######## design 1 ########
==> design_1/layer_met1.png <==
Cells faint in the background.
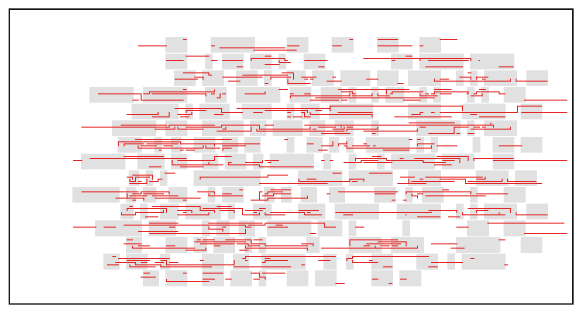
==> design_1/layer_met2.png <==
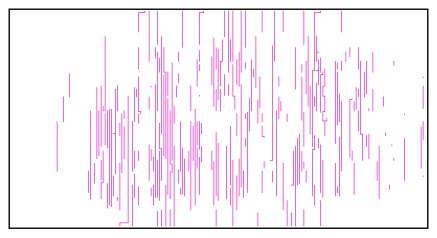
==> design_1/layer_met3.png <==
Cells faint in the background.
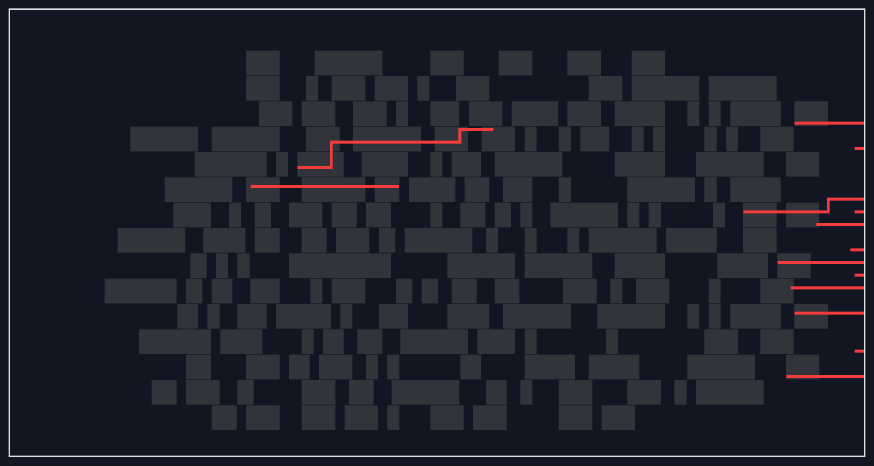
--- config.mk ---
export PLATFORM = sky130hd
export DESIGN_NAME = alu_seq_shift_right_flat
export DESIGN_NICKNAME = d
export VERILOG_FILES = /design/src/rtl/alu_seq_shift_right_if.sv /design/src/rtl/alu_seq_shift_right.sv /design/src/flat_wrapper.sv
export SDC_FILE = /design/constraint.sdc
export NUM_CORES = 1
export LEC_CHECK = 0
export CAP_MARGIN = 40
export CELL_PAD_IN_SITES_DETAIL_PLACEMENT = 1
export CELL_PAD_IN_SITES_GLOBAL_PLACEMENT = 1
export CORE_ASPECT_RATIO = 0.5
export CORE_MARGIN = 2
export CORE_UTILIZATION = 33
export DETAILED_ROUTE_END_ITERATION = 8
export PLACE_DENSITY = 0.82
export SLEW_MARGIN = 25
export SYNTH_ARGS = -nofsm -noshare
export SYNTH_HDL_FRONTEND = slang
export SYNTH_SLANG_ARGS = --single-unit
--- constraint.sdc ---
create_clock -name clk -period 2.1 [get_ports clk]
set_input_delay 0.525 -clock clk [delete_from_list [all_inputs] [get_ports clk]]
set_output_delay 0.525 -clock clk [all_outputs]
set_load 0.02 [all_outputs]
--- src/rtl/alu_seq_shift_right_if.sv ---
// Request/response bundle for the sequential right-shift unit.
// The requester uses master; the shift unit uses slave.
interface alu_seq_shift_right_if #(
  parameter int WIDTH   = 16,
  parameter int SHAMT_W = $clog2(WIDTH)
) ();
  logic               in_valid;
  logic               in_ready;
  logic [WIDTH-1:0]   A;
  logic [SHAMT_W-1:0] Shift;
  logic               Arith;
  logic               out_valid;
  logic               out_ready;
  logic [WIDTH-1:0]   Answer;

  modport master (
    output in_valid, A, Shift, Arith, out_ready,
    input  in_ready, out_valid, Answer
  );

  modport slave (
    input  in_valid, A, Shift, Arith, out_ready,
    output in_ready, out_valid, Answer
  );
endinterface

--- src/rtl/alu_seq_shift_right.sv ---
// Multi-cycle logical/arithmetic right shifter, STEP bits per cycle; result after ceil(Shift/STEP) edges.
// Accepts only in IDLE (in_ready low while busy); the result is held in DONE until out_ready.
module alu_seq_shift_right #(
  parameter int WIDTH   = 16,
  parameter int SHAMT_W = $clog2(WIDTH),
  parameter int STEP    = 1
) (
  input logic                 clk,
  input logic                 rst_n,
  alu_seq_shift_right_if.slave bus
);
  typedef enum logic [1:0] {
    IDLE  = 2'd0,
    SHIFT = 2'd1,
    DONE  = 2'd2
  } state_t;

  localparam logic [SHAMT_W:0] STEP_W = (SHAMT_W+1)'(STEP);

  state_t             state, state_nxt;
  logic [WIDTH-1:0]   work, work_nxt;
  logic [SHAMT_W-1:0] rem, rem_nxt, k;
  logic               fill, fill_nxt;
  logic               out_valid_q;
  logic [WIDTH:0]     shifted;

  // The fill bit rides above the MSB so an arithmetic shift replicates it into the top k bits.
  always_comb begin
    k       = ({1'b0, rem} < STEP_W) ? rem : STEP_W[SHAMT_W-1:0];
    shifted = $signed({fill, work}) >>> k;
  end

  always_comb begin
    state_nxt = state;
    work_nxt  = work;
    rem_nxt   = rem;
    fill_nxt  = fill;
    case (state)
      IDLE: begin
        if (bus.in_valid) begin
          work_nxt  = bus.A;
          rem_nxt   = bus.Shift;
          fill_nxt  = bus.Arith & bus.A[WIDTH-1];
          state_nxt = (bus.Shift == '0) ? DONE : SHIFT;
        end
      end
      SHIFT: begin
        work_nxt = shifted[WIDTH-1:0];
        rem_nxt  = rem - k;
        if (rem_nxt == '0) state_nxt = DONE;
      end
      DONE: begin
        if (bus.out_ready) state_nxt = IDLE;
      end
      default: state_nxt = IDLE;
    endcase
  end

  always_ff @(posedge clk) begin
    if (!rst_n) begin
      state       <= IDLE;
      work        <= '0;
      rem         <= '0;
      fill        <= 1'b0;
      out_valid_q <= 1'b0;
    end else begin
      state       <= state_nxt;
      work        <= work_nxt;
      rem         <= rem_nxt;
      fill        <= fill_nxt;
      out_valid_q <= (state_nxt == DONE);
    end
  end

  assign bus.in_ready  = (state == IDLE);
  assign bus.out_valid = out_valid_q;
  assign bus.Answer    = work;
endmodule

--- src/flat_wrapper.sv ---
// flat-port wrapper written by rule: the top's interface ports become plain ports
module alu_seq_shift_right_flat 
#(
  parameter int WIDTH   = 16,
  parameter int SHAMT_W = $clog2(WIDTH),
  parameter int STEP    = 1
)
  (clk, rst_n, bus_in_valid, bus_A, bus_Shift, bus_Arith, bus_out_ready, bus_in_ready, bus_out_valid, bus_Answer);
  alu_seq_shift_right_if #(.WIDTH(WIDTH), .SHAMT_W(SHAMT_W)) bus_i ();
  input logic clk;
  input logic rst_n;
  input wire logic [$bits(bus_i.in_valid)-1:0] bus_in_valid;
  input wire logic [$bits(bus_i.A)-1:0] bus_A;
  input wire logic [$bits(bus_i.Shift)-1:0] bus_Shift;
  input wire logic [$bits(bus_i.Arith)-1:0] bus_Arith;
  input wire logic [$bits(bus_i.out_ready)-1:0] bus_out_ready;
  output wire logic [$bits(bus_i.in_ready)-1:0] bus_in_ready;
  output wire logic [$bits(bus_i.out_valid)-1:0] bus_out_valid;
  output wire logic [$bits(bus_i.Answer)-1:0] bus_Answer;
  assign bus_i.in_valid = bus_in_valid;
  assign bus_i.A = bus_A;
  assign bus_i.Shift = bus_Shift;
  assign bus_i.Arith = bus_Arith;
  assign bus_i.out_ready = bus_out_ready;
  assign bus_in_ready = bus_i.in_ready;
  assign bus_out_valid = bus_i.out_valid;
  assign bus_Answer = bus_i.Answer;
  alu_seq_shift_right #(.WIDTH(WIDTH), .SHAMT_W(SHAMT_W), .STEP(STEP)) u_core (.clk(clk), .rst_n(rst_n), .bus(bus_i));
endmodule
==> out/qor.yml <==
run_status: "finished, final reports clean"
top_area_cell: "sky130_fd_sc_hd__dfxtp_1"
power_switching_uw: 872
regToRegEndpoint: "u_core.state[1]$_SDFF_PN0_"
synth_cell_type_count: 38
timing.max_cap.violations: 0
crit_slowest_cell: "sky130_fd_sc_hd__dfxtp_1"
worst_hold_path.num_cells: 2
top_cell: "sky130_fd_sc_hd__nor2_1"
clock_power_share: 0.187
ys_cells: 127
worst-path-max-fanout: 6
layout.cells.largest_class: "logic gates"
internal_power_mw: 1.36
placement.io_buffers: 42
layout.core_utilization: 0.504
critPathCapture: "u_core.state[1]$_SDFF_PN0_"
antenna_violations_before_repair: 0
routed_wire_length_per_instance_um: 15.3
buffers_inverters_on_critical_path: 1
post_drt_via_cell_ratio: 4.83
antenna_cells_inserted: 0
sw_frac_of_total: 0.391
report.final.hold_viol_count: 0
floorplan.die.height_um: 47.8
clk-insertion-delay-late_ns: 0.27
About design_1/layer_met1.png:
wire length on this layer: 1,590 um
main direction: horizontal
nets with wire on the layer: 176
via count: 1,078
Detailed Route WL: 3410 um
GRT met1 Usage: 0.195

About design_1/layer_met2.png:
main direction: vertical
wire length on this layer: 1,720 um
GR Util met2: 0.325

About design_1/layer_met3.png:
wire length on this layer: 102 um
share of all routed wire: 3.0%
longest straight run: 15.6 um
main direction: horizontal
nets with wire on the layer: 14

-- cell families after synthesis --
kind of cell             Yosys count  synth area share
adder cells (fa/ha/maj)            2            0.0197
XOR/XNOR                           1           0.00690
flip-flops                        24             0.379
AND-OR/OR-AND                     32             0.271
AND/OR/NAND/NOR                   53             0.208
multiplexers                       4            0.0316
buffers and inverters             11            0.0838
-- per-stage QoR --
step | setup WS (ns) | total power, mW | hold WS [ns] | std cells | area (um^2)
2_1_floorplan | 0.352 | 1.46 | 0.431 | 127 | 1270
3_3_place_gp | 0.245 | 1.79 | 0.437 | 219 | 1710
3_5_place_dp | 0.175 | 1.81 | 0.455 | 219 | 1710
4_1_cts | 0.0219 | 2.25 | 0.468 | 223 | 1780
5_1_grt | -0.0000600 | 2.38 | 0.490 | 223 | 1790
6_report | 0.144 | 2.23 | 0.465 | 223 | 1790
-- what timing repair did --
action / in CTS / in global routing
endpoints found under the setup margin: 0 / 3
gates resized: 0 / 3
setup buffers: 0 / 0
-- state kept, by name, summed over array words and instances (netlist names) --
register	count
u_core.bus.Answer	16
u_core.rem	4
u_core.state	2
u_core.bus.out_valid	1
u_core.fill	1

######## design 2 ########
==> design_2/congestion.png <==
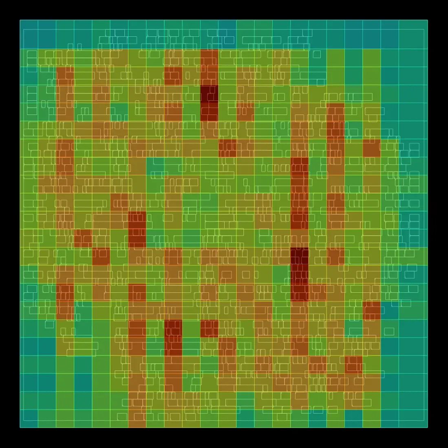
==> design_2/layer_met4.png <==
Bar = 50 um. Cells faint in the background.
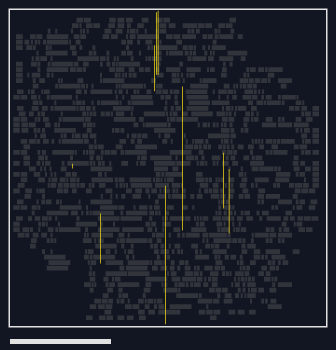
==> design_2/layer_met3.png <==
Cells faint in the background.
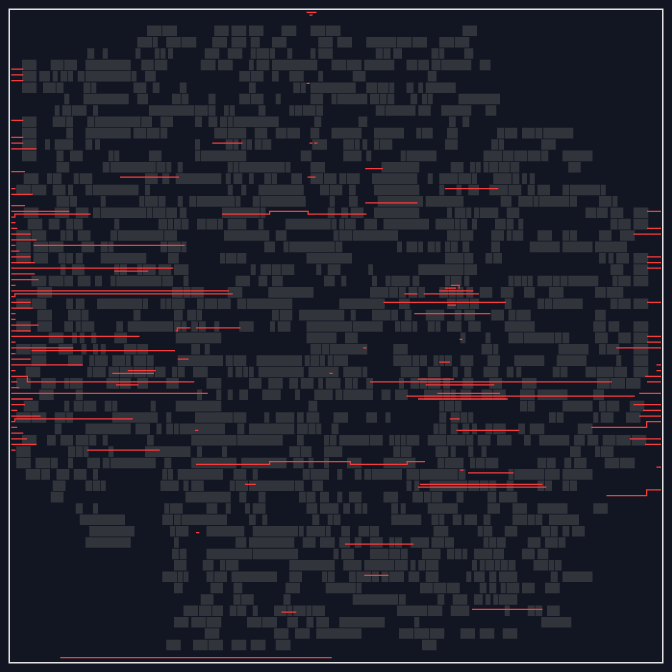
`src/rtl/imuldiv_int_div_iterative.sv`:
```
// Iterative 32-bit integer divider: one restoring step per cycle, signed or unsigned,
// with valid/ready handshakes on the request and response sides.
module imuldiv_int_div_iterative (
  input  logic        clk,
  input  logic        reset,
  input  logic        divreq_msg_fn,
  input  logic [31:0] divreq_msg_a,
  input  logic [31:0] divreq_msg_b,
  input  logic        divreq_val,
  output logic        divreq_rdy,
  output logic [63:0] divresp_msg_result,
  output logic        divresp_val,
  input  logic        divresp_rdy
);

  typedef enum logic [1:0] {
    IDLE = 2'd0,
    CALC = 2'd1,
    DONE = 2'd2
  } state_e;

  state_e      state_q;
  logic        rdy_q;
  logic        val_q;

  logic [64:0] rq_q, rq_d;
  logic [31:0] b_mag_q, b_mag_d;
  logic [4:0]  cnt_q, cnt_d;
  logic        q_neg_q, q_neg_d;
  logic        r_neg_q, r_neg_d;
  logic        div0_q, div0_d;

  logic        accept;
  logic [31:0] a_mag;
  logic [31:0] b_mag;
  logic [33:0] diff;
  logic [31:0] quot;
  logic [31:0] rem;

  assign accept = divreq_val && rdy_q;

  // NOTE: sequential state is written only with <= so every register samples
  // pre-edge values, independent of statement order inside the block.
  always_ff @(posedge clk) begin
    if (reset) begin
      state_q <= IDLE;
      rdy_q   <= 1'b1;
      val_q   <= 1'b0;
    end else begin
      case (state_q)
        IDLE: begin
          if (accept) begin
            state_q <= CALC;
            rdy_q   <= 1'b0;
          end
        end
        CALC: begin
          if (cnt_q == 5'd0) begin
            state_q <= DONE;
            val_q   <= 1'b1;
          end
        end
        DONE: begin
          if (divresp_rdy) begin
            state_q <= IDLE;
            val_q   <= 1'b0;
            rdy_q   <= 1'b1;
          end
        end
        default: begin
          state_q <= IDLE;
          rdy_q   <= 1'b1;
          val_q   <= 1'b0;
        end
      endcase
    end
  end

  // NOTE: every signal driven here gets a default before any branch, so no
  // path leaves a value unassigned and no latch is inferred.
  always_comb begin
    a_mag   = (divreq_msg_fn && divreq_msg_a[31]) ? -divreq_msg_a : divreq_msg_a;
    b_mag   = (divreq_msg_fn && divreq_msg_b[31]) ? -divreq_msg_b : divreq_msg_b;
    // Shifted partial remainder includes the bit shifted out of the top, so the
    // compare is exact even though that bit is always zero in practice.
    diff    = rq_q[64:31] - {2'b00, b_mag_q};
    rq_d    = rq_q;
    b_mag_d = b_mag_q;
    cnt_d   = cnt_q;
    q_neg_d = q_neg_q;
    r_neg_d = r_neg_q;
    div0_d  = div0_q;
    if (accept) begin
      rq_d    = {33'd0, a_mag};
      b_mag_d = b_mag;
      cnt_d   = 5'd31;
      q_neg_d = divreq_msg_fn & (divreq_msg_a[31] ^ divreq_msg_b[31]);
      r_neg_d = divreq_msg_fn & divreq_msg_a[31];
      div0_d  = (divreq_msg_b == 32'd0);
    end else if (state_q == CALC) begin
      cnt_d = cnt_q - 5'd1;
      if (!diff[33]) begin
        rq_d = {diff[32:0], rq_q[30:0], 1'b1};
      end else begin
        rq_d = {rq_q[63:0], 1'b0};
      end
    end
  end

  // NOTE: datapath registers carry no reset; they are always loaded on accept
  // before the FSM ever looks at them, so only the control state is reset.
  always_ff @(posedge clk) begin
    rq_q    <= rq_d;
    b_mag_q <= b_mag_d;
    cnt_q   <= cnt_d;
    q_neg_q <= q_neg_d;
    r_neg_q <= r_neg_d;
    div0_q  <= div0_d;
  end

  // A zero divisor leaves an all-ones magnitude; the sign fix-up is skipped so the
  // quotient reads 0xFFFFFFFF regardless of operand signs.
  assign quot = div0_q  ? 32'hFFFF_FFFF
              : q_neg_q ? -rq_q[31:0] : rq_q[31:0];
  assign rem  = r_neg_q ? -rq_q[63:32] : rq_q[63:32];

  assign divresp_msg_result = {rem, quot};
  assign divreq_rdy         = rdy_q;
  assign divresp_val        = val_q;

endmodule

```
`config.mk`:
```
export PLATFORM = sky130hd
export DESIGN_NAME = imuldiv_int_div_iterative
export DESIGN_NICKNAME = d
export VERILOG_FILES = /design/src/rtl/imuldiv_int_div_iterative.sv
export SDC_FILE = /design/constraint.sdc
export NUM_CORES = 1
export LEC_CHECK = 0
export ABC_AREA = 0
export ABC_CLOCK_PERIOD_IN_PS = 9700
export CAP_MARGIN = 20
export CELL_PAD_IN_SITES_DETAIL_PLACEMENT = 0
export CELL_PAD_IN_SITES_GLOBAL_PLACEMENT = 1
export CORE_UTILIZATION = 36
export DETAILED_ROUTE_END_ITERATION = 7
export PLACE_DENSITY = 0.72
export SYNTH_ARGS = -nofsm -noshare
export SYNTH_HDL_FRONTEND = slang
export SYNTH_SLANG_ARGS = --single-unit
```
`constraint.sdc`:
```
create_clock -name clk -period 9.7 [get_ports clk]
set_clock_uncertainty 0.2 [all_clocks]
set_input_delay 1.94 -clock clk [delete_from_list [all_inputs] [get_ports clk]]
set_output_delay 1.94 -clock clk [all_outputs]
set_load 0.01 [all_outputs]
```
==> out/qor.yml <==
drcViolationCount: 0
total_power_mw: 2.09
regToRegEndpoint: "rq_q[62]$_SDFFE_PP0P_"
dr.pass1.iters: 5
crit_slowest_cell: "sky130_fd_sc_hd__clkdlybuf4s50_1"
worst_setup_path_startpoint: "rq_q[38]$_SDFFE_PP0P_"
post_cts.repair.setup_buffers: 0
final_number_of_setup_violating_endpoints: 0
timing.critical_path.from_type: "flop"
hold_buffers: 0
antenna_violations_before_repair: 2
clock_sink_count: 109
run_status: "finished, final reports clean"
synthTopCellsByCount: "133 x sky130_fd_sc_hd__nand2_1, 116 x sky130_fd_sc_hd__o21ai_0, 86 x sky130_fd_sc_hd__xnor2_1, 81 x sky130_fd_sc_hd__a21oi_1, 67 x sky130_fd_sc_hd__edfxtp_1"
totalNegativeSetupSlack_ns: 0
floorplan.die.width_um: 156
fp.dieArea_um2: 24300
first_global_vias: 7260
timing.max_cap.violations: 0
top_area_cell: "sky130_fd_sc_hd__edfxtp_1"
cell_area_power_density_nw_per_um2: 199
ys_cells: 1023
fraction_of_final_layout_cells_with_drive_strength_greater_than_1: 0.0299
warning_count: 26
number_of_cells_on_the_worst_reg_to_reg_path: 11
worst-path-max-fanout: 8
About design_2/congestion.png:
GRT met1 Usage: 0.263
GR Util met2: 0.313

About design_2/layer_met4.png:
wire length on this layer: 308 um
nets with wire on the layer: 8
longest straight run: 70.7 um
Detailed Route WL: 23,000 um
via count: 7,552

About design_2/layer_met3.png:
share of all routed wire: 5.8%
main direction: horizontal
wire length on this layer: 1,330 um
longest straight run: 64.6 um
nets with wire on the layer: 117
M3 GR Usage: 0.0425

-- state kept, by name, summed over array words and instances, names as in the netlist, 2 cells and up --
register and cells:
b_mag_q 32, cnt_q 5, rq_q 65, state_q 2
-- metrics by stage --
stage,hold WS [ns],utilization,instance area [um^2],std cells
3_5_place_dp,0.263,0.443,10200,1436
3_3_place_gp,0.261,0.443,10200,1436
6_report,0.271,0.457,10500,1453
4_1_cts,0.275,0.457,10500,1452
2_1_floorplan,0.257,-,8530,1023
5_1_grt,0.301,0.457,10500,1452
-- layout make-up --
class	instances	area, um^2
sequential	109	2850
tap	313	392
clock inverter	6	87.6
fill	2303	12400
multi-input combinational	814	5300
inverter	59	221
clock buffer	10	229
antenna	1	2.50
timing repair buffer	141	1390
-- power by group --
group	internal [mW]	leakage (nW)	switching (mW)
Combinational	0.476	2.85	0.517
Clock	0.226	0.146	0.177
Sequential	0.582	0.999	0.108
-- routing by layer --
layer	global-route usage	wire length [um]	vias up
met1	0.263	11000	3469
met2	0.313	10400	167
met4	0.0462	308	2
met3	0.0425	1330	22
li1	-	-	3892
met5	0	13	-

######## design 3 ########
==> design_3/layer_met1.png <==
Cells faint in the background.
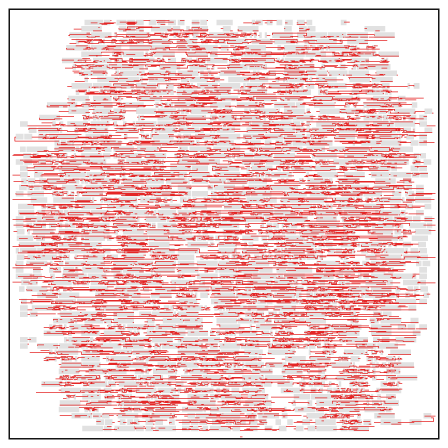
==> design_3/layer_met2.png <==
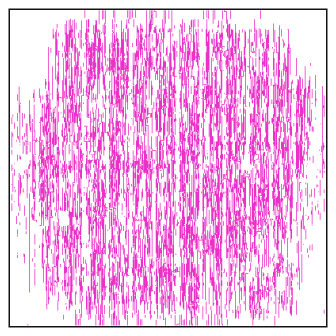
==> src/rtl/flash_burst_ctrl.sv <==
// Register-mapped burst front end for the SPI flash navigator: moves up to DEPTH
// 32-bit words between an internal buffer and flash, with sticky status, watchdog and irq.
module flash_burst_ctrl #(
    parameter int unsigned        DEPTH   = 8,
    parameter int unsigned        ADDR_W  = 24,
    parameter logic [ADDR_W-1:0]  BASE    = 24'h500000,
    parameter int unsigned        TIMEOUT = 65535
) (
    input  logic              clk,
    input  logic              reset_n,
    input  logic              ren,
    input  logic              wen,
    input  logic [7:0]        address,
    input  logic [31:0]       data_in,
    output logic [31:0]       data_out,
    output logic              irq,
    output logic              nav_enable,
    output logic              nav_read,
    output logic              nav_write,
    output logic [ADDR_W-1:0] nav_addr,
    output logic [31:0]       nav_wdata,
    input  logic              nav_ready,
    input  logic [31:0]       nav_rdata
);

    localparam int unsigned IW = (DEPTH > 1) ? $clog2(DEPTH) : 1;
    localparam int unsigned TW = $clog2(TIMEOUT + 1);
    localparam logic [TW-1:0] TMO_LAST = TW'(TIMEOUT - 1);

    localparam logic [7:0] A_STATUS = 8'h00;
    localparam logic [7:0] A_CTRL   = 8'h04;
    localparam logic [7:0] A_ADDR   = 8'h08;
    localparam logic [7:0] A_LEN    = 8'h0C;
    localparam logic [7:0] A_IRQEN  = 8'h10;

    typedef enum logic [2:0] {
        S_IDLE,
        S_ISSUE,
        S_WAIT_BUSY,
        S_WAIT_DONE,
        S_NEXT
    } state_t;

    state_t              state_q, state_d;
    logic [4:0]          idx_q, idx_d;
    logic [4:0]          count_q, count_d;
    logic [ADDR_W-1:0]   addr_q, addr_d;
    logic [4:0]          len_q, len_d;
    logic [1:0]          irqen_q, irqen_d;
    logic                done_q, done_d;
    logic                err_q, err_d;
    logic                abt_q, abt_d;
    logic                abort_pend_q, abort_pend_d;
    logic                op_wr_q, op_wr_d;
    logic [TW-1:0]       tmo_q, tmo_d;
    logic [31:0]         data_out_q;
    logic                irq_q;
    logic [31:0]         buf_q [DEPTH];

    logic                buf_we;
    logic [IW-1:0]       buf_widx;
    logic [31:0]         buf_wdata;
    logic                in_buf;
    logic                active;
    logic [31:0]         rdata;

    assign in_buf = (address[7:6] == 2'b01) && (address[1:0] == 2'b00) &&
                    (32'(address[5:2]) < DEPTH);
    assign active = (state_q == S_ISSUE) || (state_q == S_WAIT_BUSY) ||
                    (state_q == S_WAIT_DONE);

    always_comb begin
        state_d      = state_q;
        idx_d        = idx_q;
        count_d      = count_q;
        addr_d       = addr_q;
        len_d        = len_q;
        irqen_d      = irqen_q;
        done_d       = done_q;
        err_d        = err_q;
        abt_d        = abt_q;
        abort_pend_d = abort_pend_q;
        op_wr_d      = op_wr_q;
        tmo_d        = tmo_q;
        buf_we       = 1'b0;
        buf_widx     = address[IW+1:2];
        buf_wdata    = data_in;

        // Bus writes are applied first so hardware status events below take priority.
        if (wen) begin
            case (address)
                A_STATUS: begin
                    if (data_in[2]) done_d = 1'b0;
                    if (data_in[3]) err_d  = 1'b0;
                    if (data_in[4]) abt_d  = 1'b0;
                end
                A_CTRL: begin
                    if (data_in[2] && state_q != S_IDLE) abort_pend_d = 1'b1;
                end
                A_ADDR:  addr_d  = data_in[ADDR_W-1:0];
                A_LEN:   len_d   = data_in[4:0];
                A_IRQEN: irqen_d = data_in[1:0];
                default: begin
                    if (in_buf && state_q == S_IDLE) buf_we = 1'b1;
                end
            endcase
        end

        case (state_q)
            S_IDLE: begin
                if (wen && address == A_CTRL && (data_in[0] || data_in[1])) begin
                    if ((data_in[0] && data_in[1]) || len_q == 5'd0 || 32'(len_q) > DEPTH) begin
                        err_d = 1'b1;
                    end else begin
                        idx_d        = '0;
                        count_d      = '0;
                        done_d       = 1'b0;
                        err_d        = 1'b0;
                        abt_d        = 1'b0;
                        abort_pend_d = 1'b0;
                        op_wr_d      = data_in[1];
                        state_d      = S_ISSUE;
                    end
                end
            end
            S_ISSUE: begin
                tmo_d   = '0;
                state_d = S_WAIT_BUSY;
            end
            S_WAIT_BUSY: begin
                if (!nav_ready) begin
                    tmo_d   = '0;
                    state_d = S_WAIT_DONE;
                end else if (tmo_q == TMO_LAST) begin
                    err_d        = 1'b1;
                    abort_pend_d = 1'b0;
                    state_d      = S_IDLE;
                end else begin
                    tmo_d = tmo_q + 1'b1;
                end
            end
            S_WAIT_DONE: begin
                if (nav_ready) begin
                    state_d = S_NEXT;
                end else if (tmo_q == TMO_LAST) begin
                    err_d        = 1'b1;
                    abort_pend_d = 1'b0;
                    state_d      = S_IDLE;
                end else begin
                    tmo_d = tmo_q + 1'b1;
                end
            end
            S_NEXT: begin
                if (!op_wr_q) begin
                    buf_we    = 1'b1;
                    buf_widx  = idx_q[IW-1:0];
                    buf_wdata = nav_rdata;
                end
                count_d = count_q + 1'b1;
                idx_d   = idx_q + 1'b1;
                if (count_d == len_q || abort_pend_q) begin
                    if (abort_pend_q) abt_d = 1'b1;
                    else              done_d = 1'b1;
                    abort_pend_d = 1'b0;
                    state_d      = S_IDLE;
                end else begin
                    state_d = S_ISSUE;
                end
            end
            default: state_d = S_IDLE;
        endcase
    end

    always_comb begin
        rdata = 32'hDEAD_BEEF;
        case (address)
            A_STATUS: rdata = {19'd0, count_q, 3'd0, abt_q, err_q, done_q,
                               state_q != S_IDLE, state_q == S_IDLE};
            A_CTRL:   rdata = '0;
            A_ADDR:   rdata = 32'(addr_q);
            A_LEN:    rdata = {27'd0, len_q};
            A_IRQEN:  rdata = {30'd0, irqen_q};
            default: begin
                if (in_buf) rdata = buf_q[address[IW+1:2]];
            end
        endcase
    end

    always_ff @(posedge clk or negedge reset_n) begin
        if (!reset_n) begin
            state_q      <= S_IDLE;
            idx_q        <= '0;
            count_q      <= '0;
            addr_q       <= '0;
            len_q        <= '0;
            irqen_q      <= '0;
            done_q       <= 1'b0;
            err_q        <= 1'b0;
            abt_q        <= 1'b0;
            abort_pend_q <= 1'b0;
            op_wr_q      <= 1'b0;
            tmo_q        <= '0;
            data_out_q   <= '0;
            irq_q        <= 1'b0;
        end else begin
            state_q      <= state_d;
            idx_q        <= idx_d;
            count_q      <= count_d;
            addr_q       <= addr_d;
            len_q        <= len_d;
            irqen_q      <= irqen_d;
            done_q       <= done_d;
            err_q        <= err_d;
            abt_q        <= abt_d;
            abort_pend_q <= abort_pend_d;
            op_wr_q      <= op_wr_d;
            tmo_q        <= tmo_d;
            if (ren) data_out_q <= rdata;
            irq_q        <= (done_d & irqen_d[0]) | (err_d & irqen_d[1]);
        end
    end

    always_ff @(posedge clk or negedge reset_n) begin
        if (!reset_n) begin
            for (int unsigned i = 0; i < DEPTH; i++) buf_q[i] <= '0;
        end else if (buf_we) begin
            buf_q[buf_widx] <= buf_wdata;
        end
    end

    // Navigator signals are decoded from state so reset or timeout drops them at once.
    assign nav_enable = active;
    assign nav_read   = active & ~op_wr_q;
    assign nav_write  = active & op_wr_q;
    assign nav_addr   = active ? (BASE + addr_q + ADDR_W'({idx_q, 2'b00})) : '0;
    assign nav_wdata  = active ? buf_q[idx_q[IW-1:0]] : '0;
    assign data_out   = data_out_q;
    assign irq        = irq_q;

endmodule

==> config.mk <==
export PLATFORM = sky130hd
export DESIGN_NAME = flash_burst_ctrl
export DESIGN_NICKNAME = d
export VERILOG_FILES = /design/src/rtl/flash_burst_ctrl.sv
export SDC_FILE = /design/constraint.sdc
export NUM_CORES = 1
export LEC_CHECK = 0
export CAP_MARGIN = 20
export CORE_MARGIN = 2
export CORE_UTILIZATION = 58
export CTS_CLUSTER_SIZE = 16
export DETAILED_ROUTE_END_ITERATION = 6
export PLACE_DENSITY = 0.76
export SYNTH_ARGS = -nofsm -noshare
export SYNTH_HDL_FRONTEND = slang
export SYNTH_SLANG_ARGS = --single-unit
==> constraint.sdc <==
create_clock -name clk -period 3.2 [get_ports clk]
set_input_delay 0.32 -clock clk [delete_from_list [all_inputs] [get_ports clk]]
set_output_delay 0.32 -clock clk [all_outputs]
set_load 0.05 [all_outputs]
==> out/qor.yml <==
run_status: "complete, but fails checks"
violations: "setup timing"
synth-warning-count: 0
instance_count_of_the_mapped_netlist: 1732
crit_slowest_cell: "sky130_fd_sc_hd__dfrtp_4"
seqAreaFraction: 0.393
critical_path_class: "flop to primary output"
dr.first_iter.drc_count: 1510
topCellsByArea: "sky130_fd_sc_hd__dfrtp_1 47%, sky130_fd_sc_hd__mux4_2 15%, sky130_fd_sc_hd__a21oi_1 5.9%"
number_of_cell_rows: 65
finish.cell_count_without_fillers: 2310
placement.setup.worst_slack_ns: 0.401
total_power_mw: 19.9
final-seq-area_um2: 8870
final_common_cell: "sky130_fd_sc_hd__dfrtp_1"
core_um2: 31600
number_of_multi_input_combinational_cells_in_the_layout: 1221
postSynthRegisterBits: 354
synth_largest_type_area_fraction: 0.474
wire_length_of_the_first_global_routing_pass_um: 82900
drcViolationCount: 0
clk-insertion-delay-late_ns: 0.55
synth_cell_type_count: 62
timing.final.crit_share: 1.00
timing.critical_path.mode_cell: "sky130_fd_sc_hd__buf_4"
cp_data_arrival_time_ns: 2.88
initCoreUtil: 0.591
vdd.ir_drop.worst_v: 0.000723
slew_headroom: 0.431
worst_slew_pin_slew_ns: 0.830
clockBufferCount: 50
worst_setup_path_startpoint: "idx_q[0]$_DFFE_PN0P_"
yosys-stat-area_um2: 18700
timing.clock.skew_ns: 0.0195
detailed_place.area_um2: 21100
top_area_cell: "sky130_fd_sc_hd__dfrtp_1"
timing.max_cap.violations: 0
clock_sink_count: 354
layout_setup_ws_ns: -0.00233
warning_count: 29
clock_tree.htree_level_count: 2
final_number_of_setup_violating_endpoints: 1
comb_area_frac: 0.412
Notes on design_3/layer_met1.png above:
nets with wire on the layer: 1,782
wire length on this layer: 21.1 mm
Detailed Route WL: 52,800 um
via count: 14,800
GRT met1 Usage: 0.449

Notes on design_3/layer_met2.png above:
longest straight run: 62.2 um
wire length on this layer: 25.2 mm

worst reg2reg max path: cells and delay by family (launching register included):
family,cells,cell delay [ns]
AND-OR/OR-AND,2,0.59
flip-flops,1,0.57
AND/OR/NAND/NOR,4,1.15
buffers and inverters,1,0.23
sequential cells by signal, summed over array words and instances (netlist names), 2 cells and up:
register and cells:
addr_q 24, buf_q 256, count_q 5, data_out 32, idx_q 5, irqen_q 2
len_q 5, state_q 3, tmo_q 16
kinds of logic after synthesis:
kind of cell,share of synthesized area
AND/OR/NAND/NOR,0.113
flip-flops,0.474
multiplexers,0.232
XOR/XNOR,0.0169
adder cells (fa/ha/maj),0.00710
buffers and inverters,0.0358
AND-OR/OR-AND,0.121
layer usage:
metal | track usage | share of wire | vias up
met3 | 0.0563 | 0.092 | 140
met1 | 0.449 | 0.40 | 7418
li1 | - | - | 6540
met4 | 0.113 | 0.032 | 0
met5 | 0 | 0 | -
met2 | 0.513 | 0.48 | 749
report_power, final:
part           total (mW)  switching [mW]  internal (mW)
registers            7.03            1.15           5.88
clock network        4.54            1.88           2.67
logic                8.32            4.65           3.67

######## design 4 ########
`src/rtl/alu_exec_unit_pkg.sv`:
```
// Shared definitions for the miniRISC execute-stage ALU.
package alu_exec_unit_pkg;

   localparam int unsigned WIDTH = 32;
   localparam int unsigned OPW   = 4;
   localparam int unsigned SHW   = 5;

   localparam logic [OPW-1:0] OP_ADD  = 4'd0;
   localparam logic [OPW-1:0] OP_COMP = 4'd1;
   localparam logic [OPW-1:0] OP_AND  = 4'd2;
   localparam logic [OPW-1:0] OP_XOR  = 4'd3;
   localparam logic [OPW-1:0] OP_SHLL = 4'd4;
   localparam logic [OPW-1:0] OP_SHRL = 4'd5;
   localparam logic [OPW-1:0] OP_SHRA = 4'd6;
   localparam logic [OPW-1:0] OP_DIFF = 4'd7;

   localparam logic [0:0] ST_IDLE  = 1'b0;
   localparam logic [0:0] ST_SHIFT = 1'b1;

   // True for the three multi-cycle shift opcodes
   function automatic logic is_shift(input logic [OPW-1:0] o);
      return (o == OP_SHLL) || (o == OP_SHRL) || (o == OP_SHRA);
   endfunction

   // One-bit shift step for the latched shift opcode
   function automatic logic [WIDTH-1:0] shift_step(input logic [OPW-1:0] o,
                                                   input logic [WIDTH-1:0] v);
      logic [WIDTH-1:0] r;
      r = v;
      case (o)
         OP_SHLL: r = {v[WIDTH-2:0], 1'b0};
         OP_SHRL: r = {1'b0, v[WIDTH-1:1]};
         OP_SHRA: r = {v[WIDTH-1], v[WIDTH-1:1]};
         default: r = v;
      endcase
      return r;
   endfunction

endpackage

```
`src/rtl/alu_exec_unit_diff.sv`:
```
// Lowest differing bit of a and b as a one-hot word (0 when a == b).
module alu_exec_unit_diff
   import alu_exec_unit_pkg::*;
(
   input  logic [WIDTH-1:0] a,
   input  logic [WIDTH-1:0] b,
   output logic [WIDTH-1:0] diff_bit
);

   logic [WIDTH-1:0] x;

   // Isolate the least significant set bit of a^b
   always_comb begin
      x        = a ^ b;
      diff_bit = x & (~x + WIDTH'(1));
   end

endmodule

```
`src/rtl/alu_exec_unit.sv`:
```
// Execute-stage ALU: single-cycle ops plus bit-serial shifts, start/busy/done handshake.
module alu_exec_unit
   import alu_exec_unit_pkg::*;
(
   input  logic             clk,
   input  logic             rst,
   input  logic             start,
   input  logic [OPW-1:0]   op,
   input  logic [WIDTH-1:0] a,
   input  logic [WIDTH-1:0] b,
   output logic [WIDTH-1:0] result,
   output logic             carry,
   output logic             zero,
   output logic             sign,
   output logic             busy,
   output logic             done
);

   logic [0:0]       state, state_nxt;
   logic [WIDTH-1:0] work, work_nxt;
   logic [SHW-1:0]   cnt, cnt_nxt;
   logic [OPW-1:0]   sop, sop_nxt;
   logic [WIDTH-1:0] result_nxt;
   logic             carry_nxt, zero_nxt, sign_nxt, busy_nxt, done_nxt;

   logic [WIDTH-1:0] diff_c;
   logic [WIDTH:0]   sum_c;
   logic [WIDTH-1:0] single_c;
   logic             single_carry_c;
   logic [WIDTH-1:0] step_c;
   logic             wr_c;
   logic [WIDTH-1:0] wr_val_c;
   logic             wr_carry_c;

   alu_exec_unit_diff u_diff (
      .a        (a),
      .b        (b),
      .diff_bit (diff_c)
   );

   // Single-cycle operation mux on the live operands
   always_comb begin
      sum_c          = {1'b0, a} + {1'b0, b};
      single_c       = '0;
      single_carry_c = 1'b0;
      case (op)
         OP_ADD:  {single_carry_c, single_c} = sum_c;
         OP_COMP: single_c = ~b + WIDTH'(1);
         OP_AND:  single_c = a & b;
         OP_XOR:  single_c = a ^ b;
         OP_DIFF: single_c = diff_c;
         default: single_c = '0;
      endcase
   end

   // Next-state, datapath and output-register logic
   always_comb begin
      state_nxt  = state;
      work_nxt   = work;
      cnt_nxt    = cnt;
      sop_nxt    = sop;
      result_nxt = result;
      carry_nxt  = carry;
      zero_nxt   = zero;
      sign_nxt   = sign;
      busy_nxt   = busy;
      done_nxt   = 1'b0;
      wr_c       = 1'b0;
      wr_val_c   = '0;
      wr_carry_c = 1'b0;
      step_c     = shift_step(sop, work);

      case (state)
         ST_IDLE: begin
            if (start) begin
               if (is_shift(op)) begin
                  work_nxt = a;
                  cnt_nxt  = b[SHW-1:0];
                  sop_nxt  = op;
                  if (b[SHW-1:0] == '0) begin
                     wr_c     = 1'b1;
                     wr_val_c = a;
                  end else begin
                     state_nxt = ST_SHIFT;
                     busy_nxt  = 1'b1;
                  end
               end else begin
                  wr_c       = 1'b1;
                  wr_val_c   = single_c;
                  wr_carry_c = single_carry_c;
               end
            end
         end
         ST_SHIFT: begin
            work_nxt = step_c;
            cnt_nxt  = cnt - SHW'(1);
            if (cnt == SHW'(1)) begin
               wr_c      = 1'b1;
               wr_val_c  = step_c;
               state_nxt = ST_IDLE;
               busy_nxt  = 1'b0;
            end
         end
         default: begin
            state_nxt = ST_IDLE;
            busy_nxt  = 1'b0;
         end
      endcase

      if (wr_c) begin
         result_nxt = wr_val_c;
         carry_nxt  = wr_carry_c;
         zero_nxt   = (wr_val_c == '0);
         sign_nxt   = wr_val_c[WIDTH-1];
         done_nxt   = 1'b1;
      end
   end

   // State and output registers
   always_ff @(posedge clk or posedge rst) begin
      if (rst) begin
         state  <= ST_IDLE;
         work   <= '0;
         cnt    <= '0;
         sop    <= '0;
         result <= '0;
         carry  <= 1'b0;
         zero   <= 1'b0;
         sign   <= 1'b0;
         busy   <= 1'b0;
         done   <= 1'b0;
      end else begin
         state  <= state_nxt;
         work   <= work_nxt;
         cnt    <= cnt_nxt;
         sop    <= sop_nxt;
         result <= result_nxt;
         carry  <= carry_nxt;
         zero   <= zero_nxt;
         sign   <= sign_nxt;
         busy   <= busy_nxt;
         done   <= done_nxt;
      end
   end

endmodule

```
`config.mk`:
```
export PLATFORM = sky130hd
export DESIGN_NAME = alu_exec_unit
export DESIGN_NICKNAME = d
export VERILOG_FILES = /design/src/rtl/alu_exec_unit_pkg.sv /design/src/rtl/alu_exec_unit_diff.sv /design/src/rtl/alu_exec_unit.sv
export SDC_FILE = /design/constraint.sdc
export NUM_CORES = 1
export LEC_CHECK = 0
export CAP_MARGIN = 20
export CORE_MARGIN = 2
export CORE_UTILIZATION = 55
export DETAILED_ROUTE_END_ITERATION = 10
export PLACE_DENSITY = 0.85
export REMOVE_ABC_BUFFERS = 1
export SYNTH_ARGS = -nofsm -noshare
export SYNTH_HDL_FRONTEND = slang
export SYNTH_SLANG_ARGS = --single-unit
```
`constraint.sdc`:
```
create_clock -name clk -period 3.7 [get_ports clk]
set_clock_uncertainty 0.15 [all_clocks]
set_input_delay 0.37 -clock clk [delete_from_list [all_inputs] [get_ports clk]]
set_output_delay 0.37 -clock clk [all_outputs]
set_load 0.01 [all_outputs]
```
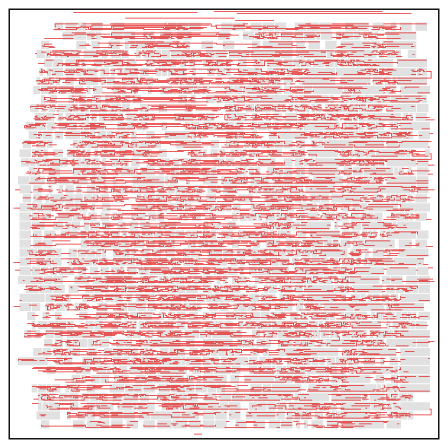
(design_4/layer_met1.png)
Cells faint in the background.
main direction: horizontal
nets with wire on the layer: 1,450
longest straight run: 58.4 um

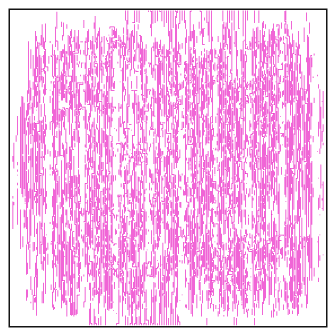
(design_4/layer_met2.png)
longest straight run: 46.7 um
main direction: vertical
wire length on this layer: 16,100 um
nets with wire on the layer: 1,351
Detailed Route WL: 38,900 um
via count: 11,600
GR Util met2: 0.668

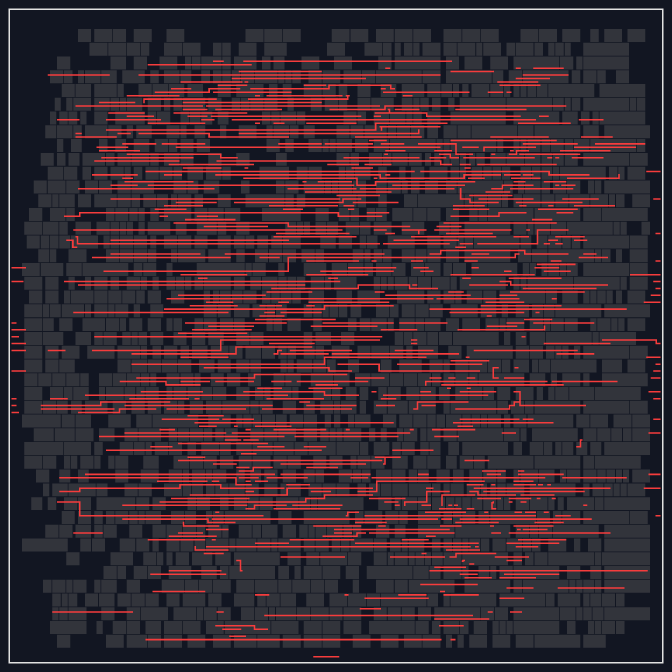
(design_4/layer_met3.png)
Cells faint in the background.
longest straight run: 59.8 um
nets with wire on the layer: 362
share of all routed wire: 16%
wire length on this layer: 6,320 um

==> out/qor.yml <==
violations: "DRC"
placement.setup.worst_slack_ns: -0.536
drcViolationCount: 1
synth-async-reset-ratio: 1.00
hold_buffers: 0
slew_headroom: 0.382
grt.busiest_layer: "met2"
m3_gr_usage: 0.178
run_status: "complete, but fails checks"
clock_tree.htree_level_count: 3
holdCritPathClass: "input port to asynchronous set/reset pin"
post_cts.repair.setup_buffers: 1
dr_wl_met3_um: 6320
floorplan.die.height_um: 129
critPathCapture: "zero$_DFFE_PP0P_"
wire_length_of_the_first_global_routing_pass_um: 58600
warning_count: 27
cts_tree: "done"
met1_usage: 0.629
regToRegEndpoint: "zero$_DFFE_PP0P_"
clk_pin_slew_worst_paths_ns: 0.06
report.final.hold_viol_count: 0
clk-insertion-delay-late_ns: 0.34
fp.dieArea_um2: 16600
reg2reg_start: "sop[3]$_DFFE_PP0P_"
grt_usage: 0.456
worst_ep_required_time_ns: 3.83
finish.cell_count_without_fillers: 1639
[cells in the final DEF (no fill, tap or decap), types with 23 or more instances in the layout]
cell type	n
sky130_fd_sc_hd__buf_4	279
sky130_fd_sc_hd__nand2_1	119
sky130_fd_sc_hd__a21oi_1	116
sky130_fd_sc_hd__clkdlybuf4s50_1	102
sky130_fd_sc_hd__nor2_1	89
sky130_fd_sc_hd__dfrtp_1	77
sky130_fd_sc_hd__o21ai_0	62
sky130_fd_sc_hd__a211oi_1	40
sky130_fd_sc_hd__nor3_1	35
sky130_fd_sc_hd__and3_1	30
sky130_fd_sc_hd__a21o_1	27
sky130_fd_sc_hd__ha_1	26
sky130_fd_sc_hd__nand3_1	25
sky130_fd_sc_hd__xnor2_1	23
[final cells by class]
type	instances	area (um^2)
Multi-Input combinational cell	945	6460
Timing Repair Buffer	390	3250
Sequential cell	78	1950
Inverter	22	83.8
Fill cell	1002	2900
Clock buffer	11	243
Clock inverter	5	82.6
Tap cell	188	235
[state kept, by name, indices dropped and copies added (netlist names)]
name    count
result     32
work       32
cnt         5
sop         4
busy        1
carry       1
done        1
state       1
zero        1

######## design 5 ########
==> design_5/layer_met1.png <==
Cells faint in the background.
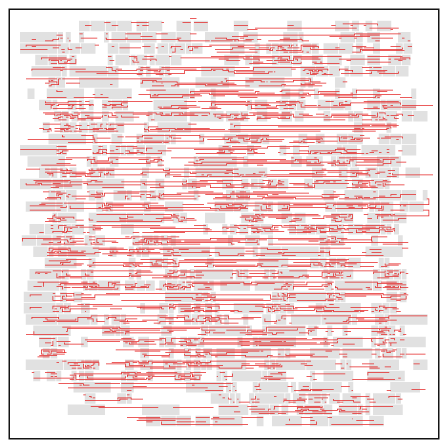
==> design_5/layer_met2.png <==
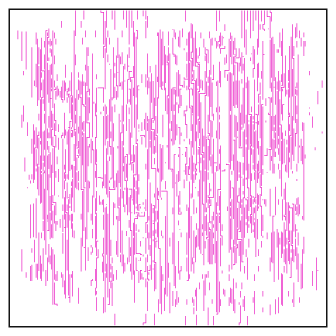
==> design_5/layer_met3.png <==
Cells faint in the background.
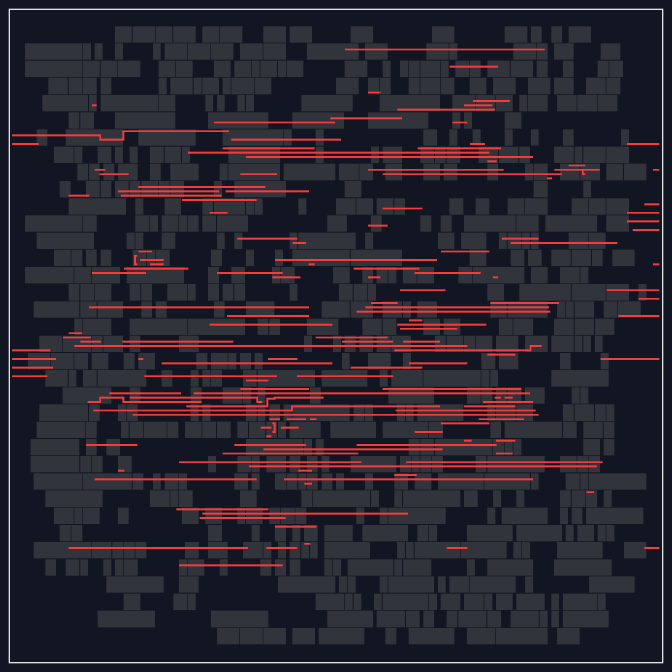
### src/rtl/rf_scoreboard_pkg.sv
// Shared core definitions for the register-file write scoreboard.
//   SB_REG_COUNT : number of architectural registers tracked
//   SB_PTR_W     : width of a register pointer
//   SB_CNT_W     : width of each per-register in-flight counter
//   SB_CNT_MAX   : saturation value of a counter (2^SB_CNT_W - 1)
package rf_scoreboard_pkg;
  localparam int SB_REG_COUNT = 16;
  localparam int SB_PTR_W     = 4;
  localparam int SB_CNT_W     = 2;
  localparam int SB_CNT_MAX   = (1 << SB_CNT_W) - 1;
  localparam int SB_TOTAL_W   = 6;
endpackage

### src/rtl/rf_scoreboard_if.sv
// Issue / writeback / status bundle between the FD/MW pipeline and the
// scoreboard.
//   master : pipeline side, drives flush, issue_* and wb_* requests
//   slave  : scoreboard side, returns issue_accept, stall, busy_mask,
//            inflight_total and sb_error
interface rf_scoreboard_if
  import rf_scoreboard_pkg::*;
#(
  parameter int REG_COUNT = SB_REG_COUNT
);
  logic                  flush;
  logic                  issue_valid;
  logic                  issue_writes;
  logic [SB_PTR_W-1:0]   issue_dst;
  logic [SB_PTR_W-1:0]   issue_src_0;
  logic [SB_PTR_W-1:0]   issue_src_1;
  logic [SB_PTR_W-1:0]   issue_src_2;
  logic [2:0]            issue_src_used;
  logic                  wb_valid;
  logic [SB_PTR_W-1:0]   wb_dst;
  logic                  issue_accept;
  logic                  stall;
  logic [REG_COUNT-1:0]  busy_mask;
  logic [SB_TOTAL_W-1:0] inflight_total;
  logic                  sb_error;

  modport master (
    output flush, issue_valid, issue_writes, issue_dst,
           issue_src_0, issue_src_1, issue_src_2, issue_src_used,
           wb_valid, wb_dst,
    input  issue_accept, stall, busy_mask, inflight_total, sb_error
  );

  modport slave (
    input  flush, issue_valid, issue_writes, issue_dst,
           issue_src_0, issue_src_1, issue_src_2, issue_src_used,
           wb_valid, wb_dst,
    output issue_accept, stall, busy_mask, inflight_total, sb_error
  );
endinterface

### src/rtl/rf_scoreboard_sb_counter.sv
// One in-flight write counter for a single architectural register.
//   clk, reset_n : clock and asynchronous active-low reset
//   inc, dec     : one pending write issued / retired this cycle
//   flush        : clear the counter, overriding inc/dec
//   count        : current number of writes in flight
//   nonzero      : count != 0
module sb_counter #(
  parameter int CNT_W = 2
) (
  input  logic             clk,
  input  logic             reset_n,
  input  logic             inc,
  input  logic             dec,
  input  logic             flush,
  output logic [CNT_W-1:0] count,
  output logic             nonzero
);
  localparam logic [CNT_W-1:0] CNT_MAX = '1;

  always_ff @(posedge clk or negedge reset_n) begin
    if (!reset_n) begin
      count <= '0;
    end else if (flush) begin
      count <= '0;
    end else if (inc && !dec) begin
      // Issue is stalled at max, so this guard only protects against misuse.
      if (count != CNT_MAX) count <= count + CNT_W'(1);
    end else if (dec && !inc) begin
      count <= count - CNT_W'(1);
    end
  end

  assign nonzero = |count;
endmodule

### src/rtl/rf_scoreboard.sv
// Register-file write scoreboard. Tracks writes in flight per register,
// stalls FD on RAW hazards and on counter saturation (WAW depth), and flags
// writebacks to registers with nothing pending.
//   clk, reset_n : clock and asynchronous active-low reset
//   sb (slave)   : issue/writeback requests in, accept/stall/status out
module rf_scoreboard
  import rf_scoreboard_pkg::*;
#(
  parameter int REG_COUNT = SB_REG_COUNT,
  parameter int CNT_W     = SB_CNT_W
) (
  input logic            clk,
  input logic            reset_n,
  rf_scoreboard_if.slave sb
);
  localparam logic [CNT_W-1:0] CNT_MAX = '1;
  localparam logic [CNT_W-1:0] CNT_ONE = CNT_W'(1);

  logic [CNT_W-1:0]    cnt [REG_COUNT];
  logic [REG_COUNT-1:0] nz;
  logic [REG_COUNT-1:0] inc_v;
  logic [REG_COUNT-1:0] dec_v;
  logic [SB_PTR_W-1:0] src [3];
  logic [2:0]          hit;
  logic                stall_c;
  logic                accept_c;
  logic                underflow;
  logic                sb_error_q;
  logic [SB_TOTAL_W-1:0] total_c;

  assign src[0] = sb.issue_src_0;
  assign src[1] = sb.issue_src_1;
  assign src[2] = sb.issue_src_2;

  // A source whose only pending write is retiring this cycle is served by
  // the RF write-through bypass, so it is not a hazard.
  always_comb begin
    hit = '0;
    for (int k = 0; k < 3; k++) begin
      hit[k] = sb.issue_src_used[k] & nz[src[k]]
             & ~(sb.wb_valid & (sb.wb_dst == src[k]) & (cnt[src[k]] == CNT_ONE));
    end
  end

  assign stall_c  = sb.issue_valid
                  & ((|hit) | (sb.issue_writes & (cnt[sb.issue_dst] == CNT_MAX)));
  assign accept_c = sb.issue_valid & ~stall_c;

  always_comb begin
    inc_v = '0;
    dec_v = '0;
    for (int i = 0; i < REG_COUNT; i++) begin
      inc_v[i] = accept_c & sb.issue_writes & (sb.issue_dst == SB_PTR_W'(i));
      dec_v[i] = sb.wb_valid & (sb.wb_dst == SB_PTR_W'(i)) & nz[i];
    end
  end

  for (genvar g = 0; g < REG_COUNT; g++) begin : g_cnt
    sb_counter #(.CNT_W(CNT_W)) u_cnt (
      .clk     (clk),
      .reset_n (reset_n),
      .inc     (inc_v[g]),
      .dec     (dec_v[g]),
      .flush   (sb.flush),
      .count   (cnt[g]),
      .nonzero (nz[g])
    );
  end

  assign underflow = sb.wb_valid & ~nz[sb.wb_dst];

  // Sticky until reset; flush deliberately leaves it alone.
  always_ff @(posedge clk or negedge reset_n) begin
    if (!reset_n)       sb_error_q <= 1'b0;
    else if (underflow) sb_error_q <= 1'b1;
  end

  always_comb begin
    total_c = '0;
    for (int i = 0; i < REG_COUNT; i++) begin
      total_c = total_c + SB_TOTAL_W'(cnt[i]);
    end
  end

  assign sb.stall          = stall_c;
  assign sb.issue_accept   = accept_c;
  assign sb.busy_mask      = nz;
  assign sb.inflight_total = total_c;
  assign sb.sb_error       = sb_error_q;
endmodule

### src/flat_wrapper.sv
// flat-port wrapper written by rule: the top's interface ports become plain ports
module rf_scoreboard_flat import rf_scoreboard_pkg::*;
#(
  parameter int REG_COUNT = SB_REG_COUNT,
  parameter int CNT_W     = SB_CNT_W
)
  (clk, reset_n, sb_flush, sb_issue_valid, sb_issue_writes, sb_issue_dst, sb_issue_src_0, sb_issue_src_1, sb_issue_src_2, sb_issue_src_used, sb_wb_valid, sb_wb_dst, sb_issue_accept, sb_stall, sb_busy_mask, sb_inflight_total, sb_sb_error);
  rf_scoreboard_if #(.REG_COUNT(REG_COUNT)) sb_i ();
  input logic clk;
  input logic reset_n;
  input wire logic [$bits(sb_i.flush)-1:0] sb_flush;
  input wire logic [$bits(sb_i.issue_valid)-1:0] sb_issue_valid;
  input wire logic [$bits(sb_i.issue_writes)-1:0] sb_issue_writes;
  input wire logic [$bits(sb_i.issue_dst)-1:0] sb_issue_dst;
  input wire logic [$bits(sb_i.issue_src_0)-1:0] sb_issue_src_0;
  input wire logic [$bits(sb_i.issue_src_1)-1:0] sb_issue_src_1;
  input wire logic [$bits(sb_i.issue_src_2)-1:0] sb_issue_src_2;
  input wire logic [$bits(sb_i.issue_src_used)-1:0] sb_issue_src_used;
  input wire logic [$bits(sb_i.wb_valid)-1:0] sb_wb_valid;
  input wire logic [$bits(sb_i.wb_dst)-1:0] sb_wb_dst;
  output wire logic [$bits(sb_i.issue_accept)-1:0] sb_issue_accept;
  output wire logic [$bits(sb_i.stall)-1:0] sb_stall;
  output wire logic [$bits(sb_i.busy_mask)-1:0] sb_busy_mask;
  output wire logic [$bits(sb_i.inflight_total)-1:0] sb_inflight_total;
  output wire logic [$bits(sb_i.sb_error)-1:0] sb_sb_error;
  assign sb_i.flush = sb_flush;
  assign sb_i.issue_valid = sb_issue_valid;
  assign sb_i.issue_writes = sb_issue_writes;
  assign sb_i.issue_dst = sb_issue_dst;
  assign sb_i.issue_src_0 = sb_issue_src_0;
  assign sb_i.issue_src_1 = sb_issue_src_1;
  assign sb_i.issue_src_2 = sb_issue_src_2;
  assign sb_i.issue_src_used = sb_issue_src_used;
  assign sb_i.wb_valid = sb_wb_valid;
  assign sb_i.wb_dst = sb_wb_dst;
  assign sb_issue_accept = sb_i.issue_accept;
  assign sb_stall = sb_i.stall;
  assign sb_busy_mask = sb_i.busy_mask;
  assign sb_inflight_total = sb_i.inflight_total;
  assign sb_sb_error = sb_i.sb_error;
  rf_scoreboard #(.REG_COUNT(REG_COUNT), .CNT_W(CNT_W)) u_core (.clk(clk), .reset_n(reset_n), .sb(sb_i));
endmodule
### config.mk
export PLATFORM = sky130hd
export DESIGN_NAME = rf_scoreboard_flat
export DESIGN_NICKNAME = d
export VERILOG_FILES = /design/src/rtl/rf_scoreboard_pkg.sv /design/src/rtl/rf_scoreboard_if.sv /design/src/rtl/rf_scoreboard_sb_counter.sv /design/src/rtl/rf_scoreboard.sv /design/src/flat_wrapper.sv
export SDC_FILE = /design/constraint.sdc
export NUM_CORES = 1
export LEC_CHECK = 0
export CAP_MARGIN = 20
export CORE_MARGIN = 2
export CORE_UTILIZATION = 50
export DETAILED_ROUTE_END_ITERATION = 7
export GPL_TIMING_DRIVEN = 0
export PLACE_DENSITY = 0.72
export SKIP_CTS_REPAIR_TIMING = 1
export SLEW_MARGIN = 20
export SYNTH_ARGS = -nofsm -noshare
export SYNTH_HDL_FRONTEND = slang
export SYNTH_SLANG_ARGS = --single-unit
### constraint.sdc
create_clock -name clk -period 6.65 [get_ports clk]
set_clock_uncertainty 0.1 [all_clocks]
set_input_delay 1.33 -clock clk [delete_from_list [all_inputs] [get_ports clk]]
set_output_delay 1.33 -clock clk [all_outputs]
set_load 0.01 [all_outputs]
==> out/qor.yml <==
run_status: "finished, final reports clean"
grt.busiest_layer: "met2"
fmaxAchievable_mhz: 155
dominant_logic_cell_types_in_the_final_layout: "64 x sky130_fd_sc_hd__inv_1, 43 x sky130_fd_sc_hd__nor2_1, 40 x sky130_fd_sc_hd__clkdlybuf4s50_1, 33 x sky130_fd_sc_hd__a21oi_1"
critical_path_cell_count: 16
cp_data_arrival_time_ns: 5.02
seqAreaFraction: 0.146
fp.dieArea_um2: 10600
worst_slew_pin_slew_ns: 0.717
postSynthRegisterBits: 33
timing.final.crit_share: 0.970
timing.max_cap.violations: 0
drt_wl_total_um: 17500
sequential_cell_total: 33
drt-met1-wl_um: 7350
count_of_nets_left_with_antenna_violations_after_detail_routing: 0
post_synthesis_mux_area_share: 0.0888
Notes on design_5/layer_met1.png above:
share of all routed wire: 42%
nets with wire on the layer: 663
wire length on this layer: 7,350 um
main direction: horizontal

Notes on design_5/layer_met2.png above:
wire length on this layer: 7,800 um
main direction: vertical
share of all routed wire: 45%
nets with wire on the layer: 608
longest straight run: 73.1 um

Notes on design_5/layer_met3.png above:
nets with wire on the layer: 105
main direction: horizontal
longest straight run: 63.9 um
wire length on this layer: 1,790 um

-- flip-flops by register name, indices dropped and copies added, names as in the netlist --
signal,flops
u_core.g_cnt.u_cnt.count,32
u_core.sb.sb_error,1
-- worst min path at each step --
stage,from,to,slack [ns],cells after the start
after detailed placement,u_core.sb.sb_error$_DFFE_PN0P_,u_core.sb.sb_error$_DFFE_PN0P_,0.34,1
after floorplan,u_core.sb.sb_error$_DFFE_PN0P_,u_core.sb.sb_error$_DFFE_PN0P_,0.39,1
after CTS,u_core.sb.sb_error$_DFFE_PN0P_,u_core.sb.sb_error$_DFFE_PN0P_,0.36,1
final,u_core.sb.sb_error$_DFFE_PN0P_,u_core.sb.sb_error$_DFFE_PN0P_,0.36,1
after global routing,u_core.sb.sb_error$_DFFE_PN0P_,u_core.sb.sb_error$_DFFE_PN0P_,0.38,1
after global placement,u_core.sb.sb_error$_DFFE_PN0P_,u_core.sb.sb_error$_DFFE_PN0P_,0.34,1
-- report_power, final --
group	switching, mW	internal (mW)
registers	0.00204	0.201
logic	0.102	0.0584
clock network	0.0826	0.0691
total	0.187	0.329

######## design 6 ########
==> design_6/layer_met1.png <==
Cells faint in the background.
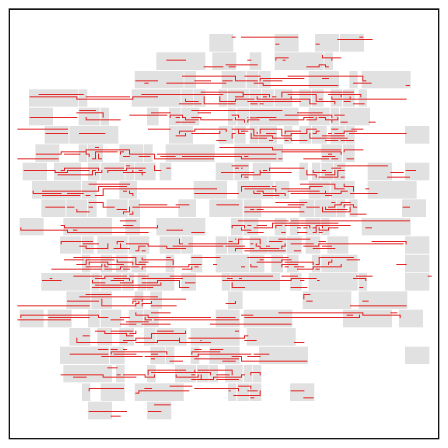
==> design_6/layer_met2.png <==
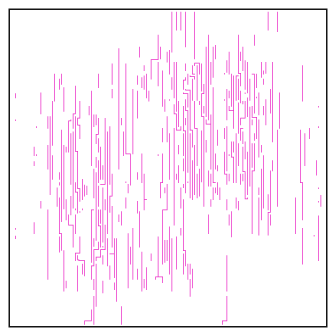
<file path="config.mk">
export PLATFORM = sky130hd
export DESIGN_NAME = vga_timing_gen
export DESIGN_NICKNAME = d
export VERILOG_FILES = /design/src/rtl/vga_timing_pkg.sv /design/src/rtl/vga_pix_div.sv /design/src/rtl/vga_timing_gen.sv
export SDC_FILE = /design/constraint.sdc
export NUM_CORES = 1
export LEC_CHECK = 0
export CAP_MARGIN = 10
export CORE_MARGIN = 1
export CORE_UTILIZATION = 40
export CTS_CLUSTER_DIAMETER = 40
export CTS_CLUSTER_SIZE = 12
export DETAILED_ROUTE_END_ITERATION = 10
export PLACE_DENSITY = 0.66
export SLEW_MARGIN = 40
export SYNTH_ARGS = -nofsm -noshare
export SYNTH_HDL_FRONTEND = slang
export SYNTH_SLANG_ARGS = --single-unit
</file>
<file path="constraint.sdc">
create_clock -name clk -period 6.35 [get_ports clk]
set_input_delay 0.9525 -clock clk [delete_from_list [all_inputs] [get_ports clk]]
set_output_delay 0.9525 -clock clk [all_outputs]
set_load 0.005 [all_outputs]
</file>
<file path="src/rtl/vga_timing_pkg.sv">
// Shared constants and helpers for the VGA timing generator.
// Holds the default 640x480@60 timing, a function that derives the total
// length and sync window of one axis, and a counter width check.
package vga_timing_pkg;

  // Default 640x480 timing, in pixels (horizontal) and lines (vertical).
  localparam int DEF_CLK_DIV  = 4;
  localparam int DEF_CNT_W    = 10;
  localparam int DEF_H_ACTIVE = 640;
  localparam int DEF_H_FP     = 16;
  localparam int DEF_H_SYNC   = 96;
  localparam int DEF_H_BP     = 48;
  localparam int DEF_V_ACTIVE = 480;
  localparam int DEF_V_FP     = 10;
  localparam int DEF_V_SYNC   = 2;
  localparam int DEF_V_BP     = 33;

  // Derived timing of one axis; sync_end is inclusive.
  typedef struct packed {
    int unsigned total;
    int unsigned sync_start;
    int unsigned sync_end;
  } axis_timing_t;

  function automatic axis_timing_t axis_timing(input int unsigned active,
                                               input int unsigned fp,
                                               input int unsigned sync,
                                               input int unsigned bp);
    axis_timing_t t;
    t.total      = active + fp + sync + bp;
    t.sync_start = active + fp;
    t.sync_end   = active + fp + sync - 1;
    return t;
  endfunction

  // A counter of width w can hold 0..total-1 when total <= 2^w.
  function automatic bit fits_cnt_w(input int unsigned total, input int unsigned w);
    longint unsigned cap;
    cap = 64'd1 << w;
    return ({32'd0, total} <= cap);
  endfunction

endpackage

</file>
<file path="src/rtl/vga_pix_div.sv">
// Pixel-rate divider: div_cnt runs 0..CLK_DIV-1 while en is high.
// tick is the combinational advance request used by the counters on the
// same edge; pix_tick is its registered, one-clock-wide output copy.
module vga_pix_div #(
  parameter int CLK_DIV = 4
) (
  input  logic clk,
  input  logic rst,
  input  logic en,
  output logic tick,
  output logic pix_tick
);

  localparam int DIV_W = (CLK_DIV > 1) ? $clog2(CLK_DIV) : 1;
  localparam logic [DIV_W-1:0] DIV_LAST = DIV_W'(CLK_DIV - 1);

  logic [DIV_W-1:0] div_cnt;

  assign tick = en && (div_cnt == DIV_LAST);

  // Divider count and registered tick; en=0 holds the phase.
  always_ff @(posedge clk) begin
    if (rst) begin
      div_cnt  <= '0;
      pix_tick <= 1'b0;
    end else begin
      pix_tick <= tick;
      if (en) begin
        if (tick) div_cnt <= '0;
        else      div_cnt <= div_cnt + DIV_W'(1);
      end
    end
  end

endmodule

</file>
<file path="src/rtl/vga_timing_gen.sv">
// Parametrised VGA timing generator.
// Divides clk into a pixel tick, counts horizontal/vertical position and
// drives sync, video_on, coordinates and line/frame strobes. Every output is
// registered from the next-state counter values, so sync and video_on change
// on the same edge as pixel_x/pixel_y.
// Optional feature: define VTG_FRAME_CNT_EN to add the 16-bit frame_cnt port.
module vga_timing_gen
  import vga_timing_pkg::*;
#(
  parameter int   CLK_DIV   = DEF_CLK_DIV,
  parameter int   CNT_W     = DEF_CNT_W,
  parameter int   H_ACTIVE  = DEF_H_ACTIVE,
  parameter int   H_FP      = DEF_H_FP,
  parameter int   H_SYNC    = DEF_H_SYNC,
  parameter int   H_BP      = DEF_H_BP,
  parameter int   V_ACTIVE  = DEF_V_ACTIVE,
  parameter int   V_FP      = DEF_V_FP,
  parameter int   V_SYNC    = DEF_V_SYNC,
  parameter int   V_BP      = DEF_V_BP,
  parameter logic HSYNC_POL = 1'b0,
  parameter logic VSYNC_POL = 1'b0
) (
  input  logic             clk,
  input  logic             rst,
  input  logic             en,
  output logic             pix_tick,
  output logic             hsync,
  output logic             vsync,
  output logic             video_on,
  output logic [CNT_W-1:0] pixel_x,
  output logic [CNT_W-1:0] pixel_y,
  output logic             line_start,
  output logic             frame_start
`ifdef VTG_FRAME_CNT_EN
  ,
  output logic [15:0]      frame_cnt
`endif
);

  localparam axis_timing_t H_T = axis_timing(H_ACTIVE, H_FP, H_SYNC, H_BP);
  localparam axis_timing_t V_T = axis_timing(V_ACTIVE, V_FP, V_SYNC, V_BP);

  localparam logic [CNT_W-1:0] H_LAST     = CNT_W'(H_T.total - 1);
  localparam logic [CNT_W-1:0] V_LAST     = CNT_W'(V_T.total - 1);
  localparam logic [CNT_W-1:0] H_ACT_C    = CNT_W'(H_ACTIVE);
  localparam logic [CNT_W-1:0] V_ACT_C    = CNT_W'(V_ACTIVE);
  localparam logic [CNT_W-1:0] HS_START_C = CNT_W'(H_T.sync_start);
  localparam logic [CNT_W-1:0] HS_END_C   = CNT_W'(H_T.sync_end);
  localparam logic [CNT_W-1:0] VS_START_C = CNT_W'(V_T.sync_start);
  localparam logic [CNT_W-1:0] VS_END_C   = CNT_W'(V_T.sync_end);

  // Elaboration-time sanity checks on the parameter set.
  if (CLK_DIV < 1) begin : g_div_err
    $error("vga_timing_gen: CLK_DIV must be at least 1");
  end
  if (!fits_cnt_w(H_T.total, CNT_W) || !fits_cnt_w(V_T.total, CNT_W)) begin : g_width_err
    $error("vga_timing_gen: H_TOTAL or V_TOTAL does not fit in CNT_W bits");
  end

  logic             tick;
  logic [CNT_W-1:0] h_nxt;
  logic [CNT_W-1:0] v_nxt;
  logic             h_wrap;
  logic             hs_win;
  logic             vs_win;

  vga_pix_div #(
    .CLK_DIV (CLK_DIV)
  ) u_pix_div (
    .clk      (clk),
    .rst      (rst),
    .en       (en),
    .tick     (tick),
    .pix_tick (pix_tick)
  );

  // Next-state position: h advances per tick, v advances when h wraps.
  always_comb begin
    h_nxt  = pixel_x;
    v_nxt  = pixel_y;
    h_wrap = 1'b0;
    if (tick) begin
      if (pixel_x == H_LAST) begin
        h_nxt  = '0;
        h_wrap = 1'b1;
        if (pixel_y == V_LAST) v_nxt = '0;
        else                   v_nxt = pixel_y + CNT_W'(1);
      end else begin
        h_nxt = pixel_x + CNT_W'(1);
      end
    end
  end

  // Sync windows decoded from the next-state position.
  always_comb begin
    hs_win = (h_nxt >= HS_START_C) && (h_nxt <= HS_END_C);
    vs_win = (v_nxt >= VS_START_C) && (v_nxt <= VS_END_C);
  end

  // Position counters and all decoded outputs, registered together.
  always_ff @(posedge clk) begin
    if (rst) begin
      pixel_x     <= '0;
      pixel_y     <= '0;
      hsync       <= ~HSYNC_POL;
      vsync       <= ~VSYNC_POL;
      video_on    <= 1'b1;
      line_start  <= 1'b0;
      frame_start <= 1'b0;
    end else begin
      pixel_x     <= h_nxt;
      pixel_y     <= v_nxt;
      hsync       <= hs_win ? HSYNC_POL : ~HSYNC_POL;
      vsync       <= vs_win ? VSYNC_POL : ~VSYNC_POL;
      video_on    <= (h_nxt < H_ACT_C) && (v_nxt < V_ACT_C);
      line_start  <= h_wrap;
      frame_start <= h_wrap && (v_nxt == '0);
    end
  end

`ifdef VTG_FRAME_CNT_EN
  // Completed-frame counter, stepped by the same condition as frame_start.
  always_ff @(posedge clk) begin
    if (rst) begin
      frame_cnt <= 16'd0;
    end else if (h_wrap && (v_nxt == '0)) begin
      frame_cnt <= frame_cnt + 16'd1;
    end
  end
`endif

endmodule

</file>
==> out/qor.yml <==
run_status: "finished, final reports clean"
number_of_cell_rows: 21
worst_slew_pin_slew_ns: 0.532
floorplan.die.width_um: 63.3
cts_buffers: 3
drcViolationCount: 0
final_number_of_setup_violating_endpoints: 0
dr.first_iter.drc_count: 105
reg2reg_start: "pixel_x[0]$_SDFF_PP0_"
slew_headroom: 0.642
initCoreUtil: 0.434
path_cells: "clkdlybuf4s50_1, nand3_1, nor4_2, buf_4, nand4_1, xor2_1, nand4b_1, nor4b_2"
sw_frac_of_total: 0.203
instance_count_of_the_mapped_netlist: 184
ios: 29
fp.dieArea_um2: 4010
ys_dominant_reg_cell: "sky130_fd_sc_hd__dfxtp_1"
power.sequential.fraction: 0.638
synthTopCellsByCount: "28 x sky130_fd_sc_hd__dfxtp_1, 21 x sky130_fd_sc_hd__nor2_1, 13 x sky130_fd_sc_hd__nand3_1, 11 x sky130_fd_sc_hd__nand2_1"
leakage_nw: 0.666
fraction_of_final_layout_cells_with_drive_strength_greater_than_1: 0.0488
timing.critical_path.from_type: "input port"
## Picture notes: design_6/layer_met1.png
longest straight run: 17.5 um
wire length on this layer: 1,690 um
nets with wire on the layer: 190
share of all routed wire: 48%

## Picture notes: design_6/layer_met2.png
longest straight run: 24.1 um
share of all routed wire: 47%
Detailed Route WL: 3550 um
GR Util met2: 0.298
via count: 1,448

==> registers in the layout, indices dropped and copies added (netlist names) <==
| signal | flops |
|---|---|
| pixel_x | 10 |
| video_on | 1 |
| frame_start | 1 |
| u_pix_div.div_cnt | 2 |
| hsync | 1 |
| line_start | 1 |
| vsync | 1 |
| pixel_y | 10 |
| u_pix_div.pix_tick | 1 |
==> cells in the final DEF, fill, tap and decap left out, drive strengths merged, types with 6 or more instances in the layout <==
cell	count
and3	6
a21oi	10
nand4	7
inv	6
dfxtp	28
nand2	11
nor3	10
nor2	21
clkdlybuf4s50	27
nand3	13
o21ai	7
xnor2	6
==> final timing paths <==
check / to / slack [ns] / cells past startpoint
max: frame_start$_SDFF_PP0_ / 3.22 / 8
max reg2reg: frame_start$_SDFF_PP0_ / 3.72 / 8
min reg2reg: u_pix_div.div_cnt[1]$_SDFFE_PP0P_ / 0.52 / 2
min: u_pix_div.div_cnt[1]$_SDFFE_PP0P_ / 0.52 / 2
==> layout make-up <==
cell class,instances,area (um^2)
clock buffer,3,41.3
tap,46,57.6
multi-input combinational,139,878
inverter,6,22.5
fill,346,1630
timing repair buffer,29,283
sequential,28,561

######## design 7 ########
==> design_7/layer_met1.png <==
Cells faint in the background.
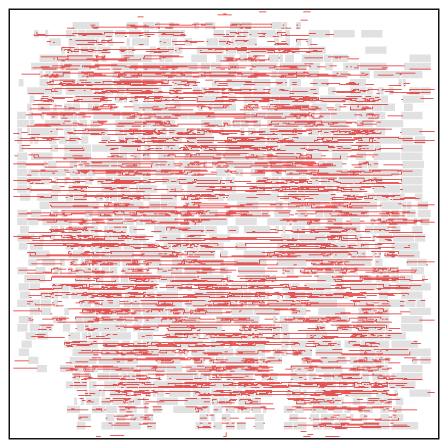
==> design_7/layer_met2.png <==
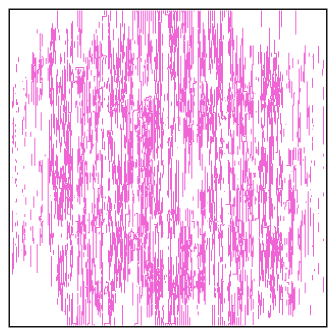
==> src/rtl/trigger_match_ctrl_pkg.sv <==
// -----------------------------------------------------------------------------
// trigger_match_ctrl_pkg
//  Shared definitions for the hardware trigger match controller:
//  mcontrol (type 2) field offsets, match and action encodings, FSM state
//  encodings, the request selection record and small decode helpers.
// -----------------------------------------------------------------------------
package trigger_match_ctrl_pkg;

   // mcontrol field positions within tdata1
   localparam int MC_TYPE_HI   = 31;
   localparam int MC_TYPE_LO   = 28;
   localparam int MC_DMODE_BIT = 27;
   localparam int MC_ACTION_HI = 15;
   localparam int MC_ACTION_LO = 12;
   localparam int MC_CHAIN_BIT = 11;
   localparam int MC_MATCH_HI  = 10;
   localparam int MC_MATCH_LO  = 7;
   localparam int MC_M_BIT     = 6;
   localparam int MC_EXEC_BIT  = 2;
   localparam int MC_STORE_BIT = 1;
   localparam int MC_LOAD_BIT  = 0;

   localparam logic [3:0] MC_TYPE_MCONTROL = 4'd2;

   // match field encodings (unsigned address compare)
   localparam logic [3:0] MATCH_EQ = 4'd0;
   localparam logic [3:0] MATCH_GE = 4'd2;
   localparam logic [3:0] MATCH_LT = 4'd3;

   // action field encodings
   localparam logic [3:0] ACTION_EXC = 4'd0;
   localparam logic [3:0] ACTION_DBG = 4'd1;

   // sequencer states
   localparam logic [0:0] ST_IDLE = 1'b0;
   localparam logic [0:0] ST_REQ  = 1'b1;

   // Winning trigger of a cycle: requested action and its index
   typedef struct packed {
      logic dbg;
      logic idx;
   } trig_sel_t;

   // Actions other than exception / debug entry make the trigger inert
   function automatic logic action_known(input logic [3:0] action);
      return (action == ACTION_EXC) || (action == ACTION_DBG);
   endfunction

   // Debug entry is only honoured when the trigger is debug-owned (dmode=1);
   // otherwise the request degrades to a breakpoint exception.
   function automatic logic action_is_dbg(input logic [3:0] action,
                                          input logic       dmode);
      return (action == ACTION_DBG) && dmode;
   endfunction

endpackage

==> src/rtl/trigger_match_ctrl_trig_match_unit.sv <==
// -----------------------------------------------------------------------------
// trig_match_unit
//  Single mcontrol trigger evaluation: qualification (type, M-mode enable,
//  not in debug mode, known action) plus address compare against the fetch
//  PC and the load/store address.
//  Ports:
//   tdata1, tdata2        trigger configuration and compare value
//   priv_m, dbg_mode      hart privilege / debug state
//   if_valid, if_pc       fetch address stream
//   lsu_valid, lsu_wr,
//   lsu_addr              load/store address stream
//   fire                  trigger matched and qualified this cycle
//   act_dbg               resolved action (1 = debug entry, 0 = exception)
//   tval                  matched address (execute preferred over load/store)
// -----------------------------------------------------------------------------
module trig_match_unit
   import trigger_match_ctrl_pkg::*;
#(
   parameter int DW = 32
) (
   input  logic [DW-1:0] tdata1,
   input  logic [DW-1:0] tdata2,
   input  logic          priv_m,
   input  logic          dbg_mode,
   input  logic          if_valid,
   input  logic [DW-1:0] if_pc,
   input  logic          lsu_valid,
   input  logic          lsu_wr,
   input  logic [DW-1:0] lsu_addr,
   output logic          fire,
   output logic          act_dbg,
   output logic [DW-1:0] tval
);

   logic [3:0] type_f;
   logic [3:0] action_f;
   logic [3:0] match_f;
   logic       qualified;
   logic       ls_dir_ok;
   logic       exec_hit;
   logic       ls_hit;
   logic       unused_fields;

   function automatic logic addr_hit(input logic [DW-1:0] addr,
                                     input logic [DW-1:0] cmp_v,
                                     input logic [3:0]    mode);
      logic hit;
      hit = 1'b0;
      case (mode)
         MATCH_EQ: hit = (addr == cmp_v);
         MATCH_GE: hit = (addr >= cmp_v);
         MATCH_LT: hit = (addr <  cmp_v);
         default:  hit = 1'b0;
      endcase
      return hit;
   endfunction

   assign type_f   = tdata1[MC_TYPE_HI:MC_TYPE_LO];
   assign action_f = tdata1[MC_ACTION_HI:MC_ACTION_LO];
   assign match_f  = tdata1[MC_MATCH_HI:MC_MATCH_LO];

   assign qualified = (type_f == MC_TYPE_MCONTROL)
                    && tdata1[MC_M_BIT] && priv_m
                    && !dbg_mode
                    && action_known(action_f);

   assign ls_dir_ok = lsu_wr ? tdata1[MC_STORE_BIT] : tdata1[MC_LOAD_BIT];

   assign exec_hit = qualified && tdata1[MC_EXEC_BIT] && if_valid
                   && addr_hit(if_pc, tdata2, match_f);
   assign ls_hit   = qualified && ls_dir_ok && lsu_valid
                   && addr_hit(lsu_addr, tdata2, match_f);

   assign fire    = exec_hit || ls_hit;
   assign act_dbg = action_is_dbg(action_f, tdata1[MC_DMODE_BIT]);
   assign tval    = exec_hit ? if_pc : lsu_addr;

   // chain is consumed by the controller; the rest is not modelled here
   assign unused_fields = ^{tdata1[26:16], tdata1[MC_CHAIN_BIT], tdata1[5:3]};

endmodule

==> src/rtl/trigger_match_ctrl.sv <==
// -----------------------------------------------------------------------------
// trigger_match_ctrl
//  Evaluates two mcontrol hardware triggers every cycle and sequences the
//  resulting breakpoint-exception / debug-entry request to the core with a
//  req/ack handshake. Keeps sticky per-trigger hit flags.
//  Build option: define TRIG_CHAIN_EN to let tdata1_t0.chain pair triggers
//  0 and 1 (pair fires only when both match in the same cycle).
//  Ports:
//   cpu_clk, cpu_rstn       clock, async active-low reset
//   tdata1_t*, tdata2_t*    trigger configuration / compare values
//   priv_m, dbg_mode        hart state
//   if_valid, if_pc         fetch address stream
//   lsu_valid, lsu_wr,
//   lsu_addr                load/store address stream
//   trig_ack                core accepted the pending request
//   hit_clr                 per-trigger hit flag clear
//   trig_req, trig_action,
//   trig_idx, trig_tval     request and its payload (stable while req)
//   trig_hit                sticky per-trigger hit flags
//
//  state   | meaning
//  --------+-----------------------------------------------------------
//  ST_IDLE | no request pending; first qualified fire latches payload
//  ST_REQ  | trig_req high, payload frozen until ack or dbg_mode cancel
// -----------------------------------------------------------------------------
module trigger_match_ctrl
   import trigger_match_ctrl_pkg::*;
#(
   parameter int DW    = 32,
   parameter int NTRIG = 2
) (
   input  logic             cpu_clk,
   input  logic             cpu_rstn,
   input  logic [DW-1:0]    tdata1_t0,
   input  logic [DW-1:0]    tdata1_t1,
   input  logic [DW-1:0]    tdata2_t0,
   input  logic [DW-1:0]    tdata2_t1,
   input  logic             priv_m,
   input  logic             dbg_mode,
   input  logic             if_valid,
   input  logic [DW-1:0]    if_pc,
   input  logic             lsu_valid,
   input  logic             lsu_wr,
   input  logic [DW-1:0]    lsu_addr,
   input  logic             trig_ack,
   input  logic [NTRIG-1:0] hit_clr,
   output logic             trig_req,
   output logic             trig_action,
   output logic             trig_idx,
   output logic [DW-1:0]    trig_tval,
   output logic [NTRIG-1:0] trig_hit
);

   logic             fire0;
   logic             fire1;
   logic             dbg0;
   logic             dbg1;
   logic [DW-1:0]    tval0;
   logic [DW-1:0]    tval1;

   logic             eff0;
   logic             eff1;
   logic [NTRIG-1:0] hit_set;
   logic             any_fire;
   trig_sel_t        sel_n;
   logic [DW-1:0]    tval_n;

   logic [0:0]       state_q;
   logic [0:0]       state_d;
   trig_sel_t        sel_q;
   trig_sel_t        sel_d;
   logic [DW-1:0]    tval_q;
   logic [DW-1:0]    tval_d;
   logic [NTRIG-1:0] hit_q;
   logic [NTRIG-1:0] hit_d;

   trig_match_unit #(.DW(DW)) u_match0 (
      .tdata1    (tdata1_t0),
      .tdata2    (tdata2_t0),
      .priv_m    (priv_m),
      .dbg_mode  (dbg_mode),
      .if_valid  (if_valid),
      .if_pc     (if_pc),
      .lsu_valid (lsu_valid),
      .lsu_wr    (lsu_wr),
      .lsu_addr  (lsu_addr),
      .fire      (fire0),
      .act_dbg   (dbg0),
      .tval      (tval0)
   );

   trig_match_unit #(.DW(DW)) u_match1 (
      .tdata1    (tdata1_t1),
      .tdata2    (tdata2_t1),
      .priv_m    (priv_m),
      .dbg_mode  (dbg_mode),
      .if_valid  (if_valid),
      .if_pc     (if_pc),
      .lsu_valid (lsu_valid),
      .lsu_wr    (lsu_wr),
      .lsu_addr  (lsu_addr),
      .fire      (fire1),
      .act_dbg   (dbg1),
      .tval      (tval1)
   );

`ifdef TRIG_CHAIN_EN
   logic chained;
   assign chained = tdata1_t0[MC_CHAIN_BIT];

   // A chained pair reports as trigger 1 (its action and tval); trigger 0
   // on its own never raises a request or a hit.
   always_comb begin
      eff0    = fire0 && !chained;
      eff1    = chained ? (fire0 && fire1) : fire1;
      hit_set = chained ? {2{fire0 && fire1}} : {fire1, fire0};
   end
`else
   always_comb begin
      eff0    = fire0;
      eff1    = fire1;
      hit_set = {fire1, fire0};
   end
`endif

   // Debug entry outranks exception; on equal actions trigger 0 wins.
   always_comb begin
      sel_n     = '0;
      sel_n.idx = eff1 && (!eff0 || (dbg1 && !dbg0));
      sel_n.dbg = sel_n.idx ? dbg1 : dbg0;
      tval_n    = sel_n.idx ? tval1 : tval0;
      any_fire  = eff0 || eff1;
   end

   always_comb begin
      state_d = state_q;
      sel_d   = sel_q;
      tval_d  = tval_q;
      case (state_q)
         ST_IDLE: begin
            if (any_fire) begin
               state_d = ST_REQ;
               sel_d   = sel_n;
               tval_d  = tval_n;
            end
         end
         ST_REQ: begin
            // fires here are dropped; entering debug mode withdraws the
            // request without waiting for the core to ack it
            if (trig_ack || dbg_mode) begin
               state_d = ST_IDLE;
            end
         end
         default: state_d = ST_IDLE;
      endcase
   end

   // set beats a same-cycle clear
   assign hit_d = (hit_q & ~hit_clr) | hit_set;

   always_ff @(posedge cpu_clk or negedge cpu_rstn) begin
      if (!cpu_rstn) begin
         state_q <= ST_IDLE;
         sel_q   <= '0;
         tval_q  <= '0;
         hit_q   <= '0;
      end else begin
         state_q <= state_d;
         sel_q   <= sel_d;
         tval_q  <= tval_d;
         hit_q   <= hit_d;
      end
   end

   assign trig_req    = (state_q == ST_REQ);
   assign trig_action = sel_q.dbg;
   assign trig_idx    = sel_q.idx;
   assign trig_tval   = tval_q;
   assign trig_hit    = hit_q;

endmodule

==> config.mk <==
export PLATFORM = sky130hd
export DESIGN_NAME = trigger_match_ctrl
export DESIGN_NICKNAME = d
export VERILOG_FILES = /design/src/rtl/trigger_match_ctrl_pkg.sv /design/src/rtl/trigger_match_ctrl_trig_match_unit.sv /design/src/rtl/trigger_match_ctrl.sv
export SDC_FILE = /design/constraint.sdc
export NUM_CORES = 1
export LEC_CHECK = 0
export ABC_CLOCK_PERIOD_IN_PS = 1400
export CELL_PAD_IN_SITES_DETAIL_PLACEMENT = 0
export CELL_PAD_IN_SITES_GLOBAL_PLACEMENT = 1
export CORE_MARGIN = 2
export CORE_UTILIZATION = 34
export CTS_CLUSTER_SIZE = 10
export DETAILED_ROUTE_END_ITERATION = 12
export GPL_ROUTABILITY_DRIVEN = 0
export PLACE_DENSITY_LB_ADDON = 0.05
export SKIP_LAST_GASP = 1
export SYNTH_ARGS = -nofsm -noshare
export SYNTH_HDL_FRONTEND = slang
export SYNTH_HIERARCHICAL = 1
export SYNTH_SLANG_ARGS = --single-unit
==> constraint.sdc <==
create_clock -name cpu_clk -period 1.4 [get_ports cpu_clk]
set_input_delay 0.21 -clock cpu_clk [delete_from_list [all_inputs] [get_ports cpu_clk]]
set_output_delay 0.21 -clock cpu_clk [all_outputs]
set_load 0.05 [all_outputs]
==> out/qor.yml <==
nNetsFinal: 1494
antenna_cells_inserted: 0
dr.first_iter.drc_count: 369
m3_gr_usage: 0.0283
violations: "setup timing"
cts_tree: "done"
antenna_violations_before_repair: 0
number_of_cell_rows: 50
seqAreaFraction: 0.0687
crit_path_end_kind: "flop"
top_cell: "sky130_fd_sc_hd__ha_1"
clock_power_share: 0.278
worst_slew_pin_slew_ns: 0.448
floorplan.die.height_um: 143
nWellTaps: 234
critical_path_class: "input port to flop"
holdCritPathClass: "input port to asynchronous set/reset pin"
fmaxAchievable_mhz: 337
hold_buffers: 1
dr.pass1.iters: 5
layout_setup_ws_ns: -1.57
grt_setup_unrepaired: "true"
synth-async-reset-ratio: 1.00
first_global_vias: 8381
final.min_clock_period_ns: 2.97
top_area_cell: "sky130_fd_sc_hd__ha_1"
grt_usage: 0.289
comb_area_frac: 0.523
timing.clock.skew_ns: 0.00253
run_status: "complete, but fails checks"
cell_area_power_density_nw_per_um2: 403
final_number_of_setup_violating_endpoints: 37
dominant_logic_cell_types_in_the_final_layout: "198 x sky130_fd_sc_hd__buf_4, 79 x sky130_fd_sc_hd__ha_4, 61 x sky130_fd_sc_hd__mux2_4, 57 x sky130_fd_sc_hd__buf_12, 52 x sky130_fd_sc_hd__dlygate4sd2_1"
place.detailed.hpwl_um: 22500
crit_slowest_cell: "sky130_fd_sc_hd__or3_4"
sw_frac_of_total: 0.330
synthTopCellsByCount: "128 x sky130_fd_sc_hd__ha_1, 73 x sky130_fd_sc_hd__inv_1, 71 x sky130_fd_sc_hd__nand2_1, 65 x sky130_fd_sc_hd__o2111ai_1, 58 x sky130_fd_sc_hd__mux2_4"
final_common_cell: "sky130_fd_sc_hd__buf_4"
instance_count_of_the_mapped_netlist: 728
floorplan.die.width_um: 143
worst_ep_required_time_ns: 1.57
fp.dieArea_um2: 20300
enable_flop_cells: 0
grt.busiest_layer: "met2"
Notes on design_7/layer_met1.png above:
share of all routed wire: 44%
wire length on this layer: 13,400 um
longest straight run: 59.8 um
nets with wire on the layer: 1,320
main direction: horizontal
via count: 7,908
Detailed Route WL: 30,400 um
GRT met1 Usage: 0.398

Notes on design_7/layer_met2.png above:
longest straight run: 48.3 um
wire length on this layer: 14,800 um
nets with wire on the layer: 1,326
GR Util met2: 0.492

[metrics by stage]
step | setup slack [ns] | hold WS, ns | utilization | setup TNS, ns | cell area (um^2)
3_3_place_gp | -2.38 | 0.155 | 0.579 | -86.79 | 10900
2_1_floorplan | -1.36 | -0.0856 | - | -48.72 | 6870
6_report | -1.57 | 0.395 | 0.718 | -56.50 | 13500
4_1_cts | -1.53 | 0.402 | 0.694 | -55.48 | 13000
5_1_grt | -1.67 | 0.415 | 0.718 | -60.07 | 13500
3_5_place_dp | -2.50 | 0.171 | 0.579 | -90.61 | 10900
[logic make-up after synthesis]
family,synth area share
buf+inv,0.0993
flops,0.142
compound gates,0.203
simple gates,0.158
fa+ha+maj,0.245
mux,0.150
xor+xnor,0.00268
[worst paths after layout]
path                                        endpoint  slack, ns  cells past startpoint
setup reg to reg           trig_tval[28]$_DFFE_PN0P_       0.05                      4
setup / recovery           trig_tval[13]$_DFFE_PN0P_      -1.57                     18
min in group cpu_clk           trig_hit[0]$_DFF_PN0_       0.48                      2
max in group asynchronous   trig_tval[6]$_DFFE_PN0P_       0.54                      3
hold / removal             trig_tval[23]$_DFFE_PN0P_       0.39                      2
hold reg to reg            trig_tval[20]$_DFFE_PN0P_       0.56                      2

######## design 8 ########
==> design_8/layer_met1.png <==
Cells faint in the background.
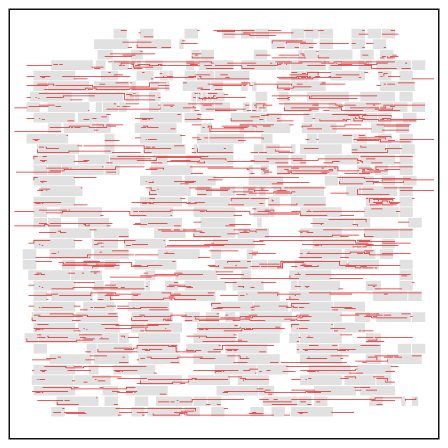
--- src/rtl/scalar_fu_pkg.sv ---
// Shared definitions for the scalar function unit and its command sequencer.
// Latency: n/a (types, constants and a pure helper function only).
// Backpressure: n/a.
package scalar_fu_pkg;

  localparam int DATA_WIDTH  = 8;
  localparam int ALUOP_WIDTH = 3;

  typedef enum logic [ALUOP_WIDTH-1:0] {
    ADD = 3'd0,
    SNA = 3'd1,
    MUL = 3'd2,
    LSH = 3'd3,
    RSH = 3'd4
  } aluop_t;

  // Opcodes above RSH have no FU implementation and must be rejected.
  function automatic logic is_legal_aluop(input logic [ALUOP_WIDTH-1:0] op);
    return (op <= 3'd4);
  endfunction

endpackage

--- src/rtl/scalar_fu_cmd_fifo.sv ---
// Synchronous command FIFO, power-of-two depth, occupancy counter of log2(DEPTH)+1 bits.
// Latency: a pushed entry is visible at the head the cycle after the push.
// Backpressure: push ignored while full (a same-cycle pop does not free a slot); pop ignored while empty.
module scalar_fu_cmd_fifo #(
  parameter int WIDTH = 8,
  parameter int DEPTH = 4
) (
  input  logic                     clk,
  input  logic                     rst_n,
  input  logic                     push,
  input  logic [WIDTH-1:0]         push_data,
  input  logic                     pop,
  output logic [WIDTH-1:0]         pop_data,
  output logic                     full,
  output logic                     empty,
  output logic [$clog2(DEPTH):0]   count
);

  localparam int AW = $clog2(DEPTH);

  logic [WIDTH-1:0] mem [DEPTH];
  logic [AW-1:0]    wr_ptr;
  logic [AW-1:0]    rd_ptr;
  logic             push_ok;
  logic             pop_ok;

  assign full     = (count == (AW+1)'(DEPTH));
  assign empty    = (count == '0);
  assign push_ok  = push && !full;
  assign pop_ok   = pop && !empty;
  assign pop_data = mem[rd_ptr];

  // Storage array; contents are don't-care until written, so no reset.
  always_ff @(posedge clk) begin
    if (push_ok) mem[wr_ptr] <= push_data;
  end

  // Pointers wrap naturally at DEPTH; occupancy tracks push/pop balance.
  always_ff @(posedge clk or negedge rst_n) begin
    if (!rst_n) begin
      wr_ptr <= '0;
      rd_ptr <= '0;
      count  <= '0;
    end else begin
      if (push_ok) wr_ptr <= wr_ptr + AW'(1);
      if (pop_ok)  rd_ptr <= rd_ptr + AW'(1);
      case ({push_ok, pop_ok})
        2'b10:   count <= count + (AW+1)'(1);
        2'b01:   count <= count - (AW+1)'(1);
        default: count <= count;
      endcase
    end
  end

endmodule

--- src/rtl/scalar_fu_seq.sv ---
// Scalar FU command sequencer: queues ops, drives the FU operands, captures out and returns it with its tag.
// Latency: result held FU_LAT cycles on the FU; one op per FU_LAT+2 cycles; illegal opcodes skip the FU.
// Backpressure: cmd_ready = FIFO not full; a stalled response holds the FSM in RESP while the FIFO fills.
// Optional: SCALAR_FU_SEQ_SAT_EN saturates results to the signed DATA_WIDTH range and adds rsp_sat.
module scalar_fu_seq #(
  parameter int DATA_WIDTH  = scalar_fu_pkg::DATA_WIDTH,
  parameter int ALUOP_WIDTH = scalar_fu_pkg::ALUOP_WIDTH,
  parameter int TAG_WIDTH   = 4,
  parameter int DEPTH       = 4,
  parameter int FU_LAT      = 1
) (
  input  logic                    CLK,
  input  logic                    nRST,
  input  logic                    cmd_valid,
  output logic                    cmd_ready,
  input  logic [ALUOP_WIDTH-1:0]  cmd_aluop,
  input  logic [DATA_WIDTH-1:0]   cmd_a,
  input  logic [DATA_WIDTH-1:0]   cmd_b,
  input  logic [TAG_WIDTH-1:0]    cmd_tag,
  output logic [DATA_WIDTH-1:0]   fu_a,
  output logic [DATA_WIDTH-1:0]   fu_b,
  output logic [ALUOP_WIDTH-1:0]  fu_aluop,
  input  logic [2*DATA_WIDTH-1:0] fu_out,
  output logic                    rsp_valid,
  input  logic                    rsp_ready,
  output logic [2*DATA_WIDTH-1:0] rsp_data,
  output logic [TAG_WIDTH-1:0]    rsp_tag,
  output logic                    rsp_err,
  output logic                    busy
`ifdef SCALAR_FU_SEQ_SAT_EN
  ,
  output logic                    rsp_sat
`endif
);

  import scalar_fu_pkg::*;

  localparam int RW     = 2*DATA_WIDTH;
  localparam int CW     = $clog2(FU_LAT+1);
  localparam int PKG_AW = scalar_fu_pkg::ALUOP_WIDTH;

  typedef enum logic [1:0] {IDLE, EXEC, RESP} state_t;

  typedef struct packed {
    logic [ALUOP_WIDTH-1:0] aluop;
    logic [DATA_WIDTH-1:0]  a;
    logic [DATA_WIDTH-1:0]  b;
    logic [TAG_WIDTH-1:0]   tag;
  } cmd_t;

  state_t               state, state_d;
  logic [CW-1:0]        cnt, cnt_d;
  logic [TAG_WIDTH-1:0] op_tag;
  cmd_t                 cmd_in, head;
  logic                 full, empty, pop;
  logic [$clog2(DEPTH):0] count;
  logic                 issue, reject, capture;
  logic [RW-1:0]        res_d;
  logic                 res_clip;

  assign cmd_in    = '{aluop: cmd_aluop, a: cmd_a, b: cmd_b, tag: cmd_tag};
  assign cmd_ready = !full;
  assign rsp_valid = (state == RESP);
  assign busy      = (count != '0) || (state != IDLE);

  scalar_fu_cmd_fifo #(
    .WIDTH ($bits(cmd_t)),
    .DEPTH (DEPTH)
  ) u_fifo (
    .clk       (CLK),
    .rst_n     (nRST),
    .push      (cmd_valid && cmd_ready),
    .push_data (cmd_in),
    .pop       (pop),
    .pop_data  (head),
    .full      (full),
    .empty     (empty),
    .count     (count)
  );

`ifdef SCALAR_FU_SEQ_SAT_EN
  // Clip to the signed DATA_WIDTH range when the upper bits are not a pure sign extension.
  always_comb begin
    res_clip = !((&fu_out[RW-1:DATA_WIDTH-1]) || !(|fu_out[RW-1:DATA_WIDTH-1]));
    res_d    = fu_out;
    if (res_clip) begin
      res_d = fu_out[RW-1] ? {{(DATA_WIDTH+1){1'b1}}, {(DATA_WIDTH-1){1'b0}}}
                           : {{(DATA_WIDTH+1){1'b0}}, {(DATA_WIDTH-1){1'b1}}};
    end
  end
`else
  assign res_d    = fu_out;
  assign res_clip = 1'b0;
`endif

  // Next-state and per-cycle strobes: pop/issue in IDLE, count down in EXEC, wait for handshake in RESP.
  always_comb begin
    state_d = state;
    cnt_d   = cnt;
    pop     = 1'b0;
    issue   = 1'b0;
    reject  = 1'b0;
    capture = 1'b0;
    case (state)
      IDLE: begin
        if (!empty) begin
          pop = 1'b1;
          if (is_legal_aluop(PKG_AW'(head.aluop))) begin
            issue   = 1'b1;
            cnt_d   = CW'(FU_LAT-1);
            state_d = EXEC;
          end else begin
            reject  = 1'b1;
            state_d = RESP;
          end
        end
      end
      EXEC: begin
        if (cnt != '0) begin
          cnt_d = cnt - CW'(1);
        end else begin
          capture = 1'b1;
          state_d = RESP;
        end
      end
      RESP: begin
        if (rsp_ready) state_d = IDLE;
      end
      default: state_d = IDLE;
    endcase
  end

  // FSM state and FU hold counter.
  always_ff @(posedge CLK or negedge nRST) begin
    if (!nRST) begin
      state <= IDLE;
      cnt   <= '0;
    end else begin
      state <= state_d;
      cnt   <= cnt_d;
    end
  end

  // FU operand registers change only when a legal op is issued, so the FU sees no idle toggling.
  always_ff @(posedge CLK or negedge nRST) begin
    if (!nRST) begin
      fu_a     <= '0;
      fu_b     <= '0;
      fu_aluop <= ALUOP_WIDTH'(ADD);
      op_tag   <= '0;
    end else if (issue) begin
      fu_a     <= head.a;
      fu_b     <= head.b;
      fu_aluop <= head.aluop;
      op_tag   <= head.tag;
    end
  end

  // Response register: loaded on capture or reject, otherwise held through any RESP stall.
  always_ff @(posedge CLK or negedge nRST) begin
    if (!nRST) begin
      rsp_data <= '0;
      rsp_tag  <= '0;
      rsp_err  <= 1'b0;
`ifdef SCALAR_FU_SEQ_SAT_EN
      rsp_sat  <= 1'b0;
`endif
    end else if (reject) begin
      rsp_data <= '0;
      rsp_tag  <= head.tag;
      rsp_err  <= 1'b1;
`ifdef SCALAR_FU_SEQ_SAT_EN
      rsp_sat  <= 1'b0;
`endif
    end else if (capture) begin
      rsp_data <= res_d;
      rsp_tag  <= op_tag;
      rsp_err  <= 1'b0;
`ifdef SCALAR_FU_SEQ_SAT_EN
      rsp_sat  <= res_clip;
`endif
    end
  end

endmodule

--- config.mk ---
export PLATFORM = sky130hd
export DESIGN_NAME = scalar_fu_seq
export DESIGN_NICKNAME = d
export VERILOG_FILES = /design/src/rtl/scalar_fu_pkg.sv /design/src/rtl/scalar_fu_cmd_fifo.sv /design/src/rtl/scalar_fu_seq.sv
export SDC_FILE = /design/constraint.sdc
export NUM_CORES = 1
export LEC_CHECK = 0
export CELL_PAD_IN_SITES_DETAIL_PLACEMENT = 0
export CELL_PAD_IN_SITES_GLOBAL_PLACEMENT = 1
export CORE_MARGIN = 3
export CORE_UTILIZATION = 52
export CTS_BUF_LIST = sky130_fd_sc_hd__clkbuf_4
export CTS_CLUSTER_DIAMETER = 200
export CTS_CLUSTER_SIZE = 8
export DETAILED_ROUTE_END_ITERATION = 12
export HOLD_SLACK_MARGIN = 0.15
export PLACE_DENSITY_LB_ADDON = 0.1
export RECOVER_POWER = 100
export SETUP_SLACK_MARGIN = 0.05
export SLEW_MARGIN = 5
export SYNTH_ARGS = -nofsm -noshare
export SYNTH_HDL_FRONTEND = slang
export SYNTH_HIERARCHICAL = 1
export SYNTH_SLANG_ARGS = --single-unit
--- constraint.sdc ---
create_clock -name CLK -period 6.01 [get_ports CLK]
set_input_delay 1.202 -clock CLK [delete_from_list [all_inputs] [get_ports CLK]]
set_output_delay 1.202 -clock CLK [all_outputs]
set_load 0.03 [all_outputs]
==> out/qor.yml <==
slew_violations: 128
antenna_violations_before_repair: 1
adder_and_majority_gate_portion_of_the_synthesized_area: 0.0145
run_status: "complete, but fails checks"
ios: 86
vdd.ir_drop.worst_v: 0.000280
synth-simple-area-share: 0.0223
warning_count: 29
r2r_setup_slack_ns: 1.91
crit_slowest_cell: "sky130_fd_sc_hd__dfrtp_1"
post_drt_via_cell_ratio: 5.47
violations: "capacitance limit, slew limit"
min_from: "rsp_data[4]$_DFFE_PN0P_"
synth-compound-area-share: 0.0383
timing.max_cap.violations: 4
clk_pin_slew_worst_paths_ns: 0.12
cts_tree: "done"
power.sequential.fraction: 0.444
drcViolationCount: 0
internal_power_mw: 2.35
Notes on design_8/layer_met1.png above:
nets with wire on the layer: 368
main direction: horizontal
longest straight run: 29.0 um

## through the flow
stage	cell area, um^2	std cells
final	6830	521
after global routing	6830	521
after CTS	6960	520
after detailed placement	6640	488
after global placement	6640	488
after floorplan	5710	275
## synthesized netlist by cell type, drive strengths merged, types with 2 or more instances
cell type,number,share of area
xor2,3,0.0046
nor2,5,0.0046
o21ai,2,0.0044
edfxtp,92,0.48
nor2b,2,0.0026
inv,9,0.0068
clkbuf,3,0.0020
a32o,16,0.028
xnor2,3,0.0046
dfrtp,53,0.23
ha,5,0.011
and2,4,0.0044
mux2,31,0.074
nor3,2,0.0018
buf,10,0.021
nand2,3,0.0048
mux4,23,0.094
## registers in the layout, summed over array words and instances, names as in the netlist
register / count
fu_a: 8
fu_aluop: 3
op_tag: 4
rsp_tag: 4
u_fifo/count: 3
rsp_data: 16
u_fifo/rd_ptr: 2
rsp_err: 1
u_fifo/mem: 92
u_fifo/wr_ptr: 2
state: 2
fu_b: 8
## power groups by stage
stage                     registers [mW]  clock network (mW)  logic, mW
after global routing                1.65               0.739       1.45
final                               1.61               0.664       1.35
after detailed placement            1.64                   0       1.59
after floorplan                     1.74                   0       1.04
after global placement              1.62                   0       1.56
after CTS                           1.62               0.687       1.59

######## design 9 ########
`config.mk`:
```
export PLATFORM = sky130hd
export DESIGN_NAME = mux_stim_scheduler_flat
export DESIGN_NICKNAME = d
export VERILOG_FILES = /design/src/rtl/mux_stim_pkg.sv /design/src/rtl/mux_stim_scheduler_if.sv /design/src/rtl/mux_stim_channel.sv /design/src/rtl/mux_stim_scheduler.sv /design/src/flat_wrapper.sv
export SDC_FILE = /design/constraint.sdc
export NUM_CORES = 1
export LEC_CHECK = 0
export CAP_MARGIN = 5
export CORE_ASPECT_RATIO = 0.75
export CORE_MARGIN = 3
export CORE_UTILIZATION = 40
export DETAILED_ROUTE_END_ITERATION = 10
export PLACE_DENSITY_LB_ADDON = 0.2
export SYNTH_ARGS = -nofsm -noshare
export SYNTH_HDL_FRONTEND = slang
export SYNTH_HIERARCHICAL = 1
export SYNTH_SLANG_ARGS = --single-unit
```
`constraint.sdc`:
```
create_clock -name clk -period 3.76 [get_ports clk]
set_input_delay 0.94 -clock clk [delete_from_list [all_inputs] [get_ports clk]]
set_output_delay 0.94 -clock clk [all_outputs]
set_load 0.005 [all_outputs]
```
`src/rtl/mux_stim_pkg.sv`:
```
// mux_stim_pkg: shared sizes and types for the mux stimulus scheduler
package mux_stim_pkg;
  localparam int STIM_DEPTH = 20;
  localparam int DLY_W = 8;
  typedef enum logic [1:0] {CH_IN0, CH_IN1, CH_SEL, CH_BAD} chan_e;
  typedef enum logic [1:0] {IDLE, RUN, DONE} state_e;
  typedef struct packed {
    logic value;
    logic [DLY_W-1:0] delay;
  } stim_entry_t;
endpackage

```
`src/rtl/mux_stim_scheduler_if.sv`:
```
// mux_stim_scheduler_if: load port, playback control and mux drive signals
interface mux_stim_scheduler_if;
  import mux_stim_pkg::*;
  logic load_valid, load_ready, load_value, start, abort;
  logic in0, in1, sel, busy, done, load_err;
  chan_e load_chan;
  logic [DLY_W-1:0] load_delay;
  modport master (
    output load_valid, load_chan, load_value, load_delay, start, abort,
    input load_ready, in0, in1, sel, busy, done, load_err
  );
  modport slave (
    input load_valid, load_chan, load_value, load_delay, start, abort,
    output load_ready, in0, in1, sel, busy, done, load_err
  );
endinterface

```
`src/rtl/mux_stim_channel.sv`:
```
// mux_stim_channel: entry FIFO plus hold counter driving one mux input
module mux_stim_channel
  import mux_stim_pkg::*;
#(
  parameter int DEPTH = STIM_DEPTH
) (
  input  logic        clk,
  input  logic        rst_n,
  input  logic        push,
  input  stim_entry_t push_entry,
  input  logic        flush,
  input  logic        run,
  output logic        full,
  output logic        finished,
  output logic        out
);
  localparam int PW = $clog2(DEPTH);
  localparam int CW = $clog2(DEPTH + 1);
  stim_entry_t mem [DEPTH];
  logic [PW-1:0] wr_ptr, rd_ptr;
  logic [CW-1:0] count;
  logic [DLY_W-1:0] cnt;
  logic pop, wr;
  function automatic logic [PW-1:0] inc(input logic [PW-1:0] p);
    return p == PW'(DEPTH - 1) ? '0 : p + PW'(1);
  endfunction
  assign full = count == CW'(DEPTH);
  assign finished = count == '0 && cnt == '0;
  assign wr = push && !full;
  // a flush on the same edge wins over a pending pop, freezing the output
  assign pop = run && !flush && cnt == '0 && count != '0;
  always_ff @(posedge clk) if (wr) mem[wr_ptr] <= push_entry;
  always_ff @(posedge clk) begin
    if (!rst_n || flush) begin
      wr_ptr <= '0;
      rd_ptr <= '0;
      count <= '0;
      cnt <= '0;
    end else begin
      if (wr) wr_ptr <= inc(wr_ptr);
      if (pop) rd_ptr <= inc(rd_ptr);
      count <= count + CW'(wr) - CW'(pop);
      cnt <= pop ? mem[rd_ptr].delay : cnt != '0 ? cnt - DLY_W'(1) : cnt;
    end
  end
  // output keeps its last value across done/abort; only reset clears it
  always_ff @(posedge clk) out <= !rst_n ? 1'b0 : pop ? mem[rd_ptr].value : out;
endmodule

```
`src/rtl/mux_stim_scheduler.sv`:
```
// mux_stim_scheduler: buffers per-channel (value, delay) stimulus and plays in0/in1/sel out concurrently
module mux_stim_scheduler
  import mux_stim_pkg::*;
#(
  parameter int DEPTH = STIM_DEPTH
) (
  input logic clk,
  input logic rst_n,
  mux_stim_scheduler_if.slave bus
);
  state_e state, state_n;
  logic armed, run, flush, err_q, accept;
  logic [2:0] push, full_ch, fin, outs;
  logic [3:0] full;
  stim_entry_t entry;
  assign entry = '{value: bus.load_value, delay: bus.load_delay};
  assign run = state == RUN;
  assign flush = run && bus.abort;
  assign full = {1'b0, full_ch};
  assign accept = bus.load_valid && bus.load_ready;
  assign bus.load_ready = state == IDLE && !full[bus.load_chan];
  for (genvar c = 0; c < 3; c++) begin : g_ch
    assign push[c] = accept && bus.load_chan == chan_e'(c);
    mux_stim_channel #(.DEPTH(DEPTH)) u_ch (
      .clk(clk), .rst_n(rst_n), .push(push[c]), .push_entry(entry), .flush(flush),
      .run(run), .full(full_ch[c]), .finished(fin[c]), .out(outs[c])
    );
  end
  // finish is only judged once the first playback edge has passed, so an empty start still spends a RUN cycle
  always_comb
    state_n = state == IDLE ? (bus.start ? RUN : IDLE)
            : state == RUN  ? (bus.abort ? IDLE : armed && &fin ? DONE : RUN)
            : IDLE;
  always_ff @(posedge clk) begin
    if (!rst_n) begin
      state <= IDLE;
      armed <= 1'b0;
      err_q <= 1'b0;
    end else begin
      state <= state_n;
      armed <= run;
      err_q <= accept && bus.load_chan == CH_BAD;
    end
  end
  assign bus.busy = run;
  assign bus.done = state == DONE;
  assign bus.load_err = err_q;
  assign bus.in0 = outs[0];
  assign bus.in1 = outs[1];
  assign bus.sel = outs[2];
endmodule

```
`src/flat_wrapper.sv`:
```
// flat-port wrapper written by rule: the top's interface ports become plain ports
module mux_stim_scheduler_flat import mux_stim_pkg::*;
#(
  parameter int DEPTH = STIM_DEPTH
)
  (clk, rst_n, bus_load_valid, bus_load_chan, bus_load_value, bus_load_delay, bus_start, bus_abort, bus_load_ready, bus_in0, bus_in1, bus_sel, bus_busy, bus_done, bus_load_err);
  mux_stim_scheduler_if bus_i ();
  input logic clk;
  input logic rst_n;
  input wire logic [$bits(bus_i.load_valid)-1:0] bus_load_valid;
  input wire logic [$bits(bus_i.load_chan)-1:0] bus_load_chan;
  input wire logic [$bits(bus_i.load_value)-1:0] bus_load_value;
  input wire logic [$bits(bus_i.load_delay)-1:0] bus_load_delay;
  input wire logic [$bits(bus_i.start)-1:0] bus_start;
  input wire logic [$bits(bus_i.abort)-1:0] bus_abort;
  output wire logic [$bits(bus_i.load_ready)-1:0] bus_load_ready;
  output wire logic [$bits(bus_i.in0)-1:0] bus_in0;
  output wire logic [$bits(bus_i.in1)-1:0] bus_in1;
  output wire logic [$bits(bus_i.sel)-1:0] bus_sel;
  output wire logic [$bits(bus_i.busy)-1:0] bus_busy;
  output wire logic [$bits(bus_i.done)-1:0] bus_done;
  output wire logic [$bits(bus_i.load_err)-1:0] bus_load_err;
  assign bus_i.load_valid = bus_load_valid;
  assign bus_i.load_chan = bus_load_chan;
  assign bus_i.load_value = bus_load_value;
  assign bus_i.load_delay = bus_load_delay;
  assign bus_i.start = bus_start;
  assign bus_i.abort = bus_abort;
  assign bus_load_ready = bus_i.load_ready;
  assign bus_in0 = bus_i.in0;
  assign bus_in1 = bus_i.in1;
  assign bus_sel = bus_i.sel;
  assign bus_busy = bus_i.busy;
  assign bus_done = bus_i.done;
  assign bus_load_err = bus_i.load_err;
  mux_stim_scheduler #(.DEPTH(DEPTH)) u_core (.clk(clk), .rst_n(rst_n), .bus(bus_i));
endmodule
```
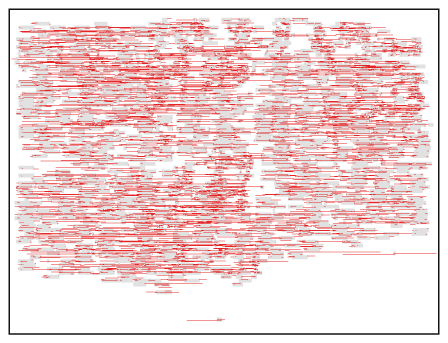
(design_9/layer_met1.png)
Cells faint in the background.
main direction: horizontal
longest straight run: 78.2 um
wire length on this layer: 28.8 mm
nets with wire on the layer: 1,686
share of all routed wire: 49%

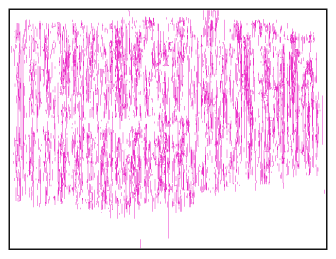
(design_9/layer_met2.png)
wire length on this layer: 26.1 mm
main direction: vertical
GR Util met2: 0.265
Detailed Route WL: 59,100 um
via count: 14,000

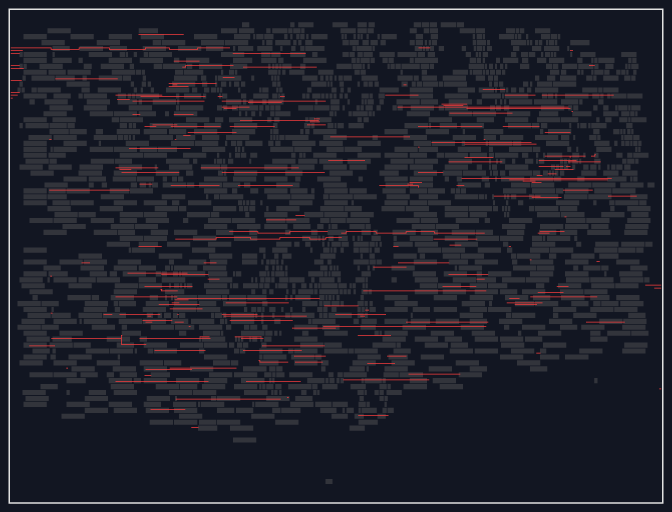
(design_9/layer_met3.png)
Cells faint in the background.
wire length on this layer: 3,290 um
main direction: horizontal
share of all routed wire: 5.6%
nets with wire on the layer: 118
longest straight run: 78.2 um

-- critical path, delay by kind of cell --
kind,cells,cell delay (ns)
AND/OR/NAND/NOR,6,1.01
adder cells (fa/ha/maj),3,0.88
buffers and inverters,4,0.78
AND-OR/OR-AND,1,0.17
XOR/XNOR,1,0.13
-- cell usage after synthesis, drive strengths merged, types with 4 or more instances --
cell type  instances  area share
edfxtp           540        0.63
o21ai             35      0.0068
a31oi              4     0.00097
a2111oi            5      0.0017
nand2             62       0.010
mux4             118        0.10
o22ai              9      0.0022
nor2             143       0.021
mux2              23       0.010
a211oi            10      0.0029
o2111ai            4      0.0014
ha                39       0.019
a21oi             65       0.013
nand3             16      0.0031
nor4b              4      0.0019
nand4              8      0.0019
dfxtp             91       0.071
or2                5      0.0012
and3               5      0.0012
nor3              17      0.0033
or4                4      0.0015
o311ai             5      0.0017
nor3b              6      0.0019
a311oi             4      0.0014
xor2              11      0.0037
inv               43      0.0065
nor2b             34      0.0083
xnor2              7      0.0024
o21a               6      0.0017
o32ai              4      0.0014
a22oi              5      0.0015
nor4               9      0.0034
nand2b            24      0.0058
and2               5      0.0013
clkbuf            25      0.0036
buf               40      0.0091
mux2i             47       0.018
or3                9      0.0022
nand3b             9      0.0026
==> out/qor.yml <==
clock_tree.htree_level_count: 2
detailed_place.area_um2: 27700
final_common_cell: "sky130_fd_sc_hd__edfxtp_1"
cts-resized-gates: 0
proportion_of_final_cell_area_spent_on_non_clock_buffers: 0.0408
synth-warning-count: 6
final_number_of_setup_violating_endpoints: 0
largest_registers: "u_core/g_ch.u_ch/mem: 540 flops, u_core/g_ch.u_ch/cnt: 24 flops"
non_clock_buffer_count: 158
ios: 23
power.sequential.fraction: 0.507
syn-mean-instance-area_um2: 16.7
layout_setup_ws_ns: 0.335
cts-root-to-sink-buffers: 3
grt_usage: 0.177
first_global_vias: 14000
met1_usage: 0.274
post_synthesis_mux_area_share: 0.132
drcViolationCount: 0
nWellTaps: 850
crit_path_max_incr_delay_ns: 0.46
area.combinational_um2: 7220
cell_area_power_density_nw_per_um2: 529
totalNegativeSetupSlack_ns: 0
synthesis.area_um2: 25800
run_status: "finished, final reports clean"
postSynthRegisterBits: 631
dr_wl_met3_um: 3290
number_of_multi_input_combinational_cells_in_the_layout: 803
area_delta_synth_final_pct: 14.9
floorplan.die.height_um: 226
final-seq-area_um2: 18000
internal_power_mw: 11.8
yosys.area_share.xor_xnor: 0.00612
pwr-share-comb: 0.119

######## design 10 ########
==> src/rtl/serial_tc_pkg.sv <==
// Shared types and elaboration helpers for the serial two's-complement datapath.
// No latency or backpressure of its own; constants only.
package serial_tc_pkg;

  typedef enum logic {
    HUNT    = 1'b0,
    COLLECT = 1'b1
  } state_t;

  // Bit counter must hold 0..WIDTH without wrapping.
  function automatic int cnt_width(input int width);
    return $clog2(width + 1);
  endfunction

  // Most-negative word: 1 followed by width-1 zeros.
  function automatic logic [31:0] most_neg(input int width);
    return 32'h1 << (width - 1);
  endfunction

endpackage

==> src/rtl/serial_tc_decoder_if.sv <==
// Serial-in / parallel-out bundle for the two's-complement decoder.
// Master drives the serial stream and dout_ready; slave returns the decoded word and status.
interface serial_tc_decoder_if #(
  parameter int WIDTH = 8
);

  logic             x;
  logic             x_valid;
  logic             x_first;
  logic [WIDTH-1:0] dout;
  logic             dout_valid;
  logic             dout_ready;
  logic             dout_ovf;
  logic             sync_err;
  logic             overrun;

  modport master (
    output x, x_valid, x_first, dout_ready,
    input  dout, dout_valid, dout_ovf, sync_err, overrun
  );

  modport slave (
    input  x, x_valid, x_first, dout_ready,
    output dout, dout_valid, dout_ovf, sync_err, overrun
  );

endinterface

==> src/rtl/tc_out_buffer.sv <==
// One-entry valid/ready holding register for parallel words.
// Loads on the cycle after load_vld; a load while full and not draining is dropped and flags sticky overrun.
module tc_out_buffer #(
  parameter int DW = 9
) (
  input  logic          core_clk,
  input  logic          arst_n,
  input  logic          load_vld,
  input  logic [DW-1:0] load_dat,
  output logic          out_vld,
  input  logic          out_rdy,
  output logic [DW-1:0] out_dat,
  output logic          overrun
);

  logic free;

  // A same-cycle drain frees the slot for an incoming word.
  assign free = !out_vld || out_rdy;

  always_ff @(posedge core_clk or negedge arst_n) begin
    if (!arst_n) begin
      out_vld <= 1'b0;
      out_dat <= '0;
      overrun <= 1'b0;
    end else begin
      if (load_vld && free) begin
        out_vld <= 1'b1;
        out_dat <= load_dat;
      end else if (load_vld) begin
        overrun <= 1'b1;
      end else if (out_rdy) begin
        out_vld <= 1'b0;
      end
    end
  end

endmodule

==> src/rtl/serial_tc_decoder.sv <==
// LSB-first serial two's-complement decoder with parallel valid/ready output.
// Word valid one cycle after its last bit is sampled; full buffer drops new words and sets overrun.
module serial_tc_decoder
  import serial_tc_pkg::*;
#(
  parameter int WIDTH = 8
) (
  input logic                t_clock,
  input logic                r_n,
  serial_tc_decoder_if.slave tc
);

  localparam int               CW       = cnt_width(WIDTH);
  localparam logic [WIDTH-1:0] MOST_NEG = WIDTH'(most_neg(WIDTH));

  state_t           state;
  logic [CW-1:0]    cnt;
  logic             seen_one;
  logic [WIDTH-1:0] sreg;
  logic             sync_err_q;

  logic [WIDTH-1:0] sreg_first;
  logic [WIDTH-1:0] sreg_nxt;
  logic             last_bit;
  logic [WIDTH:0]   buf_in;
  logic [WIDTH:0]   buf_out;

  // Bit 0 always starts from seen_one=0, so it passes through undecoded.
  assign sreg_first = {tc.x, sreg[WIDTH-1:1]};
  assign sreg_nxt   = {tc.x ^ seen_one, sreg[WIDTH-1:1]};

  assign last_bit = tc.x_valid && !tc.x_first && (state == COLLECT)
                    && (cnt == CW'(WIDTH - 1));

  assign buf_in = {sreg_nxt == MOST_NEG, sreg_nxt};

  always_ff @(posedge t_clock or negedge r_n) begin
    if (!r_n) begin
      state      <= HUNT;
      cnt        <= '0;
      seen_one   <= 1'b0;
      sreg       <= '0;
      sync_err_q <= 1'b0;
    end else begin
      sync_err_q <= 1'b0;
      if (tc.x_valid) begin
        if (tc.x_first) begin
          // Early x_first aborts any partial frame and restarts on this bit.
          sync_err_q <= (state == COLLECT);
          state      <= COLLECT;
          cnt        <= CW'(1);
          seen_one   <= tc.x;
          sreg       <= sreg_first;
        end else if (state == COLLECT) begin
          sreg <= sreg_nxt;
          if (last_bit) begin
            state    <= HUNT;
            cnt      <= '0;
            seen_one <= 1'b0;
          end else begin
            cnt      <= cnt + CW'(1);
            seen_one <= seen_one | tc.x;
          end
        end
      end
    end
  end

  tc_out_buffer #(
    .DW(WIDTH + 1)
  ) u_out_buffer (
    .core_clk (t_clock),
    .arst_n   (r_n),
    .load_vld (last_bit),
    .load_dat (buf_in),
    .out_vld  (tc.dout_valid),
    .out_rdy  (tc.dout_ready),
    .out_dat  (buf_out),
    .overrun  (tc.overrun)
  );

  assign tc.dout     = buf_out[WIDTH-1:0];
  assign tc.dout_ovf = buf_out[WIDTH];
  assign tc.sync_err = sync_err_q;

endmodule

==> src/flat_wrapper.sv <==
// flat-port wrapper written by rule: the top's interface ports become plain ports
module serial_tc_decoder_flat import serial_tc_pkg::*;
#(
  parameter int WIDTH = 8
)
  (t_clock, r_n, tc_x, tc_x_valid, tc_x_first, tc_dout_ready, tc_dout, tc_dout_valid, tc_dout_ovf, tc_sync_err, tc_overrun);
  serial_tc_decoder_if #(.WIDTH(WIDTH)) tc_i ();
  input logic t_clock;
  input logic r_n;
  input wire logic [$bits(tc_i.x)-1:0] tc_x;
  input wire logic [$bits(tc_i.x_valid)-1:0] tc_x_valid;
  input wire logic [$bits(tc_i.x_first)-1:0] tc_x_first;
  input wire logic [$bits(tc_i.dout_ready)-1:0] tc_dout_ready;
  output wire logic [$bits(tc_i.dout)-1:0] tc_dout;
  output wire logic [$bits(tc_i.dout_valid)-1:0] tc_dout_valid;
  output wire logic [$bits(tc_i.dout_ovf)-1:0] tc_dout_ovf;
  output wire logic [$bits(tc_i.sync_err)-1:0] tc_sync_err;
  output wire logic [$bits(tc_i.overrun)-1:0] tc_overrun;
  assign tc_i.x = tc_x;
  assign tc_i.x_valid = tc_x_valid;
  assign tc_i.x_first = tc_x_first;
  assign tc_i.dout_ready = tc_dout_ready;
  assign tc_dout = tc_i.dout;
  assign tc_dout_valid = tc_i.dout_valid;
  assign tc_dout_ovf = tc_i.dout_ovf;
  assign tc_sync_err = tc_i.sync_err;
  assign tc_overrun = tc_i.overrun;
  serial_tc_decoder #(.WIDTH(WIDTH)) u_core (.t_clock(t_clock), .r_n(r_n), .tc(tc_i));
endmodule
==> config.mk <==
export PLATFORM = sky130hd
export DESIGN_NAME = serial_tc_decoder_flat
export DESIGN_NICKNAME = d
export VERILOG_FILES = /design/src/rtl/serial_tc_pkg.sv /design/src/rtl/serial_tc_decoder_if.sv /design/src/rtl/tc_out_buffer.sv /design/src/rtl/serial_tc_decoder.sv /design/src/flat_wrapper.sv
export SDC_FILE = /design/constraint.sdc
export NUM_CORES = 1
export LEC_CHECK = 0
export ABC_AREA = 1
export CAP_MARGIN = 20
export CORE_MARGIN = 2
export CORE_UTILIZATION = 40
export DETAILED_ROUTE_END_ITERATION = 8
export PLACE_DENSITY_LB_ADDON = 0.05
export SYNTH_ARGS = -nofsm -noshare
export SYNTH_HDL_FRONTEND = slang
export SYNTH_SLANG_ARGS = --single-unit
==> constraint.sdc <==
create_clock -name t_clock -period 1.13 [get_ports t_clock]
set_input_delay 0.1695 -clock t_clock [delete_from_list [all_inputs] [get_ports t_clock]]
set_output_delay 0.1695 -clock t_clock [all_outputs]
set_load 0.01 [all_outputs]
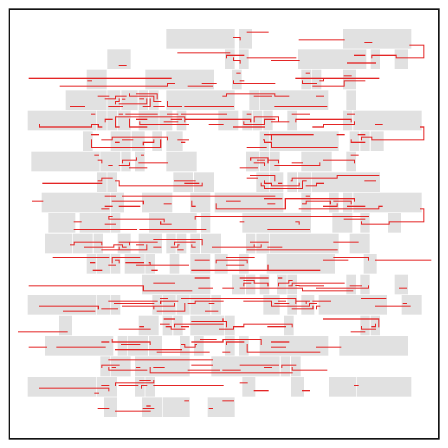
(design_10/layer_met1.png)
Cells faint in the background.
share of all routed wire: 50%
longest straight run: 23.0 um
wire length on this layer: 1,130 um

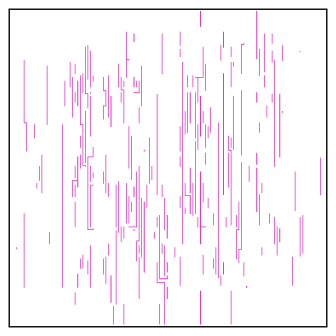
(design_10/layer_met2.png)
share of all routed wire: 46%
wire length on this layer: 1,040 um
nets with wire on the layer: 134
main direction: vertical

==> out/qor.yml <==
worst-path-max-fanout: 7
run_status: "complete, but fails checks"
top_cell: "sky130_fd_sc_hd__nand2_1"
cts-root-to-sink-buffers: 2
place.detailed.hpwl_um: 1580
synth-compound-area-share: 0.0594
final_number_of_setup_violating_endpoints: 14
layout_setup_ws_ns: -0.103
gpl.final_weighted_congestion: 0.783
initCoreUtil: 0.412
synth-warning-count: 0
post_synthesis_mux_area_share: 0
dominant_logic_cell_types_in_the_final_layout: "54 x sky130_fd_sc_hd__nand2_1, 25 x sky130_fd_sc_hd__dfrtp_1, 16 x sky130_fd_sc_hd__buf_4, 13 x sky130_fd_sc_hd__inv_1, 7 x sky130_fd_sc_hd__nand3_1"
buffers_inverters_on_critical_path: 0
violations: "setup timing"
top_register: "u_core.u_out_buffer.out_dat"
finish.cell_count_without_fillers: 199
crit_path_end_kind: "flop"
## final cells by class
type | instances | area share
Sequential cell | 25 | 0.428
Multi-Input combinational cell | 91 | 0.318
Timing Repair Buffer | 34 | 0.171
Inverter | 14 | 0.0359
Tap cell | 31 | 0.0265
Clock buffer | 3 | 0.0154
Clock inverter | 1 | 0.00513
## path summary, 6_finish.rpt
check / depth (start not counted) / end
max: 7 / u_core.u_out_buffer.out_dat[6]$_DFFE_PN0P_
min in group t_clock: 1 / u_core.u_out_buffer.overrun$_DFFE_PN0P_
min: 2 / u_core.sreg[7]$_DFFE_PN0P_
min reg2reg: 1 / u_core.u_out_buffer.overrun$_DFFE_PN0P_
max reg2reg: 7 / u_core.u_out_buffer.out_dat[6]$_DFFE_PN0P_
max in group asynchronous: 2 / u_core.u_out_buffer.out_dat[6]$_DFFE_PN0P_
## where the power goes
group	switching [mW]	total (mW)	internal, mW
logic	0.182	0.338	0.155
registers	0.0693	1.06	0.986
clock network	0.274	0.409	0.135
## repair_timing
action | CTS | global route
buffers inserted | 2 | 3
endpoints found under the setup margin | 23 | 23
resized | 37 | 10
cloned | 1 | 0
pin swaps | 1 | 3


==> layout pictures side by side <==
Signal wires on met4.
panel A
Bar = 50 um. Cells faint in the background.
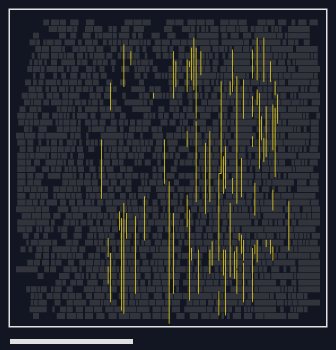
panel B
Bar = 100 um. Cells faint in the background.
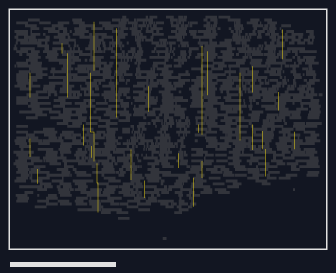
panel C
Bar = 50 um. Cells faint in the background.
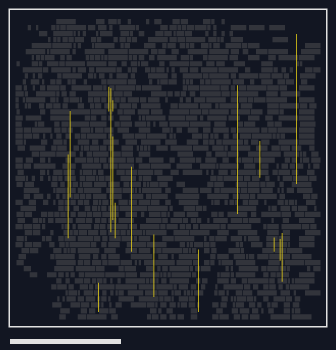
panel D
Bar = 50 um. Cells faint in the background.
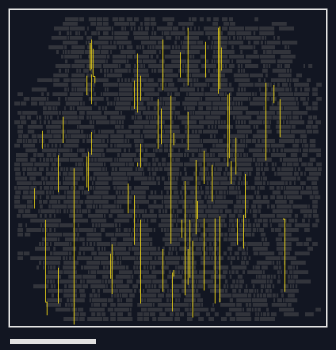
panel E
Bar = 20 um. Cells faint in the background.
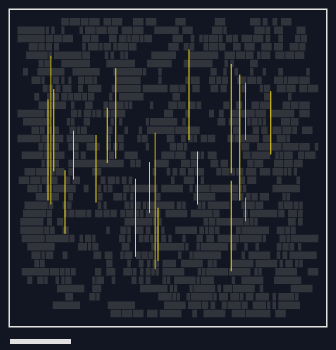
panel E -> design 5
panel C -> design 7
panel A -> design 4
panel D -> design 3
panel B -> design 9
- largest die: panel B
- smallest die: panel E

Key to panel D:
wire length on this layer: 1,670 um
share of all routed wire: 3.2%
main direction: vertical
longest straight run: 90.4 um
nets with wire on the layer: 42


==> notes/layouts.md <==
Pictures saved along the way, in no particular order.

Where the registers sit.
Bar = 20 um. Other sequential cells in the stronger grey, the rest of the logic in the fainter grey.
image #1
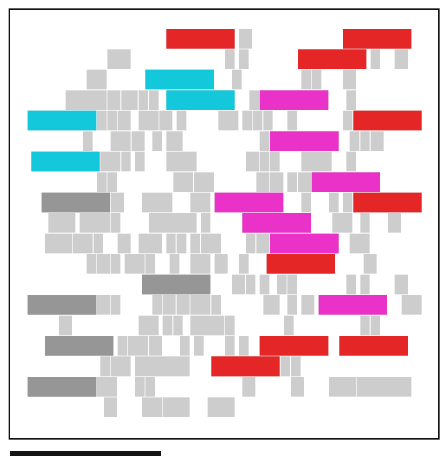
image #2
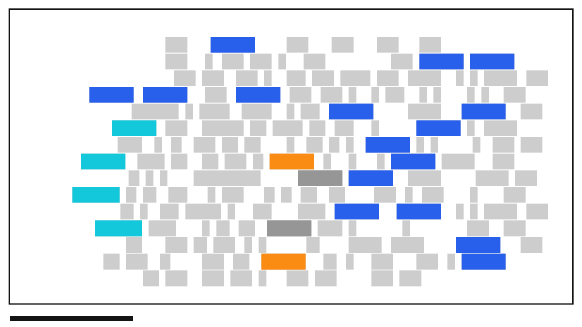
image #3
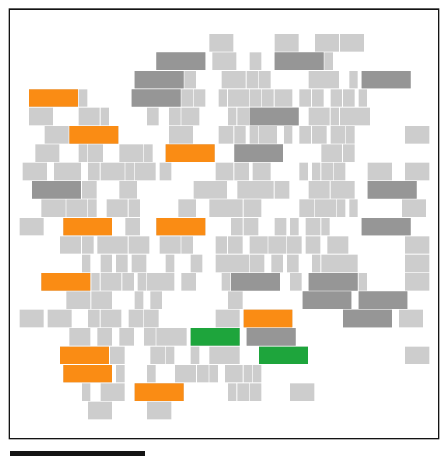
image #4
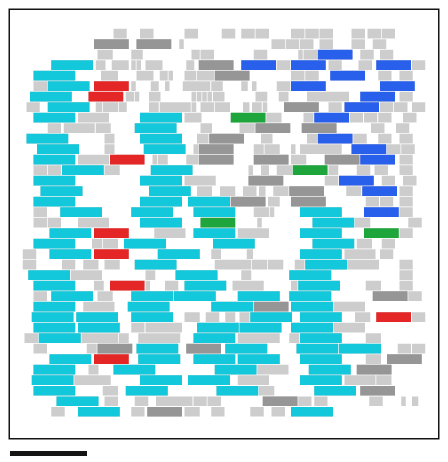
- smallest die: image #1
- most sequential cells: image #4
Design 10 is image #1.
Design 8 is image #4.
Design 1 is image #2.
Design 6 is image #3.

Key to image #2:
[u_core.rem] cyan | flops: 4 | where: middle left
[u_core.state] orange | flops: 2
[u_core.bus.Answer] blue | flops: 16
not coloured: 2

Power and IR drop assume default switching activity.
